# ---- design 1 ----
design_1/clock_wires.png
Bar = 20 um.
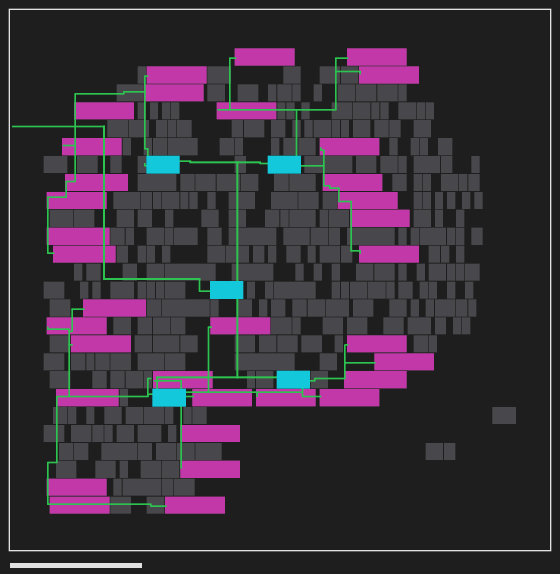

===== src/rtl/pll_lock_controller_if.sv =====
// PLL control bundle: PLL lock/restart inputs and reset/status outputs of the lock controller.
interface pll_lock_controller_if #(
  parameter int CNT_W = 8
);
  logic             locked_i;
  logic             restart_i;
  logic             pll_rst_o;
  logic             sys_resetn_o;
  logic             ready_o;
  logic             fault_o;
  logic [CNT_W-1:0] loss_count_o;

  modport master (
    input  locked_i, restart_i,
    output pll_rst_o, sys_resetn_o, ready_o, fault_o, loss_count_o
  );

  modport slave (
    output locked_i, restart_i,
    input  pll_rst_o, sys_resetn_o, ready_o, fault_o, loss_count_o
  );
endinterface


===== src/rtl/pll_lock_controller.sv =====
// PLL reset/lock sequencer: reset window, lock wait with timeout/retry, lock debounce,
// system reset release, run-time loss-of-lock recovery and sticky fault.
module pll_lock_controller #(
  parameter int RST_CYCLES    = 16,
  parameter int LOCK_TIMEOUT  = 65536,
  parameter int STABLE_CYCLES = 1024,
  parameter int MAX_RETRIES   = 3,
  parameter int CNT_W         = 8
) (
  input logic                  clock_i,
  input logic                  resetn_i,
  pll_lock_controller_if.master pll
);

  localparam int MAX_A = (RST_CYCLES > LOCK_TIMEOUT) ? RST_CYCLES : LOCK_TIMEOUT;
  localparam int MAXC  = (MAX_A > STABLE_CYCLES) ? MAX_A : STABLE_CYCLES;
  localparam int TW    = (MAXC > 1) ? $clog2(MAXC) : 1;
  localparam int RW    = (MAX_RETRIES > 1) ? $clog2(MAX_RETRIES + 1) : 1;

  localparam logic [TW-1:0]    RST_LAST  = TW'(RST_CYCLES - 1);
  localparam logic [TW-1:0]    LOCK_LAST = TW'(LOCK_TIMEOUT - 1);
  localparam logic [TW-1:0]    STAB_LAST = TW'(STABLE_CYCLES - 1);
  localparam logic [RW-1:0]    RETRY_MAX = RW'(MAX_RETRIES);
  localparam logic [CNT_W-1:0] CNT_SAT   = '1;

  typedef enum logic [2:0] {
    RST_ASSERT,
    WAIT_LOCK,
    STABLE,
    RUN,
    FAULT
  } state_e;

  state_e           state_q, state_nx;
  logic [TW-1:0]    timer_q, timer_nx;
  logic [RW-1:0]    retry_q, retry_nx, retry_inc;
  logic [CNT_W-1:0] loss_q, loss_nx;
  logic [1:0]       sync_pipe;
  logic             locked_s;
  logic             pll_rst_q, sys_resetn_q, ready_q, fault_q;

  // locked_i comes from the PLL's own timing domain
  always_ff @(posedge clock_i or negedge resetn_i) begin
    if (!resetn_i) sync_pipe <= '0;
    else           sync_pipe <= {sync_pipe[0], pll.locked_i};
  end
  assign locked_s  = sync_pipe[1];
  assign retry_inc = retry_q + 1'b1;

  always_ff @(posedge clock_i or negedge resetn_i) begin
    if (!resetn_i) begin
      state_q <= RST_ASSERT;
      timer_q <= '0;
      retry_q <= '0;
      loss_q  <= '0;
    end else begin
      state_q <= state_nx;
      timer_q <= timer_nx;
      retry_q <= retry_nx;
      loss_q  <= loss_nx;
    end
  end

  always_comb begin
    state_nx = state_q;
    timer_nx = timer_q;
    retry_nx = retry_q;
    loss_nx  = loss_q;
    if (pll.restart_i) begin
      state_nx = RST_ASSERT;
      timer_nx = '0;
      retry_nx = '0;
    end else begin
      unique case (state_q)
        RST_ASSERT: begin
          if (timer_q == RST_LAST) begin
            state_nx = WAIT_LOCK;
            timer_nx = '0;
          end else begin
            timer_nx = timer_q + 1'b1;
          end
        end
        WAIT_LOCK: begin
          if (locked_s) begin
            state_nx = STABLE;
            timer_nx = '0;
          end else if (timer_q == LOCK_LAST) begin
            timer_nx = '0;
            retry_nx = retry_inc;
            state_nx = (retry_inc == RETRY_MAX) ? FAULT : RST_ASSERT;
          end else begin
            timer_nx = timer_q + 1'b1;
          end
        end
        STABLE: begin
          // a dropout here is a glitch, not a failed attempt: retries untouched
          if (!locked_s) begin
            state_nx = WAIT_LOCK;
            timer_nx = '0;
          end else if (timer_q == STAB_LAST) begin
            state_nx = RUN;
            timer_nx = '0;
            retry_nx = '0;
          end else begin
            timer_nx = timer_q + 1'b1;
          end
        end
        RUN: begin
          if (!locked_s) begin
            state_nx = RST_ASSERT;
            timer_nx = '0;
            if (loss_q != CNT_SAT) loss_nx = loss_q + 1'b1;
          end
        end
        FAULT: ;
        default: begin
          state_nx = RST_ASSERT;
          timer_nx = '0;
        end
      endcase
    end
  end

  // Outputs decoded from next state so they change on the same edge as the state
  always_ff @(posedge clock_i or negedge resetn_i) begin
    if (!resetn_i) begin
      pll_rst_q    <= 1'b1;
      sys_resetn_q <= 1'b0;
      ready_q      <= 1'b0;
      fault_q      <= 1'b0;
    end else begin
      pll_rst_q    <= (state_nx == RST_ASSERT) || (state_nx == FAULT);
      sys_resetn_q <= (state_nx == RUN);
      ready_q      <= (state_nx == RUN);
      fault_q      <= (state_nx == FAULT);
    end
  end

  assign pll.pll_rst_o    = pll_rst_q;
  assign pll.sys_resetn_o = sys_resetn_q;
  assign pll.ready_o      = ready_q;
  assign pll.fault_o      = fault_q;
  assign pll.loss_count_o = loss_q;

endmodule


===== src/flat_wrapper.sv =====
// flat-port wrapper written by rule: the top's interface ports become plain ports
module pll_lock_controller_flat 
#(
  parameter int RST_CYCLES    = 16,
  parameter int LOCK_TIMEOUT  = 65536,
  parameter int STABLE_CYCLES = 1024,
  parameter int MAX_RETRIES   = 3,
  parameter int CNT_W         = 8
)
  (clock_i, resetn_i, pll_locked_i, pll_restart_i, pll_pll_rst_o, pll_sys_resetn_o, pll_ready_o, pll_fault_o, pll_loss_count_o);
  pll_lock_controller_if #(.CNT_W(CNT_W)) pll_i ();
  input logic clock_i;
  input logic resetn_i;
  input wire logic [$bits(pll_i.locked_i)-1:0] pll_locked_i;
  input wire logic [$bits(pll_i.restart_i)-1:0] pll_restart_i;
  output wire logic [$bits(pll_i.pll_rst_o)-1:0] pll_pll_rst_o;
  output wire logic [$bits(pll_i.sys_resetn_o)-1:0] pll_sys_resetn_o;
  output wire logic [$bits(pll_i.ready_o)-1:0] pll_ready_o;
  output wire logic [$bits(pll_i.fault_o)-1:0] pll_fault_o;
  output wire logic [$bits(pll_i.loss_count_o)-1:0] pll_loss_count_o;
  assign pll_i.locked_i = pll_locked_i;
  assign pll_i.restart_i = pll_restart_i;
  assign pll_pll_rst_o = pll_i.pll_rst_o;
  assign pll_sys_resetn_o = pll_i.sys_resetn_o;
  assign pll_ready_o = pll_i.ready_o;
  assign pll_fault_o = pll_i.fault_o;
  assign pll_loss_count_o = pll_i.loss_count_o;
  pll_lock_controller #(.RST_CYCLES(RST_CYCLES), .LOCK_TIMEOUT(LOCK_TIMEOUT), .STABLE_CYCLES(STABLE_CYCLES), .MAX_RETRIES(MAX_RETRIES), .CNT_W(CNT_W)) u_core (.clock_i(clock_i), .resetn_i(resetn_i), .pll(pll_i));
endmodule

===== config.mk =====
export PLATFORM = sky130hd
export DESIGN_NAME = pll_lock_controller_flat
export DESIGN_NICKNAME = d
export VERILOG_FILES = /design/src/rtl/pll_lock_controller_if.sv /design/src/rtl/pll_lock_controller.sv /design/src/flat_wrapper.sv
export SDC_FILE = /design/constraint.sdc
export NUM_CORES = 1
export LEC_CHECK = 0
export ABC_AREA = 1
export CAP_MARGIN = 20
export CELL_PAD_IN_SITES_DETAIL_PLACEMENT = 0
export CELL_PAD_IN_SITES_GLOBAL_PLACEMENT = 1
export CORE_MARGIN = 5
export CORE_UTILIZATION = 39
export DETAILED_ROUTE_END_ITERATION = 8
export PLACE_DENSITY = 0.87
export SETUP_SLACK_MARGIN = 0.3
export SKIP_LAST_GASP = 1
export SLEW_MARGIN = 10
export SYNTH_ARGS = -nofsm -noshare
export SYNTH_HDL_FRONTEND = slang
export SYNTH_SLANG_ARGS = --single-unit

===== constraint.sdc =====
create_clock -name clock_i -period 1.6 [get_ports clock_i]
set_input_delay 0.16 -clock clock_i [delete_from_list [all_inputs] [get_ports clock_i]]
set_output_delay 0.16 -clock clock_i [all_outputs]
set_load 0.005 [all_outputs]

# ---- design 2 ----
## src/rtl/pill_feeder.sv

```systemverilog
// -----------------------------------------------------------------------------
// pill_feeder
//   Drives a pill dispenser and bottle conveyor. A FEED state emits one pill
//   pulse every max(period,1) cycles and keeps a BCD count of pills in the
//   current bottle. A full bottle (bot_full) runs the conveyor for MOVE_CYCLES
//   cycles. A complete batch (all_full) parks the feeder in DONE until conti.
//
//   Optional feature macro: PILL_FEEDER_JAM_EN
//     defined   : jam=1 in FEED freezes the interval timer, suppresses pill
//                 and raises jam_alarm; release reloads the timer.
//     undefined : jam is ignored and jam_alarm stays 0 (same port list).
//
// Parameters
//   PERIOD_W    width of the pill-interval setting
//   MOVE_CYCLES conveyor run length per bottle change (1..255)
//
// Ports
//   CLK        system clock, rising edge
//   RST        synchronous active-high reset
//   EN_work    run enable; low pauses feeding
//   conti      restart after a DONE batch (level)
//   period     cycles between pills; 0 behaves as 1
//   bot_full   one-cycle pulse: current bottle full
//   all_full   level: batch complete
//   jam        jam sensor level
//   pill       one-cycle pulse per dropped pill
//   conveyor   high while a bottle change is in progress
//   cntL/cntH  BCD pill count of current bottle (ones/tens)
//   state      FSM state: IDLE=0 FEED=1 MOVE=2 DONE=3
//   jam_alarm  high while a jam holds feeding
//
// Handshake: there is no valid/ready channel here; every input is sampled on
//   each rising edge and every output is a register updated on that edge.
// -----------------------------------------------------------------------------
module pill_feeder #(
  parameter int PERIOD_W    = 8,
  parameter int MOVE_CYCLES = 8
) (
  input  logic                CLK,
  input  logic                RST,
  input  logic                EN_work,
  input  logic                conti,
  input  logic [PERIOD_W-1:0] period,
  input  logic                bot_full,
  input  logic                all_full,
  input  logic                jam,
  output logic                pill,
  output logic                conveyor,
  output logic [3:0]          cntL,
  output logic [3:0]          cntH,
  output logic [1:0]          state,
  output logic                jam_alarm
);

  typedef enum logic [1:0] {
    ST_IDLE = 2'd0,
    ST_FEED = 2'd1,
    ST_MOVE = 2'd2,
    ST_DONE = 2'd3
  } state_t;

  state_t              state_q, state_n;
  logic [PERIOD_W-1:0] timer_q, timer_n;
  logic [7:0]          mcnt_q, mcnt_n;
  logic                af_q, af_n;        // all_full seen during MOVE
  logic                pill_q, pill_n;
  logic                conveyor_q, conveyor_n;
  logic [3:0]          cnt_l_q, cnt_l_n;
  logic [3:0]          cnt_h_q, cnt_h_n;
  logic                jam_alarm_q, jam_alarm_n;

  logic [PERIOD_W-1:0] per_eff;
  assign per_eff = (period == '0) ? PERIOD_W'(1) : period;

`ifndef PILL_FEEDER_JAM_EN
  logic unused_jam;
  assign unused_jam = jam;
`endif

  // State and datapath registers
  always_ff @(posedge CLK) begin
    if (RST) begin
      state_q     <= ST_IDLE;
      timer_q     <= '0;
      mcnt_q      <= '0;
      af_q        <= 1'b0;
      pill_q      <= 1'b0;
      conveyor_q  <= 1'b0;
      cnt_l_q     <= 4'd0;
      cnt_h_q     <= 4'd0;
      jam_alarm_q <= 1'b0;
    end else begin
      state_q     <= state_n;
      timer_q     <= timer_n;
      mcnt_q      <= mcnt_n;
      af_q        <= af_n;
      pill_q      <= pill_n;
      conveyor_q  <= conveyor_n;
      cnt_l_q     <= cnt_l_n;
      cnt_h_q     <= cnt_h_n;
      jam_alarm_q <= jam_alarm_n;
    end
  end

  // Next-state logic. In FEED the exits are ordered all_full, bot_full,
  // EN_work. MOVE ignores everything until its cycle budget is spent.
  always_comb begin
    state_n = state_q;
    case (state_q)
      ST_IDLE: if (EN_work) state_n = ST_FEED;
      ST_FEED: begin
        if (all_full)      state_n = ST_DONE;
        else if (bot_full) state_n = ST_MOVE;
        else if (!EN_work) state_n = ST_IDLE;
      end
      ST_MOVE: begin
        if (mcnt_q == 8'd0) begin
          if (af_q || all_full) state_n = ST_DONE;
          else if (EN_work)     state_n = ST_FEED;
          else                  state_n = ST_IDLE;
        end
      end
      ST_DONE: if (conti && !all_full) state_n = ST_IDLE;
      default: state_n = ST_IDLE;
    endcase
  end

  // Next values of the registered outputs and datapath
  always_comb begin
    timer_n     = timer_q;
    mcnt_n      = mcnt_q;
    af_n        = af_q;
    pill_n      = 1'b0;
    conveyor_n  = 1'b0;
    cnt_l_n     = cnt_l_q;
    cnt_h_n     = cnt_h_q;
    jam_alarm_n = 1'b0;
    case (state_q)
      ST_IDLE: begin
        if (state_n == ST_FEED) timer_n = per_eff;
      end
      ST_FEED: begin
        if (state_n == ST_MOVE) begin
          conveyor_n = 1'b1;
          mcnt_n     = 8'(MOVE_CYCLES - 1);
          af_n       = 1'b0;
        end else if (state_n == ST_FEED) begin
`ifdef PILL_FEEDER_JAM_EN
          if (jam) begin
            jam_alarm_n = 1'b1;           // timer frozen, no pill
          end else if (jam_alarm_q) begin
            timer_n = per_eff;            // jam released: restart interval
          end else
`endif
          begin
            // timer<=1 also catches a stray 0 so the interval never stalls
            if (timer_q <= PERIOD_W'(1)) begin
              pill_n  = 1'b1;
              timer_n = per_eff;
              if (cnt_l_q == 4'd9) begin
                cnt_l_n = 4'd0;
                cnt_h_n = (cnt_h_q == 4'd9) ? 4'd0 : cnt_h_q + 4'd1;
              end else begin
                cnt_l_n = cnt_l_q + 4'd1;
              end
            end else begin
              timer_n = timer_q - PERIOD_W'(1);
            end
          end
        end
      end
      ST_MOVE: begin
        if (state_n == ST_MOVE) begin
          conveyor_n = 1'b1;
          mcnt_n     = mcnt_q - 8'd1;
          af_n       = af_q | all_full;
        end else begin
          cnt_l_n = 4'd0;
          cnt_h_n = 4'd0;
          af_n    = 1'b0;
          if (state_n == ST_FEED) timer_n = per_eff;
        end
      end
      ST_DONE: begin
        if (state_n == ST_IDLE) begin
          cnt_l_n = 4'd0;
          cnt_h_n = 4'd0;
        end
      end
      default: ;
    endcase
  end

  assign pill      = pill_q;
  assign conveyor  = conveyor_q;
  assign cntL      = cnt_l_q;
  assign cntH      = cnt_h_q;
  assign state     = state_q;
  assign jam_alarm = jam_alarm_q;

endmodule

```

## config.mk

```make
export PLATFORM = sky130hd
export DESIGN_NAME = pill_feeder
export DESIGN_NICKNAME = d
export VERILOG_FILES = /design/src/rtl/pill_feeder.sv
export SDC_FILE = /design/constraint.sdc
export NUM_CORES = 1
export LEC_CHECK = 0
export CORE_ASPECT_RATIO = 2
export CORE_MARGIN = 3
export CORE_UTILIZATION = 50
export DETAILED_ROUTE_END_ITERATION = 6
export GPL_ROUTABILITY_DRIVEN = 1
export GPL_TIMING_DRIVEN = 0
export PLACE_DENSITY = 0.76
export SKIP_LAST_GASP = 1
export SLEW_MARGIN = 15
export SYNTH_ARGS = -nofsm -noshare
export SYNTH_HDL_FRONTEND = slang
export SYNTH_SLANG_ARGS = --single-unit
```

## constraint.sdc

```tcl
create_clock -name CLK -period 2.2 [get_ports CLK]
set_input_delay 0.22 -clock CLK [delete_from_list [all_inputs] [get_ports CLK]]
set_output_delay 0.22 -clock CLK [all_outputs]
set_load 0.01 [all_outputs]
```


## Gallery

Signal wires by layer.
Plate I
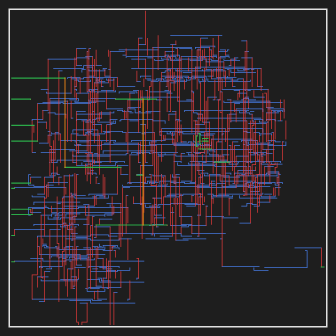
Plate II
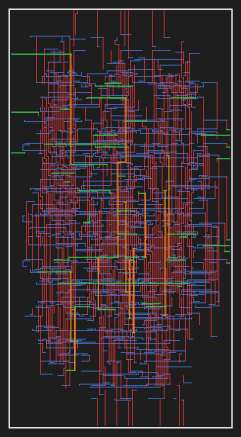
For design 2, see Plate II.
For design 1, see Plate I.
The one with the most wire is Plate II.

Key to Plate I:
legend:
  M4:
    colour: orange
    wire_length: 55.8 um
  M3:
    colour: green
    wire_length: 110 um
  M1:
    colour: blue
    wire_length: 2230 um
  M2:
    colour: red
    wire_length: 2290 um

design_2/m2.png
Cells faint in the background.
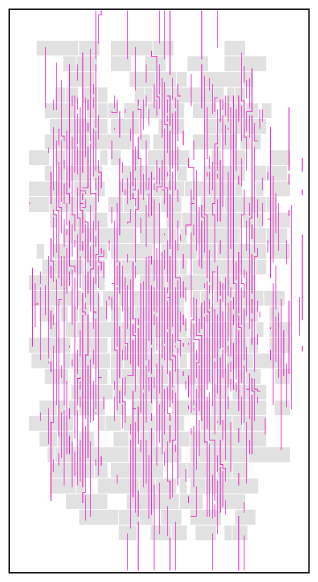
nets with wire on the layer: 304
main direction: vertical
wire length on this layer: 3620 um

==> reports/qor.log, design 2 <==
[timing] number of pins with negative max-slew slack in the final report 0
[logic_synthesis] synthesized area per cell 8.094 um^2
[floorplan] # IOs 28
[timing] final tally of hold violations 0
[routing] Routed WL per cell 17.86 um
[layout] total of plain and repair buffers excluding clock buffers 61
[routing] initial drt markers 85
[worst_setup_path] critical path cell sequence clkinvlp_4 > ha_4 > a21o_1 > a2111oi_2 > o31ai_1 > o21a_2 > a31o_4 > nand2_2 > mux2_4
[timing] minimum setup slack in the final design -0.1214 ns
[layout] clock buffer instance count of the final layout 5
[global_routing] antenna violations before repair 0
[layout] final cell count without fillers 368
[logic_synthesis] number of cells produced by synthesis 260
[global_routing] all-layer global routing usage 26.88%
[placed_design] routability congestion estimate from global placement 0.8661
[placed_design] dpl ws -0.5342 ns
[clock_tree] number of levels the H-tree was split into 2
[status] failing checks setup timing
[status] outcome complete, but fails checks
[flow_run] count of max-cap constraint violations 0
[global_routing] vias in the first global route 2252
[timing] # setup viols final 19
-- design 2: power breakdown --
part | total, mW | switching (mW) | internal, mW
Sequential | 0.679 | 0.0873 | 0.592
Combinational | 1.11 | 0.583 | 0.527
Clock | 0.448 | 0.229 | 0.219
Total | 2.24 | 0.900 | 1.34
-- design 2: kinds of logic (layout without fill, tap and decap cells) --
family	count (synthesis)	in the layout	share of synthesized area, %
and+or+nand+nor	109	109	29.67
AOI/OAI and AO/OA	78	78	27.05
DFF	29	29	27.59
buffers and inverters	26	83	5.470
adders and majority gates	12	12	7.134
muxes	5	5	2.913
other	1	1	0.1782
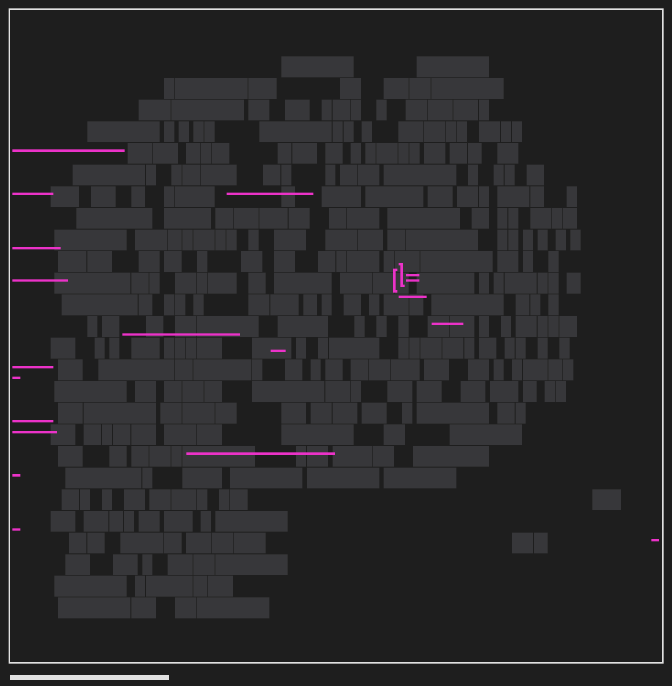
design_1/m3.png
Bar = 20 um. Cells faint in the background.
wire length on this layer: 110 um
nets with wire on the layer: 18

About design_1/clock_wires.png:
legend:
  clock-net drivers:
    colour: cyan
    count: 5
  flip-flops:
    colour: magenta
    count: 34
  clock wires:
    colour: green
    length: 418 um
routed clock nets: 6

==> reports/qor.log, design 1 <==
[status] outcome finished clean
[layout] filler instances 483
[worst_setup_path] Slowest Stage Delay on Critical Path 0.41 ns
[logic_synthesis] yosys simple share 34.41%
[global_routing] global-route wire length before repair 7755 um
[layout] final net count 329
[floorplan] horizontal die dimension 81.94 um
[logic_synthesis] sequential-to-total area share from yosys stat 42.22%
[logic_synthesis] Synth top cells by count sky130_fd_sc_hd__nand2_1, sky130_fd_sc_hd__dfrtp_1, sky130_fd_sc_hd__nor2_1
[clock_tree] PostCTS Resize Cnt 31
[timing] Tightest Pin Transition 0.4191 ns
[placed_design] count of buffers from port buffering 15
[timing] number of pins with negative max-slew slack in the final report 0
[pwr] proportion of total power due to net switching 21.95%
[worst_setup_path] Critical Setup Path Class flip-flop to flip-flop
[logic_synthesis] mux cell area share after synthesis 0%
[floorplan] placeable core area 5075 um^2
[placed_design] dpl ws 0.02172 ns
[clock_tree] Skew-Pair Late Insertion Delay 0.28 ns
[clock_tree] TritonCTS Sinks 34
[timing] minimum setup slack in the final design 0.1242 ns
-- design 1: logic make-up after synthesis --
group	count (synthesis)
compound gates	26
xor+xnor	11
fa+ha+maj	3
buf+inv	35
flops	34
simple gates	149
-- design 1: routing by layer --
metal  up-vias  track usage (%)  share of wire, %
li1        956                -                 -
met1       859            19.43                48
met2        28            25.20                49
met3         5            3.070               2.3
met4         0            4.485               1.2
met5         -                0                 0
-- design 1: final cells by class --
cell class                 instances  share of cell area, %
inverter                          31                  4.567
multi-input combinational        190                  42.87
clock buffer                       7                  2.628
timing repair buffer              60                  17.36
tap                               70                  3.016
sequential                        34                  29.56

# ---- design 3 ----
==> config.mk <==
export PLATFORM = sky130hd
export DESIGN_NAME = multicycle_control
export DESIGN_NICKNAME = d
export VERILOG_FILES = /design/src/rtl/multicycle_control.sv
export SDC_FILE = /design/constraint.sdc
export NUM_CORES = 1
export LEC_CHECK = 0
export ABC_AREA = 1
export CAP_MARGIN = 20
export CORE_ASPECT_RATIO = 1.2
export CORE_UTILIZATION = 50
export CTS_BUF_LIST = sky130_fd_sc_hd__clkbuf_8
export DETAILED_ROUTE_END_ITERATION = 10
export MAX_ROUTING_LAYER = met4
export PLACE_DENSITY = 0.87
export SLEW_MARGIN = 20
export SYNTH_ARGS = -nofsm -noshare
export SYNTH_HDL_FRONTEND = slang
export SYNTH_SLANG_ARGS = --single-unit
==> constraint.sdc <==
create_clock -name clk -period 3.55 [get_ports clk]
set_input_delay 0.71 -clock clk [delete_from_list [all_inputs] [get_ports clk]]
set_output_delay 0.71 -clock clk [all_outputs]
set_load 0.05 [all_outputs]
==> src/rtl/multicycle_control.sv <==
// multicycle_control
//
// Main control FSM of the multicycle CPU. Each instruction is walked through
// fetch, decode, execute, memory and write-back. The outputs are decoded from
// the registered state. The exceptions are pc_write in BRANCH (it follows zero)
// and the enables gated by the memory handshake.
//
// Ports
//   clk          system clock, rising edge
//   reset_n      synchronous active-low reset
//   opcode       IR[31:28], valid from DECODE onward
//   zero         ALU zero flag, consumed in BRANCH
//   mem_ready    memory completes the current read/write this cycle
//   mem_read     memory read request, held until mem_ready
//   mem_write    memory write request, held until mem_ready
//   iord         memory address select (0 = PC, 1 = ALUOut)
//   ir_write     IR load enable
//   pc_write     PC load enable
//   pc_src       PC source (00 = ALU, 01 = ALUOut, 10 = jump target)
//   alu_src_a    ALU A select (0 = PC, 1 = reg A)
//   alu_src_b    ALU B select (00 = reg B, 01 = 1, 10 = sign-extended imm)
//   alu_op       ALU operation code
//   reg_write    register-file write enable
//   reg_dst      destination register (0 = rt, 1 = rd)
//   mem_to_reg   write-back source (0 = ALUOut, 1 = MDR)
//   halted       high while in HALT
//   illegal      sticky: an illegal opcode was decoded
//   state        current state, for debug
//   instr_count  completed fetches, wraps modulo 2^CNT_W
module multicycle_control #(
  parameter int CNT_W = 16
) (
  input  logic             clk,
  input  logic             reset_n,
  input  logic [3:0]       opcode,
  input  logic             zero,
  input  logic             mem_ready,
  output logic             mem_read,
  output logic             mem_write,
  output logic             iord,
  output logic             ir_write,
  output logic             pc_write,
  output logic [1:0]       pc_src,
  output logic             alu_src_a,
  output logic [1:0]       alu_src_b,
  output logic [2:0]       alu_op,
  output logic             reg_write,
  output logic             reg_dst,
  output logic             mem_to_reg,
  output logic             halted,
  output logic             illegal,
  output logic [3:0]       state,
  output logic [CNT_W-1:0] instr_count
);

  typedef enum logic [3:0] {
    S_FETCH    = 4'd0,
    S_DECODE   = 4'd1,
    S_EXEC_R   = 4'd2,
    S_WB_R     = 4'd3,
    S_MEM_ADDR = 4'd4,
    S_MEM_RD   = 4'd5,
    S_MEM_WB   = 4'd6,
    S_MEM_WR   = 4'd7,
    S_BRANCH   = 4'd8,
    S_JUMP     = 4'd9,
    S_HALT     = 4'd10
  } state_t;

  state_t           state_r;
  state_t           next_state_s;
  state_t           dec_state_s;
  logic             illegal_r;
  logic [CNT_W-1:0] count_r;
  logic             illegal_dec_s;

  // Opcodes 1011..1110 are not defined; they are flagged in DECODE.
  assign illegal_dec_s = (state_r == S_DECODE) && (opcode >= 4'd11) && (opcode <= 4'd14);

  // State register, retired-fetch counter and sticky illegal flag.
  always_ff @(posedge clk) begin
    if (!reset_n) begin
      state_r   <= S_FETCH;
      count_r   <= '0;
      illegal_r <= 1'b0;
    end else begin
      state_r <= next_state_s;
      if ((state_r == S_FETCH) && mem_ready) begin
        count_r <= count_r + CNT_W'(1);
      end else begin
        count_r <= count_r;
      end
      if (illegal_dec_s) begin
        illegal_r <= 1'b1;
      end else begin
        illegal_r <= illegal_r;
      end
    end
  end

  // Next-state logic.
  always_comb begin
    next_state_s = state_r;
    case (state_r)
      S_FETCH: begin
        if (mem_ready) next_state_s = S_DECODE;
        else           next_state_s = S_FETCH;
      end
      S_DECODE: begin
        case (opcode)
          4'd0, 4'd1, 4'd2, 4'd3, 4'd4, 4'd5, 4'd6: next_state_s = S_EXEC_R;
          4'd7, 4'd8: next_state_s = S_MEM_ADDR;
          4'd9:       next_state_s = S_BRANCH;
          4'd10:      next_state_s = S_JUMP;
          default:    next_state_s = S_HALT;   // halt and illegal opcodes
        endcase
      end
      S_EXEC_R: next_state_s = S_WB_R;
      S_WB_R:   next_state_s = S_FETCH;
      S_MEM_ADDR: begin
        if (opcode == 4'd7) next_state_s = S_MEM_RD;
        else                next_state_s = S_MEM_WR;
      end
      S_MEM_RD: begin
        if (mem_ready) next_state_s = S_MEM_WB;
        else           next_state_s = S_MEM_RD;
      end
      S_MEM_WB: next_state_s = S_FETCH;
      S_MEM_WR: begin
        if (mem_ready) next_state_s = S_FETCH;
        else           next_state_s = S_MEM_WR;
      end
      S_BRANCH: next_state_s = S_FETCH;
      S_JUMP:   next_state_s = S_FETCH;
      S_HALT:   next_state_s = S_HALT;
      default:  next_state_s = S_FETCH;
    endcase
  end

  // Output decode. While reset_n is low the outputs show the FETCH decode with
  // every enable forced off. This abandons any in-flight transaction and keeps
  // a register or PC write from landing on the reset edge.
  always_comb begin
    mem_read    = 1'b0;
    mem_write   = 1'b0;
    iord        = 1'b0;
    ir_write    = 1'b0;
    pc_write    = 1'b0;
    pc_src      = 2'b00;
    alu_src_a   = 1'b0;
    alu_src_b   = 2'b00;
    alu_op      = 3'b000;
    reg_write   = 1'b0;
    reg_dst     = 1'b0;
    mem_to_reg  = 1'b0;
    halted      = 1'b0;
    dec_state_s = reset_n ? state_r : S_FETCH;
    case (dec_state_s)
      S_FETCH: begin
        mem_read  = 1'b1;
        alu_src_b = 2'b01;
        alu_op    = 3'b010;
        ir_write  = mem_ready & reset_n;
        pc_write  = mem_ready & reset_n;
      end
      S_DECODE: begin
        alu_src_b = 2'b10;
        alu_op    = 3'b010;
      end
      S_EXEC_R: begin
        alu_src_a = 1'b1;
        alu_op    = opcode[2:0];
      end
      S_WB_R: begin
        reg_write = 1'b1;
        reg_dst   = 1'b1;
      end
      S_MEM_ADDR: begin
        alu_src_a = 1'b1;
        alu_src_b = 2'b10;
        alu_op    = 3'b010;
      end
      S_MEM_RD: begin
        mem_read = 1'b1;
        iord     = 1'b1;
      end
      S_MEM_WB: begin
        reg_write  = 1'b1;
        mem_to_reg = 1'b1;
      end
      S_MEM_WR: begin
        mem_write = 1'b1;
        iord      = 1'b1;
      end
      S_BRANCH: begin
        alu_src_a = 1'b1;
        alu_op    = 3'b011;
        pc_src    = 2'b01;
        pc_write  = zero;
      end
      S_JUMP: begin
        pc_src   = 2'b10;
        pc_write = 1'b1;
      end
      S_HALT:  halted = 1'b1;
      default: halted = 1'b0;
    endcase
  end

  assign state       = state_r;
  assign illegal     = illegal_r;
  assign instr_count = count_r;

endmodule
# ---- design 4 ----
File: config.mk
export PLATFORM = sky130hd
export DESIGN_NAME = alu_seq
export DESIGN_NICKNAME = d
export VERILOG_FILES = /design/src/rtl/alu_seq.sv
export SDC_FILE = /design/constraint.sdc
export NUM_CORES = 1
export LEC_CHECK = 0
export ABC_AREA = 1
export CAP_MARGIN = 20
export CORE_MARGIN = 4
export CORE_UTILIZATION = 30
export CTS_BUF_LIST = sky130_fd_sc_hd__clkbuf_4 sky130_fd_sc_hd__clkbuf_8
export CTS_CLUSTER_SIZE = 25
export DETAILED_ROUTE_END_ITERATION = 12
export PLACE_DENSITY = 0.44
export SYNTH_ARGS = -nofsm -noshare
export SYNTH_HDL_FRONTEND = slang
export SYNTH_SLANG_ARGS = --single-unit
File: constraint.sdc
create_clock -name clk -period 4.7 [get_ports clk]
set_input_delay 0.47 -clock clk [delete_from_list [all_inputs] [get_ports clk]]
set_output_delay 0.47 -clock clk [all_outputs]
set_load 0.03 [all_outputs]
File: src/rtl/alu_seq.sv
// Registered ALU: single-cycle logic/arith/shift ops plus iterative MULU/DIVU (DIVU only with ALU_SEQ_DIV_EN).
// Latency: 1 cycle for single-cycle ops, WIDTH+1 cycles for MULU/DIVU; done pulses when outputs update.
// Backpressure: start is ignored while busy=1; a new start is accepted in the done cycle.
module alu_seq #(
  parameter int WIDTH = 32
) (
  input  logic             clk,
  input  logic             reset,
  input  logic             start,
  input  logic [3:0]       gin,
  input  logic [WIDTH-1:0] a,
  input  logic [WIDTH-1:0] b,
  output logic [WIDTH-1:0] sum,
  output logic [WIDTH-1:0] sum_hi,
  output logic             zout,
  output logic             nout,
  output logic             vout,
  output logic             busy,
  output logic             done
);

  localparam int SHW = $clog2(WIDTH);
  localparam logic [SHW-1:0] LAST = SHW'(WIDTH - 1);

  localparam logic [3:0] OP_AND  = 4'b0000;
  localparam logic [3:0] OP_OR   = 4'b0001;
  localparam logic [3:0] OP_ADD  = 4'b0010;
  localparam logic [3:0] OP_SUB  = 4'b0110;
  localparam logic [3:0] OP_SLT  = 4'b0111;
  localparam logic [3:0] OP_NOR  = 4'b0100;
  localparam logic [3:0] OP_SLL  = 4'b0101;
  localparam logic [3:0] OP_SRL  = 4'b1000;
  localparam logic [3:0] OP_SRA  = 4'b1001;
  localparam logic [3:0] OP_MULU = 4'b1010;
`ifdef ALU_SEQ_DIV_EN
  localparam logic [3:0] OP_DIVU = 4'b1011;
`endif

  typedef enum logic [1:0] {
    IDLE = 2'd0,
    MUL  = 2'd1
`ifdef ALU_SEQ_DIV_EN
    , DIV = 2'd2
`endif
  } state_t;

  state_t           state;
  logic [SHW-1:0]   cnt;
  // hi/lo hold accumulator:multiplier for MULU and remainder:quotient for DIVU
  logic [WIDTH-1:0] hi;
  logic [WIDTH-1:0] lo;
  logic [WIDTH-1:0] opnd;

  logic [WIDTH-1:0] add_r;
  logic [WIDTH-1:0] sub_r;
  logic [SHW-1:0]   shamt;
  logic             slt_r;
  logic [WIDTH-1:0] sc_sum;
  logic             sc_ovf;

  assign add_r = a + b;
  assign sub_r = a - b;
  assign shamt = b[SHW-1:0];
  // Sign comparison first so the result stays correct when a-b overflows
  assign slt_r = (a[WIDTH-1] != b[WIDTH-1]) ? a[WIDTH-1] : sub_r[WIDTH-1];

  always_comb begin
    sc_sum = '0;
    sc_ovf = 1'b0;
    case (gin)
      OP_AND: sc_sum = a & b;
      OP_OR:  sc_sum = a | b;
      OP_NOR: sc_sum = ~(a | b);
      OP_ADD: begin
        sc_sum = add_r;
        sc_ovf = (a[WIDTH-1] == b[WIDTH-1]) && (add_r[WIDTH-1] != a[WIDTH-1]);
      end
      OP_SUB: begin
        sc_sum = sub_r;
        sc_ovf = (a[WIDTH-1] != b[WIDTH-1]) && (sub_r[WIDTH-1] != a[WIDTH-1]);
      end
      OP_SLT: sc_sum = {{(WIDTH-1){1'b0}}, slt_r};
      OP_SLL: sc_sum = a << shamt;
      OP_SRL: sc_sum = a >> shamt;
      OP_SRA: sc_sum = $signed(a) >>> shamt;
      default: begin
        sc_sum = '0;
        sc_ovf = 1'b1;
      end
    endcase
  end

  logic [WIDTH:0]   madd;
  logic [WIDTH-1:0] mul_hi;
  logic [WIDTH-1:0] mul_lo;

  assign madd   = {1'b0, hi} + {1'b0, opnd & {WIDTH{lo[0]}}};
  assign mul_hi = madd[WIDTH:1];
  assign mul_lo = {madd[0], lo[WIDTH-1:1]};

`ifdef ALU_SEQ_DIV_EN
  logic [WIDTH:0]   dshift;
  logic [WIDTH:0]   ddiff;
  logic             div_ok;
  logic [WIDTH-1:0] div_hi;
  logic [WIDTH-1:0] div_lo;

  // Divide-by-zero needs no special case: every step subtracts, giving all-ones and rem=a
  assign dshift = {hi, lo[WIDTH-1]};
  assign ddiff  = dshift - {1'b0, opnd};
  assign div_ok = ~ddiff[WIDTH];
  assign div_hi = div_ok ? ddiff[WIDTH-1:0] : dshift[WIDTH-1:0];
  assign div_lo = {lo[WIDTH-2:0], div_ok};
`endif

  always_ff @(posedge clk) begin
    if (reset) begin
      state  <= IDLE;
      cnt    <= '0;
      hi     <= '0;
      lo     <= '0;
      opnd   <= '0;
      sum    <= '0;
      sum_hi <= '0;
      zout   <= 1'b0;
      nout   <= 1'b0;
      vout   <= 1'b0;
      busy   <= 1'b0;
      done   <= 1'b0;
    end else begin
      done <= 1'b0;
      case (state)
        IDLE: begin
          if (start) begin
            if (gin == OP_MULU) begin
              state <= MUL;
              busy  <= 1'b1;
              cnt   <= '0;
              hi    <= '0;
              lo    <= b;
              opnd  <= a;
`ifdef ALU_SEQ_DIV_EN
            end else if (gin == OP_DIVU) begin
              state <= DIV;
              busy  <= 1'b1;
              cnt   <= '0;
              hi    <= '0;
              lo    <= a;
              opnd  <= b;
`endif
            end else begin
              sum    <= sc_sum;
              sum_hi <= '0;
              vout   <= sc_ovf;
              zout   <= (sc_sum == '0);
              nout   <= sc_sum[WIDTH-1];
              done   <= 1'b1;
            end
          end
        end
        MUL: begin
          hi  <= mul_hi;
          lo  <= mul_lo;
          cnt <= cnt + SHW'(1);
          if (cnt == LAST) begin
            state  <= IDLE;
            busy   <= 1'b0;
            done   <= 1'b1;
            sum    <= mul_lo;
            sum_hi <= mul_hi;
            vout   <= |mul_hi;
            zout   <= (mul_lo == '0);
            nout   <= mul_lo[WIDTH-1];
          end
        end
`ifdef ALU_SEQ_DIV_EN
        DIV: begin
          hi  <= div_hi;
          lo  <= div_lo;
          cnt <= cnt + SHW'(1);
          if (cnt == LAST) begin
            state  <= IDLE;
            busy   <= 1'b0;
            done   <= 1'b1;
            sum    <= div_lo;
            sum_hi <= div_hi;
            vout   <= (opnd == '0);
            zout   <= (div_lo == '0);
            nout   <= div_lo[WIDTH-1];
          end
        end
`endif
        default: state <= IDLE;
      endcase
    end
  end

endmodule
# ---- design 5 ----
[config.mk]
export PLATFORM = sky130hd
export DESIGN_NAME = pc_unit
export DESIGN_NICKNAME = d
export VERILOG_FILES = /design/src/rtl/pc_pkg.sv /design/src/rtl/pc_ras.sv /design/src/rtl/pc_unit.sv
export SDC_FILE = /design/constraint.sdc
export NUM_CORES = 1
export LEC_CHECK = 0
export ABC_AREA = 1
export CAP_MARGIN = 5
export CELL_PAD_IN_SITES_DETAIL_PLACEMENT = 0
export CELL_PAD_IN_SITES_GLOBAL_PLACEMENT = 1
export CORE_MARGIN = 2
export CORE_UTILIZATION = 30
export DETAILED_ROUTE_END_ITERATION = 10
export GPL_TIMING_DRIVEN = 0
export PLACE_DENSITY = 0.92
export REMOVE_ABC_BUFFERS = 1
export SLEW_MARGIN = 15
export SYNTH_ARGS = -nofsm -noshare
export SYNTH_HDL_FRONTEND = slang
export SYNTH_HIERARCHICAL = 1
export SYNTH_SLANG_ARGS = --single-unit
[constraint.sdc]
create_clock -name clk -period 1.9 [get_ports clk]
set_input_delay 0.285 -clock clk [delete_from_list [all_inputs] [get_ports clk]]
set_output_delay 0.285 -clock clk [all_outputs]
set_load 0.01 [all_outputs]
[src/rtl/pc_pkg.sv]
// Shared types for the program-counter unit: control states and the
// next-PC source select used by the top-level datapath mux.
package pc_pkg;

    // Control states of the PC sequencer.
    typedef enum logic [1:0] {
        BOOT = 2'd0,
        RUN  = 2'd1,
        HALT = 2'd2
    } pc_state_e;

    // Source of the PC value loaded at the next clock edge.
    typedef enum logic [2:0] {
        SEL_HOLD = 3'd0,
        SEL_SEQ  = 3'd1,
        SEL_BR   = 3'd2,
        SEL_RAS  = 3'd3,
        SEL_TRAP = 3'd4
    } pc_sel_e;

endpackage

[src/rtl/pc_ras.sv]
// Return-address stack: a circular buffer of DEPTH entries (power of two).
// A push onto a full stack overwrites the oldest entry; the occupancy count
// saturates at DEPTH. A simultaneous push and pop replaces the top entry so
// the occupancy is unchanged. Entry storage is deliberately not reset; only
// the pointer and occupancy count are.
module pc_ras
    import pc_pkg::*;
#(
    parameter int WIDTH = 32,
    parameter int DEPTH = 4
) (
    input  logic             clk,
    input  logic             rst_n,
    input  logic             i_push,
    input  logic             i_pop,
    input  logic [WIDTH-1:0] i_data,
    output logic [WIDTH-1:0] o_top,
    output logic             o_empty,
    output logic             o_full
);

    localparam int AW = $clog2(DEPTH);
    localparam int CW = AW + 1;

    logic [WIDTH-1:0] r_mem [DEPTH];
    logic [AW-1:0]    r_ptr;       // next write slot
    logic [CW-1:0]    r_cnt;       // valid entries, saturating at DEPTH
    logic [AW-1:0]    w_top_idx;   // slot holding the most recent push
    logic             w_pop_ok;

    assign w_top_idx = r_ptr - AW'(1'b1);
    assign w_pop_ok  = i_pop && (r_cnt != '0);
    assign o_empty   = (r_cnt == '0);
    assign o_full    = (r_cnt == CW'(DEPTH));
    assign o_top     = r_mem[w_top_idx];

    // Entry storage: a push+pop pair rewrites the top slot in place.
    always_ff @(posedge clk) begin
        if (i_push) begin
            if (w_pop_ok) begin
                r_mem[w_top_idx] <= i_data;
            end else begin
                r_mem[r_ptr] <= i_data;
            end
        end
    end

    // Pointer and occupancy tracking.
    always_ff @(posedge clk or negedge rst_n) begin
        if (!rst_n) begin
            r_ptr <= '0;
            r_cnt <= '0;
        end else begin
            case ({i_push, w_pop_ok})
                2'b10: begin
                    r_ptr <= r_ptr + AW'(1'b1);
                    if (r_cnt != CW'(DEPTH)) begin
                        r_cnt <= r_cnt + CW'(1'b1);
                    end
                end
                2'b01: begin
                    r_ptr <= w_top_idx;
                    r_cnt <= r_cnt - CW'(1'b1);
                end
                default: begin
                    r_ptr <= r_ptr;
                    r_cnt <= r_cnt;
                end
            endcase
        end
    end

endmodule

[src/rtl/pc_unit.sv]
// Program-counter unit: BOOT/RUN/HALT sequencer with sequential stepping,
// optional wrap-to-reset, branches, traps and halt/resume.
// Optional feature macro: PC_RAS_EN builds the return-address stack
// (call pushes, ret pops). Without it, call is a plain branch, ret is
// ignored and ras_err stays low.
module pc_unit
    import pc_pkg::*;
#(
    parameter int               WIDTH      = 32,
    parameter logic [WIDTH-1:0] RESET_VEC  = '0,
    parameter logic [WIDTH-1:0] STEP       = WIDTH'(32'd4),
    parameter logic [WIDTH-1:0] WRAP_LIMIT = '0,
    parameter int               RAS_DEPTH  = 4
) (
    input  logic             clk,
    input  logic             rst_n,
    input  logic             pc_ready,
    input  logic             stall,
    input  logic             br_valid,
    input  logic [WIDTH-1:0] br_target,
    input  logic             call,
    input  logic             ret,
    input  logic             trap,
    input  logic [WIDTH-1:0] trap_vec,
    input  logic             halt_req,
    input  logic             resume,
    output logic [WIDTH-1:0] pc_out,
    output logic             pc_valid,
    output logic             ras_err
);

    pc_state_e        r_state;
    pc_state_e        w_state_nxt;
    pc_sel_e          w_sel;
    logic [WIDTH-1:0] r_pc;
    logic [WIDTH-1:0] w_pc_nxt;
    logic [WIDTH-1:0] w_seq_sum;
    logic [WIDTH-1:0] w_seq_pc;
    logic             r_valid;
    logic             r_ras_err;
    logic             w_ras_err_nxt;
    logic             w_adv;
    logic             w_push;
    logic             w_pop;
    logic             w_call_en;
    logic             w_ret_en;
    logic [WIDTH-1:0] w_ras_top;
    logic             w_ras_empty;

    // Plain sum is the return address; the wrapped value is the fetch step.
    assign w_seq_sum = r_pc + STEP;
    assign w_seq_pc  = ((WRAP_LIMIT != '0) && (w_seq_sum == WRAP_LIMIT)) ? RESET_VEC : w_seq_sum;
    assign w_adv     = (r_state == RUN) && pc_ready && !stall;

`ifdef PC_RAS_EN
    assign w_call_en = call;
    assign w_ret_en  = ret;

    pc_ras #(
        .WIDTH (WIDTH),
        .DEPTH (RAS_DEPTH)
    ) u_ras (
        .clk     (clk),
        .rst_n   (rst_n),
        .i_push  (w_push),
        .i_pop   (w_pop),
        .i_data  (w_seq_sum),
        .o_top   (w_ras_top),
        .o_empty (w_ras_empty),
        .o_full  ()
    );
`else
    logic w_unused_ras;

    assign w_call_en    = 1'b0;
    assign w_ret_en     = 1'b0;
    assign w_ras_top    = '0;
    assign w_ras_empty  = 1'b1;
    assign w_unused_ras = ^{ret, call, w_push, w_pop};
`endif

    // Next state, next-PC source, stack control and underflow flag.
    always_comb begin
        w_state_nxt   = r_state;
        w_sel         = SEL_HOLD;
        w_push        = 1'b0;
        w_pop         = 1'b0;
        w_ras_err_nxt = 1'b0;
        case (r_state)
            BOOT: begin
                w_state_nxt = RUN;
            end
            RUN: begin
                if (trap) begin
                    w_sel       = SEL_TRAP;
                    w_state_nxt = RUN;
                end else begin
                    if (w_adv) begin
                        if (w_ret_en && !w_ras_empty) begin
                            w_sel  = SEL_RAS;
                            w_pop  = 1'b1;
                            w_push = br_valid && w_call_en;
                        end else if (br_valid) begin
                            w_sel  = SEL_BR;
                            w_push = w_call_en;
                        end else begin
                            w_sel = SEL_SEQ;
                        end
                        w_ras_err_nxt = w_ret_en && w_ras_empty;
                    end else begin
                        w_sel = SEL_HOLD;
                    end
                    if (halt_req) begin
                        w_state_nxt = HALT;
                    end else begin
                        w_state_nxt = RUN;
                    end
                end
            end
            HALT: begin
                if (trap) begin
                    w_sel       = SEL_TRAP;
                    w_state_nxt = RUN;
                end else if (resume) begin
                    w_state_nxt = RUN;
                end else begin
                    w_state_nxt = HALT;
                end
            end
            default: begin
                w_state_nxt = BOOT;
            end
        endcase
    end

    // Next-PC multiplexer.
    always_comb begin
        w_pc_nxt = r_pc;
        case (w_sel)
            SEL_SEQ:  w_pc_nxt = w_seq_pc;
            SEL_BR:   w_pc_nxt = br_target;
            SEL_RAS:  w_pc_nxt = w_ras_top;
            SEL_TRAP: w_pc_nxt = trap_vec;
            default:  w_pc_nxt = r_pc;
        endcase
    end

    // State, PC and registered status outputs.
    always_ff @(posedge clk or negedge rst_n) begin
        if (!rst_n) begin
            r_state   <= BOOT;
            r_pc      <= RESET_VEC;
            r_valid   <= 1'b0;
            r_ras_err <= 1'b0;
        end else begin
            r_state   <= w_state_nxt;
            r_pc      <= w_pc_nxt;
            r_valid   <= (w_state_nxt == RUN);
            r_ras_err <= w_ras_err_nxt;
        end
    end

    assign pc_out   = r_pc;
    assign pc_valid = r_valid;
    assign ras_err  = r_ras_err;

endmodule

# ---- design 6 ----
### src/rtl/mem_port_arbiter_pkg.sv
// Shared types and constants for the main-memory port arbiter.
// Arbiter FSM states, port-owner encoding and default memory bus widths.
package mem_port_arbiter_pkg;

  localparam int MEM_ADDR_W = 16;
  localparam int MEM_DATA_W = 16;

  typedef enum logic [1:0] {
    IDLE,
    LD_GRANT,
    LD_ACK
  } arb_state_t;

  typedef enum logic {
    OWN_PIPE,
    OWN_LOADER
  } mem_owner_t;

  // Only the grant state hands the port to the loader.
  function automatic mem_owner_t owner_of(input arb_state_t s);
    return (s == LD_GRANT) ? OWN_LOADER : OWN_PIPE;
  endfunction

endpackage

### src/rtl/mem_port_arbiter_wait_counter.sv
// Saturating starvation counter for the loader.
// Counts blocked loader cycles; sat tells the arbiter the loader must win next.
module mem_port_arbiter_wait_counter #(
  parameter int MAX_WAIT = 4,
  parameter int CNT_W    = 4
) (
  input  logic             clk,
  input  logic             rst,
  input  logic             inc,
  input  logic             clr,
  input  logic             hold,
  output logic [CNT_W-1:0] count,
  output logic             sat
);

  assign sat = (count == CNT_W'(MAX_WAIT));

  // Priority: reset, then clear on grant, then hold during halt, then count.
  always_ff @(posedge clk) begin
    if (rst || clr) begin
      count <= '0;
    end else if (hold) begin
      count <= count;
    end else if (inc && !sat) begin
      count <= count + CNT_W'(1);
    end
  end

endmodule

### src/rtl/mem_port_arbiter.sv
// Arbitrates the single main-memory port between stage three and the loader.
// Pipeline has priority; a starvation counter forces the loader through after MAX_WAIT blocked cycles.
module mem_port_arbiter
  import mem_port_arbiter_pkg::*;
#(
  parameter int ADDR_W   = MEM_ADDR_W,
  parameter int DATA_W   = MEM_DATA_W,
  parameter int MAX_WAIT = 4
) (
  input  logic              clk,
  input  logic              rst,
  input  logic              halt_sys,
  input  logic              pipe_req,
  input  logic              pipe_we,
  input  logic [ADDR_W-1:0] pipe_addr,
  input  logic [DATA_W-1:0] pipe_wdata,
  output logic [DATA_W-1:0] pipe_rdata,
  output logic              pipe_stall,
  input  logic              ld_req,
  input  logic              ld_we,
  input  logic [ADDR_W-1:0] ld_addr,
  input  logic [DATA_W-1:0] ld_wdata,
  output logic              ld_ack,
  output logic [DATA_W-1:0] ld_rdata,
  output logic              mem_we,
  output logic [ADDR_W-1:0] mem_addr,
  output logic [DATA_W-1:0] mem_wdata,
  input  logic [DATA_W-1:0] mem_rdata
);

  arb_state_t state;
  arb_state_t next_state;
  mem_owner_t owner;
  logic [3:0] wait_cnt;
  logic       wait_sat;
  logic       grant;
  logic       wait_inc;

  // Loader wins from IDLE when the pipeline is quiet or has starved it long enough.
  assign grant    = (state == IDLE) && ld_req && !halt_sys && (!pipe_req || wait_sat);
  assign wait_inc = (state == IDLE) && ld_req && pipe_req && !grant;

  mem_port_arbiter_wait_counter #(
    .MAX_WAIT(MAX_WAIT),
    .CNT_W   (4)
  ) u_wait_counter (
    .clk  (clk),
    .rst  (rst),
    .inc  (wait_inc),
    .clr  (grant),
    .hold (halt_sys),
    .count(wait_cnt),
    .sat  (wait_sat)
  );

  always_ff @(posedge clk) begin
    if (rst) begin
      state <= IDLE;
    end else begin
      state <= next_state;
    end
  end

  always_comb begin
    next_state = state;
    case (state)
      IDLE:     next_state = grant ? LD_GRANT : IDLE;
      LD_GRANT: next_state = LD_ACK;
      LD_ACK:   next_state = IDLE;
      default:  next_state = IDLE;
    endcase
  end

  // Reset forces pipeline ownership and kills writes even if the state register has not cleared yet.
  always_comb begin
    owner      = rst ? OWN_PIPE : owner_of(state);
    ld_ack     = (state == LD_ACK);
    pipe_stall = 1'b0;
    mem_we     = pipe_we & pipe_req & ~halt_sys & ~rst;
    if (owner == OWN_LOADER) begin
      pipe_stall = pipe_req;
      mem_we     = ld_we;
    end
  end

  assign mem_addr   = (owner == OWN_LOADER) ? ld_addr  : pipe_addr;
  assign mem_wdata  = (owner == OWN_LOADER) ? ld_wdata : pipe_wdata;
  assign pipe_rdata = mem_rdata;

  // Loader read data is captured at the end of the grant cycle and held until the next grant.
  always_ff @(posedge clk) begin
    if (rst) begin
      ld_rdata <= '0;
    end else if (state == LD_GRANT) begin
      ld_rdata <= mem_rdata;
    end
  end

endmodule

### config.mk
export PLATFORM = sky130hd
export DESIGN_NAME = mem_port_arbiter
export DESIGN_NICKNAME = d
export VERILOG_FILES = /design/src/rtl/mem_port_arbiter_pkg.sv /design/src/rtl/mem_port_arbiter_wait_counter.sv /design/src/rtl/mem_port_arbiter.sv
export SDC_FILE = /design/constraint.sdc
export NUM_CORES = 1
export LEC_CHECK = 0
export CORE_MARGIN = 10
export CORE_UTILIZATION = 30
export CTS_BUF_LIST = sky130_fd_sc_hd__clkbuf_8 sky130_fd_sc_hd__clkbuf_16
export CTS_CLUSTER_DIAMETER = 150
export DETAILED_ROUTE_END_ITERATION = 8
export GPL_TIMING_DRIVEN = 1
export PLACE_DENSITY = 0.86
export SYNTH_ARGS = -nofsm -noshare
export SYNTH_HDL_FRONTEND = slang
export SYNTH_SLANG_ARGS = --single-unit
### constraint.sdc
create_clock -name clk -period 5.5 [get_ports clk]
set_clock_uncertainty 0.2 [all_clocks]
set_input_delay 1.1 -clock clk [delete_from_list [all_inputs] [get_ports clk]]
set_output_delay 1.1 -clock clk [all_outputs]
set_load 0.01 [all_outputs]
design_4/m3.png
Bar = 100 um. Cells faint in the background.
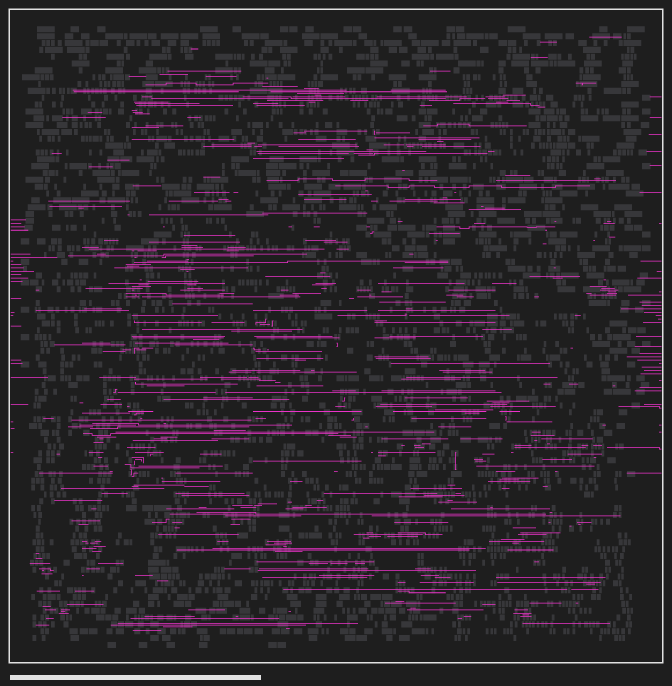
main direction: horizontal
share of all routed wire: 8.3%
longest straight run: 127 um
wire length on this layer: 9170 um

==> reports/qor.log, design 4 <==
[pwr] total power density per cell area 200.9 nW/um^2
[logic_synthesis] Post-Synth XOR/XNOR Area 0.6472%
[clock_tree] buffer levels on the longest clock path 2
[layout] #MultiIn Comb 2657
[layout] count of inserted antenna diode cells 2
[global_routing] Overflow after GRT 0
[clock_tree] number of levels the H-tree was split into 4
[layout] fin area 22300 um^2
[placed_design] number of placed instances with taps included 4359
[clock_tree] TritonCTS Sinks 169
[clock_tree] Skew-Pair Late Insertion Delay 0.50 ns
[worst_setup_path] CP Launch Point a[11]
[status] outcome finished clean
[placed_design] count of buffers from port buffering 139
[pwr] total power draw 4.481 mW
[global_routing] global-route wire length before repair 155600 um
[global_routing] vias in the first global route 21810
[worst_setup_path] cell with the biggest individual delay on the critical path sky130_fd_sc_hd__clkdlybuf4s50_1
[timing] # setup viols final 0
[design 4: sequential cells by signal, indices dropped and copies added (netlist names)]
register,count
busy,1
cnt,5
done,1
hi,32
lo,32
opnd,32
sum,32
sum_hi,32
vout,1
zout,1
[design 4: power breakdown]
part | internal (mW) | switching [mW] | leakage (nW)
Combinational | 0.573 | 1.33 | 9.51
Clock | 0.398 | 0.665 | 0.196
Sequential | 1.48 | 0.0320 | 1.38
Total | 2.45 | 2.03 | 11.1
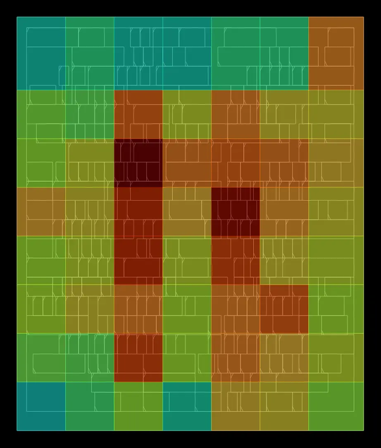
design_3/congestion_map.png
met1 Usage GRT: 24.72%
all-layer global routing usage: 26.21%
Routed WL per cell: 11.51 um
utilization after layout: 78.42%
most used routing layer in global routing: met2

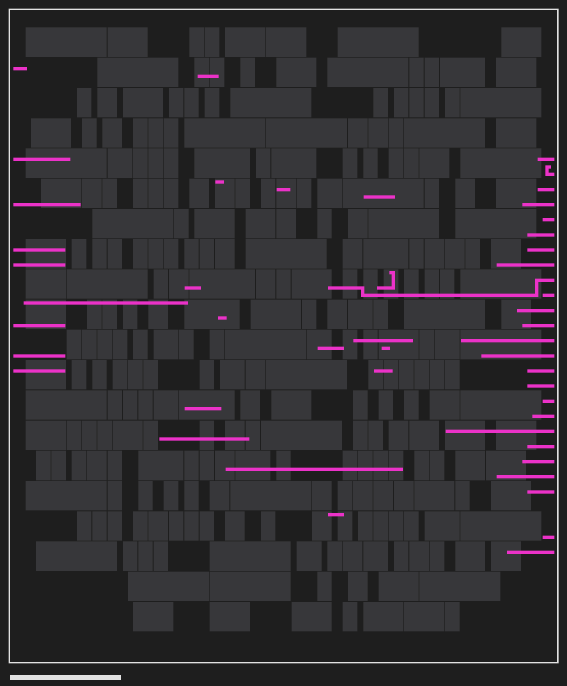
design_3/m3.png
Bar = 10 um. Cells faint in the background.
wire length on this layer: 185 um
main direction: horizontal
share of all routed wire: 5.3%
nets with wire on the layer: 42
longest straight run: 15.6 um

==> reports/qor.log, design 3 <==
[status] outcome finished clean
[clock_tree] number of levels the H-tree was split into 1
[routing] initial drt markers 46
[timing] minimum setup slack in the final design 0.5144 ns
[routing] wire length after detailed routing 3487 um
[routing] Met1 Routed Length 1346 um
[worst_hold_path] classification of the worst-slack hold path flip-flop to flip-flop
[routing] DR WL met2 1862 um
[logic_synthesis] most common cell in the synthesized netlist sky130_fd_sc_hd__nand2_1
[logic_synthesis] Nets at Floorplan 230
[clock_tree] TritonCTS clock tree built
[logic_synthesis] Synth top cells by count sky130_fd_sc_hd__nand2_1, sky130_fd_sc_hd__nor2_1, sky130_fd_sc_hd__inv_1
[clock_tree] cts bufs inserted 3
[logic_synthesis] number of cells produced by synthesis 221
[worst_setup_path] largest fanout of any net on the critical path 15
[timing] final worst path period share 85.51%
[logic_synthesis] share of synthesized registers carrying an async set or reset 0%
[pwr] switching power of the nets 0.3570 mW
[worst_hold_path] critical hold path startpoint illegal
[logic_synthesis] Area leader share 31.43%
[logic_synthesis] top area cells in the synthesized netlist sky130_fd_sc_hd__dfxtp_1, sky130_fd_sc_hd__nand2_1, sky130_fd_sc_hd__nor2_1, sky130_fd_sc_hd__inv_1, sky130_fd_sc_hd__nand3_1
[global_routing] vias in the first global route 1396
[placed_design] dpl ws 0.5153 ns
[worst_setup_path] Worst EP required 2.84 ns
[placed_design] area of placed instances 1937 um^2
[layout] area fraction of clock buffers and clock inverters 2.273%
[timing] number of pins with negative max-slew slack in the final report 0
[pwr] leakage component of the power 0.9064 nW
==> design 3: logic make-up (layout without fill, tap and decap cells) <==
family / after synthesis / after routing / synth area share (%)
flip-flops: 21 / 21 / 31.43
AND/OR/NAND/NOR: 136 / 136 / 46.31
adder cells (fa/ha/maj): 1 / 1 / 0.9353
buffers and inverters: 40 / 89 / 11.22
AND-OR/OR-AND: 22 / 22 / 9.449
XOR/XNOR: 1 / 1 / 0.6549
==> design 3: state kept, by name, summed over array words and instances, names as in the netlist <==
register     flops
illegal          1
state            4
instr_count     16
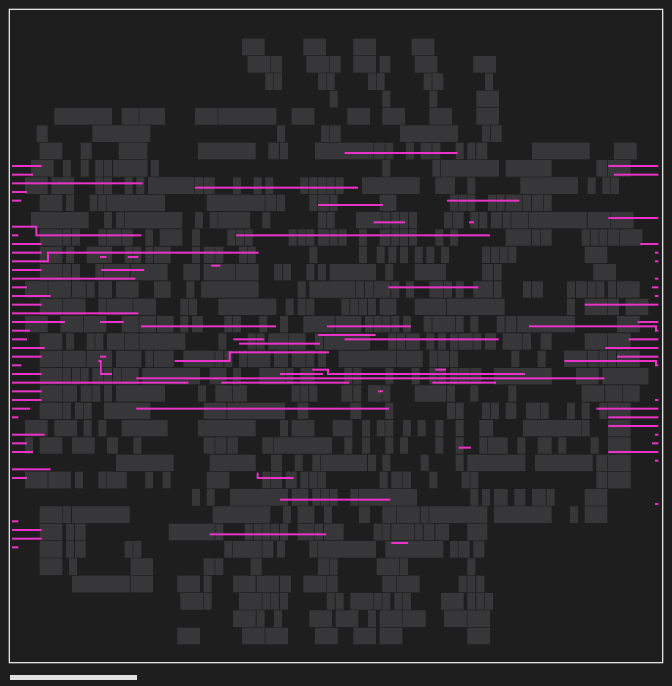
design_5/m3.png
Bar = 20 um. Cells faint in the background.
longest straight run: 73.1 um
wire length on this layer: 857 um
share of all routed wire: 8.0%
nets with wire on the layer: 83

==> reports/qor.log, design 5 <==
[status] outcome finished clean
[timing] Hold WS 0.3439 ns
[placed_design] dpl ws -1.027 ns
[logic_synthesis] number of warnings printed during yosys synthesis 6
[clock_tree] Setup Buffers After CTS 22
[worst_setup_path] CP startpoint kind flip-flop
[floorplan] # rows 35
[logic_synthesis] sequential-to-total area share from yosys stat 30.17%
[logic_synthesis] area of the synthesized netlist per yosys stat 2903 um^2
[logic_synthesis] post-synthesis instance area 2903 um^2
[clock_tree] Skew-Pair Late Insertion Delay 0.29 ns
[global_routing] largest net degree at the start of global routing 33
[logic_synthesis] yosys simple share 45.95%
[timing] # setup viols final 0
[worst_setup_path] largest fanout of any net on the critical path 7
[logic_synthesis] top area cells in the synthesized netlist sky130_fd_sc_hd__dfrtp_1, sky130_fd_sc_hd__nand2_1, sky130_fd_sc_hd__nor2_1, sky130_fd_sc_hd__inv_1, sky130_fd_sc_hd__nand3_1
[clock_tree] clock tree root buffer cell sky130_fd_sc_hd__clkbuf_8
[pwr] reported clock group power 0.619 mW
[pwr] total power draw 5.943 mW
[global_routing] vias in the first global route 3294
[layout] utilization after layout 50.11%
[logic_synthesis] synthesized area per cell 5.888 um^2
[routing] total via count in the routed design 3543
[logic_synthesis] number of cells produced by synthesis 493
[clock_tree] number of hold buffers added after CTS 1
[worst_setup_path] worst reg-to-reg setup slack 0.09 ns
[routing] DRT antenna net count 0
[pwr] power group with the highest consumption combinational logic
[clock_tree] TritonCTS Sinks 35
[worst_setup_path] r2r endpoint pc_out[21]
==> design 5: layout make-up <==
type,count,area (um^2)
clock buffers,8,100.1
fillers,925,4653
inverters,49,187.7
multi-input cells,399,1917
flip-flops and latches,35,875.8
well taps,129,161.4
repair buffers,136,1433
==> design 5: state kept, by name, indices dropped and copies added, names as in the netlist <==
signal    cells
pc_out       32
r_state       2
pc_valid      1
==> design 5: per-layer routing <==
layer / vias up / part of all wire (%) / global-route usage, %
met5: - / 0 / 0
met4: 0 / 1.4 / 4.410
met3: 13 / 8.0 / 4.241
met2: 129 / 46 / 34.01
met1: 1601 / 45 / 27.89
li1: 1800 / - / -
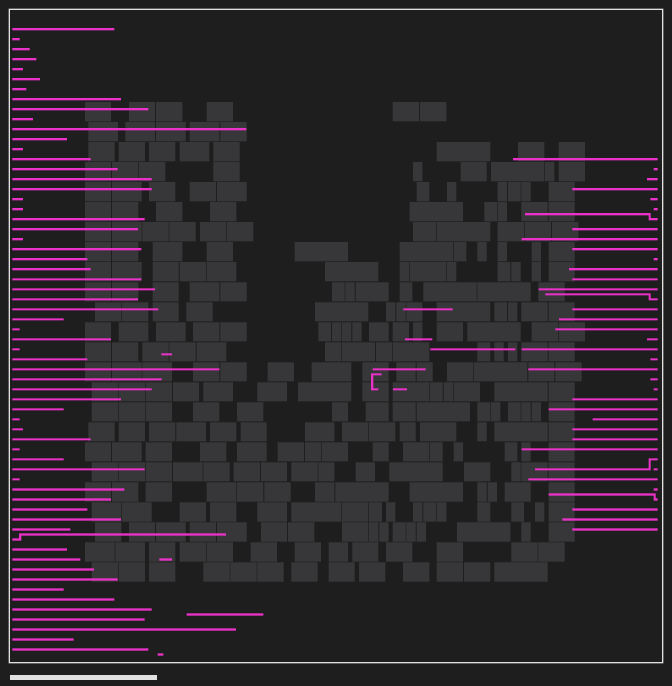
design_6/m3.png
Bar = 20 um. Cells faint in the background.
longest straight run: 31.5 um
nets with wire on the layer: 108
share of all routed wire: 18%

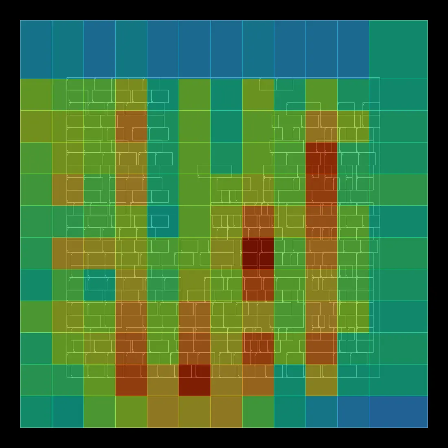
design_6/congestion_map.png
met3 track demand over resource: 10.48%
Routed WL per cell: 18.06 um
GR Layer Usage met2: 27.73%
utilization after layout: 65.37%
most used routing layer in global routing: met2

==> reports/qor.log, design 6 <==
[status] outcome finished clean
[logic_synthesis] Synth top cells by count sky130_fd_sc_hd__nand2_1, sky130_fd_sc_hd__mux2_2, sky130_fd_sc_hd__dfxtp_1
[layout] Reg with most FFs ld_rdata
[pwr] proportion of total power due to net switching 22.97%
[worst_hold_path] classification of the worst-slack hold path flip-flop to flip-flop
[placed_design] half-perimeter wire length after detailed placement 5445 um
[layout] Area-dominant class buffers
[timing] Hold WS 0.2559 ns
[layout] clock buffer instance count of the final layout 4
[global_routing] global-route wire length before repair 9349 um
[timing] final worst path period share 79.32%
[worst_setup_path] arrival time worst endpoint 3.06 ns
[flow_run] count of max-cap constraint violations 0
[logic_synthesis] synthesized area per cell 8.561 um^2
[logic_synthesis] number of synthesized register bits 22
[logic_synthesis] Nets at Floorplan 254
[layout] number of flip-flops under the largest register name 16
[clock_tree] Setup Buffers After CTS 0
[timing] final tally of hold violations 0
[routing] drt pass-1 iters 4
[pwr] internal power consumption 0.3329 mW
[flow_run] total number of warnings across the stage logs 27
[floorplan] die area 7854 um^2
[timing] unrepaired setup endpoints after global routing false
[layout] share of cell area taken by multi-input logic gates 26.96%
[logic_synthesis] synth unique cells 26
## design 6: logic make-up after synthesis
group | synth area share [%]
muxes | 25.51
and+or+nand+nor | 18.42
buffers and inverters | 13.82
AOI/OAI and AO/OA | 9.300
DFF | 31.18
adders and majority gates | 1.771
## design 6: worst max-delay path by stage
stage                     from             to  slack [ns]  depth (start not counted)
after global placement     rst  mem_wdata[15]        1.14                          5
after CTS                  rst   mem_wdata[2]        1.13                          5
after detailed placement   rst   mem_wdata[2]        1.13                          5
final                      rst   mem_wdata[2]        1.14                          5
after floorplan            rst   mem_addr[10]        1.97                          4
after global routing       rst  mem_wdata[15]        1.07                          5

==> screenshots <==
Signal wires by layer.
(a)
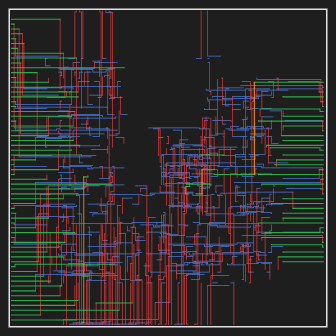
(b)
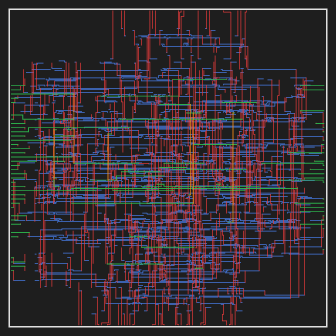
(c)
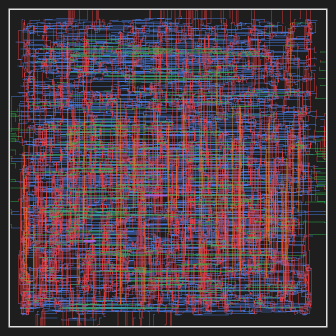
(d)
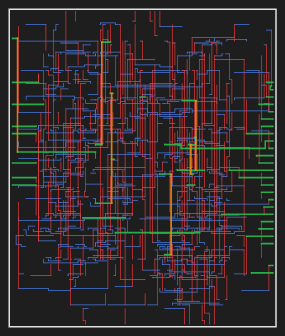
(d) comes from design 3.
(c) comes from design 4.
(a) comes from design 6.
(b) comes from design 5.
The one with the least wire is (d).
The one with the most wire is (c).

Key to (c):
legend:
  M5:
    colour: purple
    wire_length: 25.8 um
  M1:
    colour: blue
    wire_length: 52.5 mm
  M2:
    colour: red
    wire_length: 45.0 mm
  M4:
    colour: orange
    wire_length: 3690 um
  M3:
    colour: green
    wire_length: 9170 um



==> layout pictures side by side <==
Clock distribution.
image #1
Bar = 20 um.
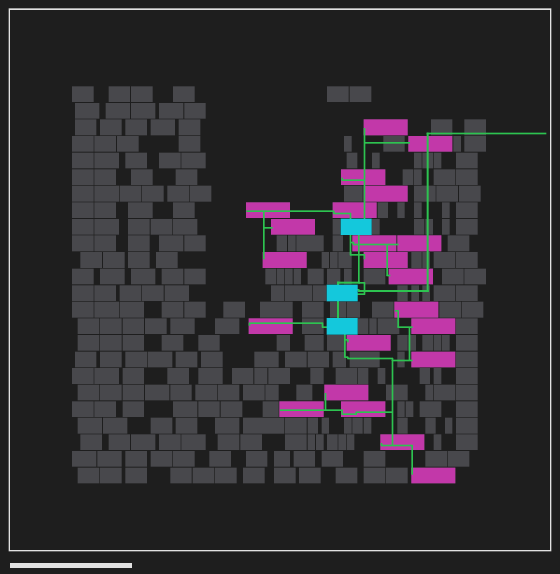
image #2
Bar = 20 um.
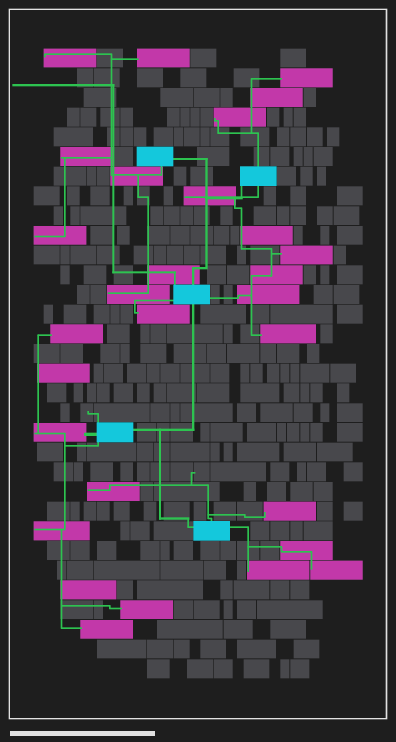
image #3
Bar = 100 um.
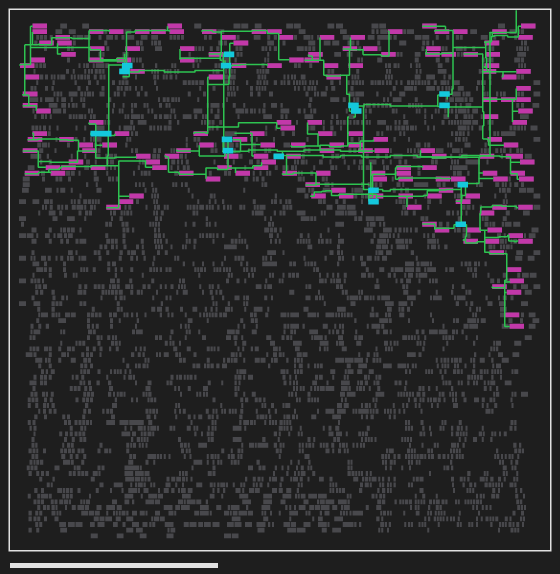
image #4
Bar = 10 um.
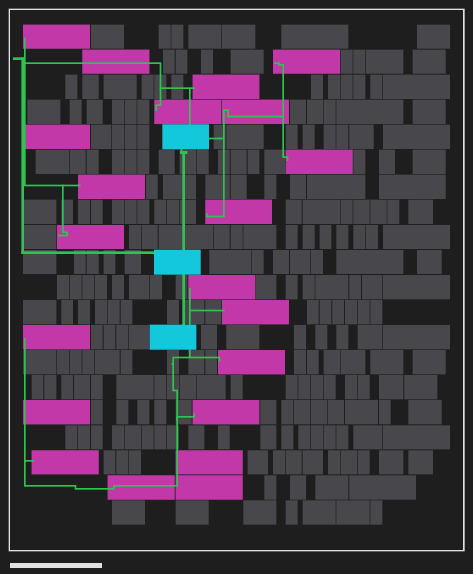
image #5
Bar = 20 um.
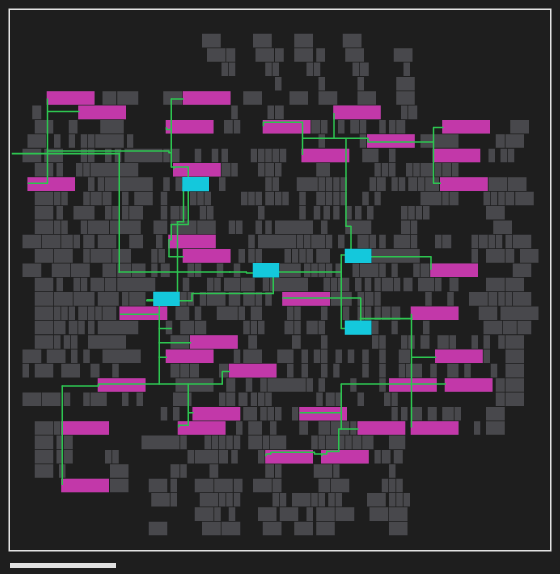
design 3 -> image #4
design 2 -> image #2
design 4 -> image #3
design 5 -> image #5
design 6 -> image #1
- most sequential cells: image #3
- smallest die: image #4


==> notes/layouts.md <==
Pictures saved along the way, in no particular order.

Routing congestion.
shot_01.png
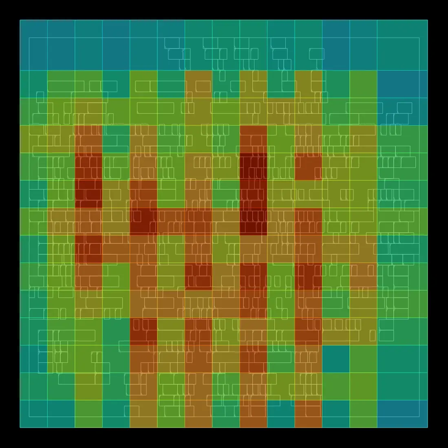
shot_02.png
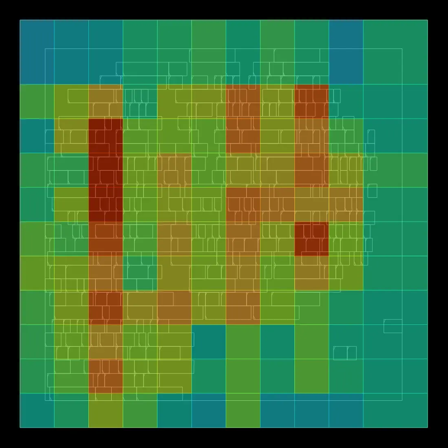
shot_03.png
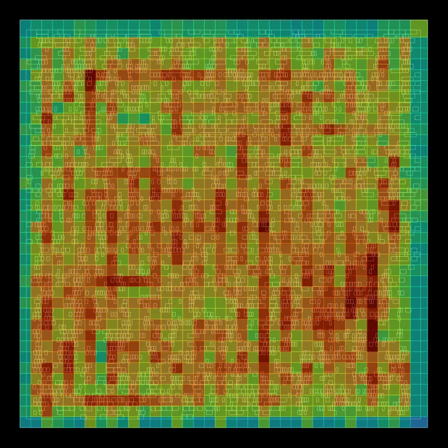
shot_04.png
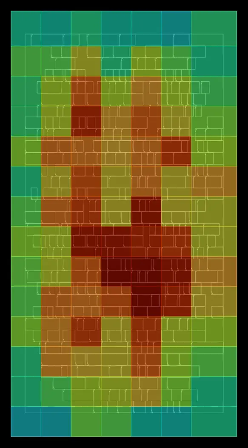
| picture | from |
|---|---|
| shot_01.png | design 5 |
| shot_02.png | design 1 |
| shot_03.png | design 4 |
| shot_04.png | design 2 |

No activity file was given, so power comes from the tool's default toggle rates.
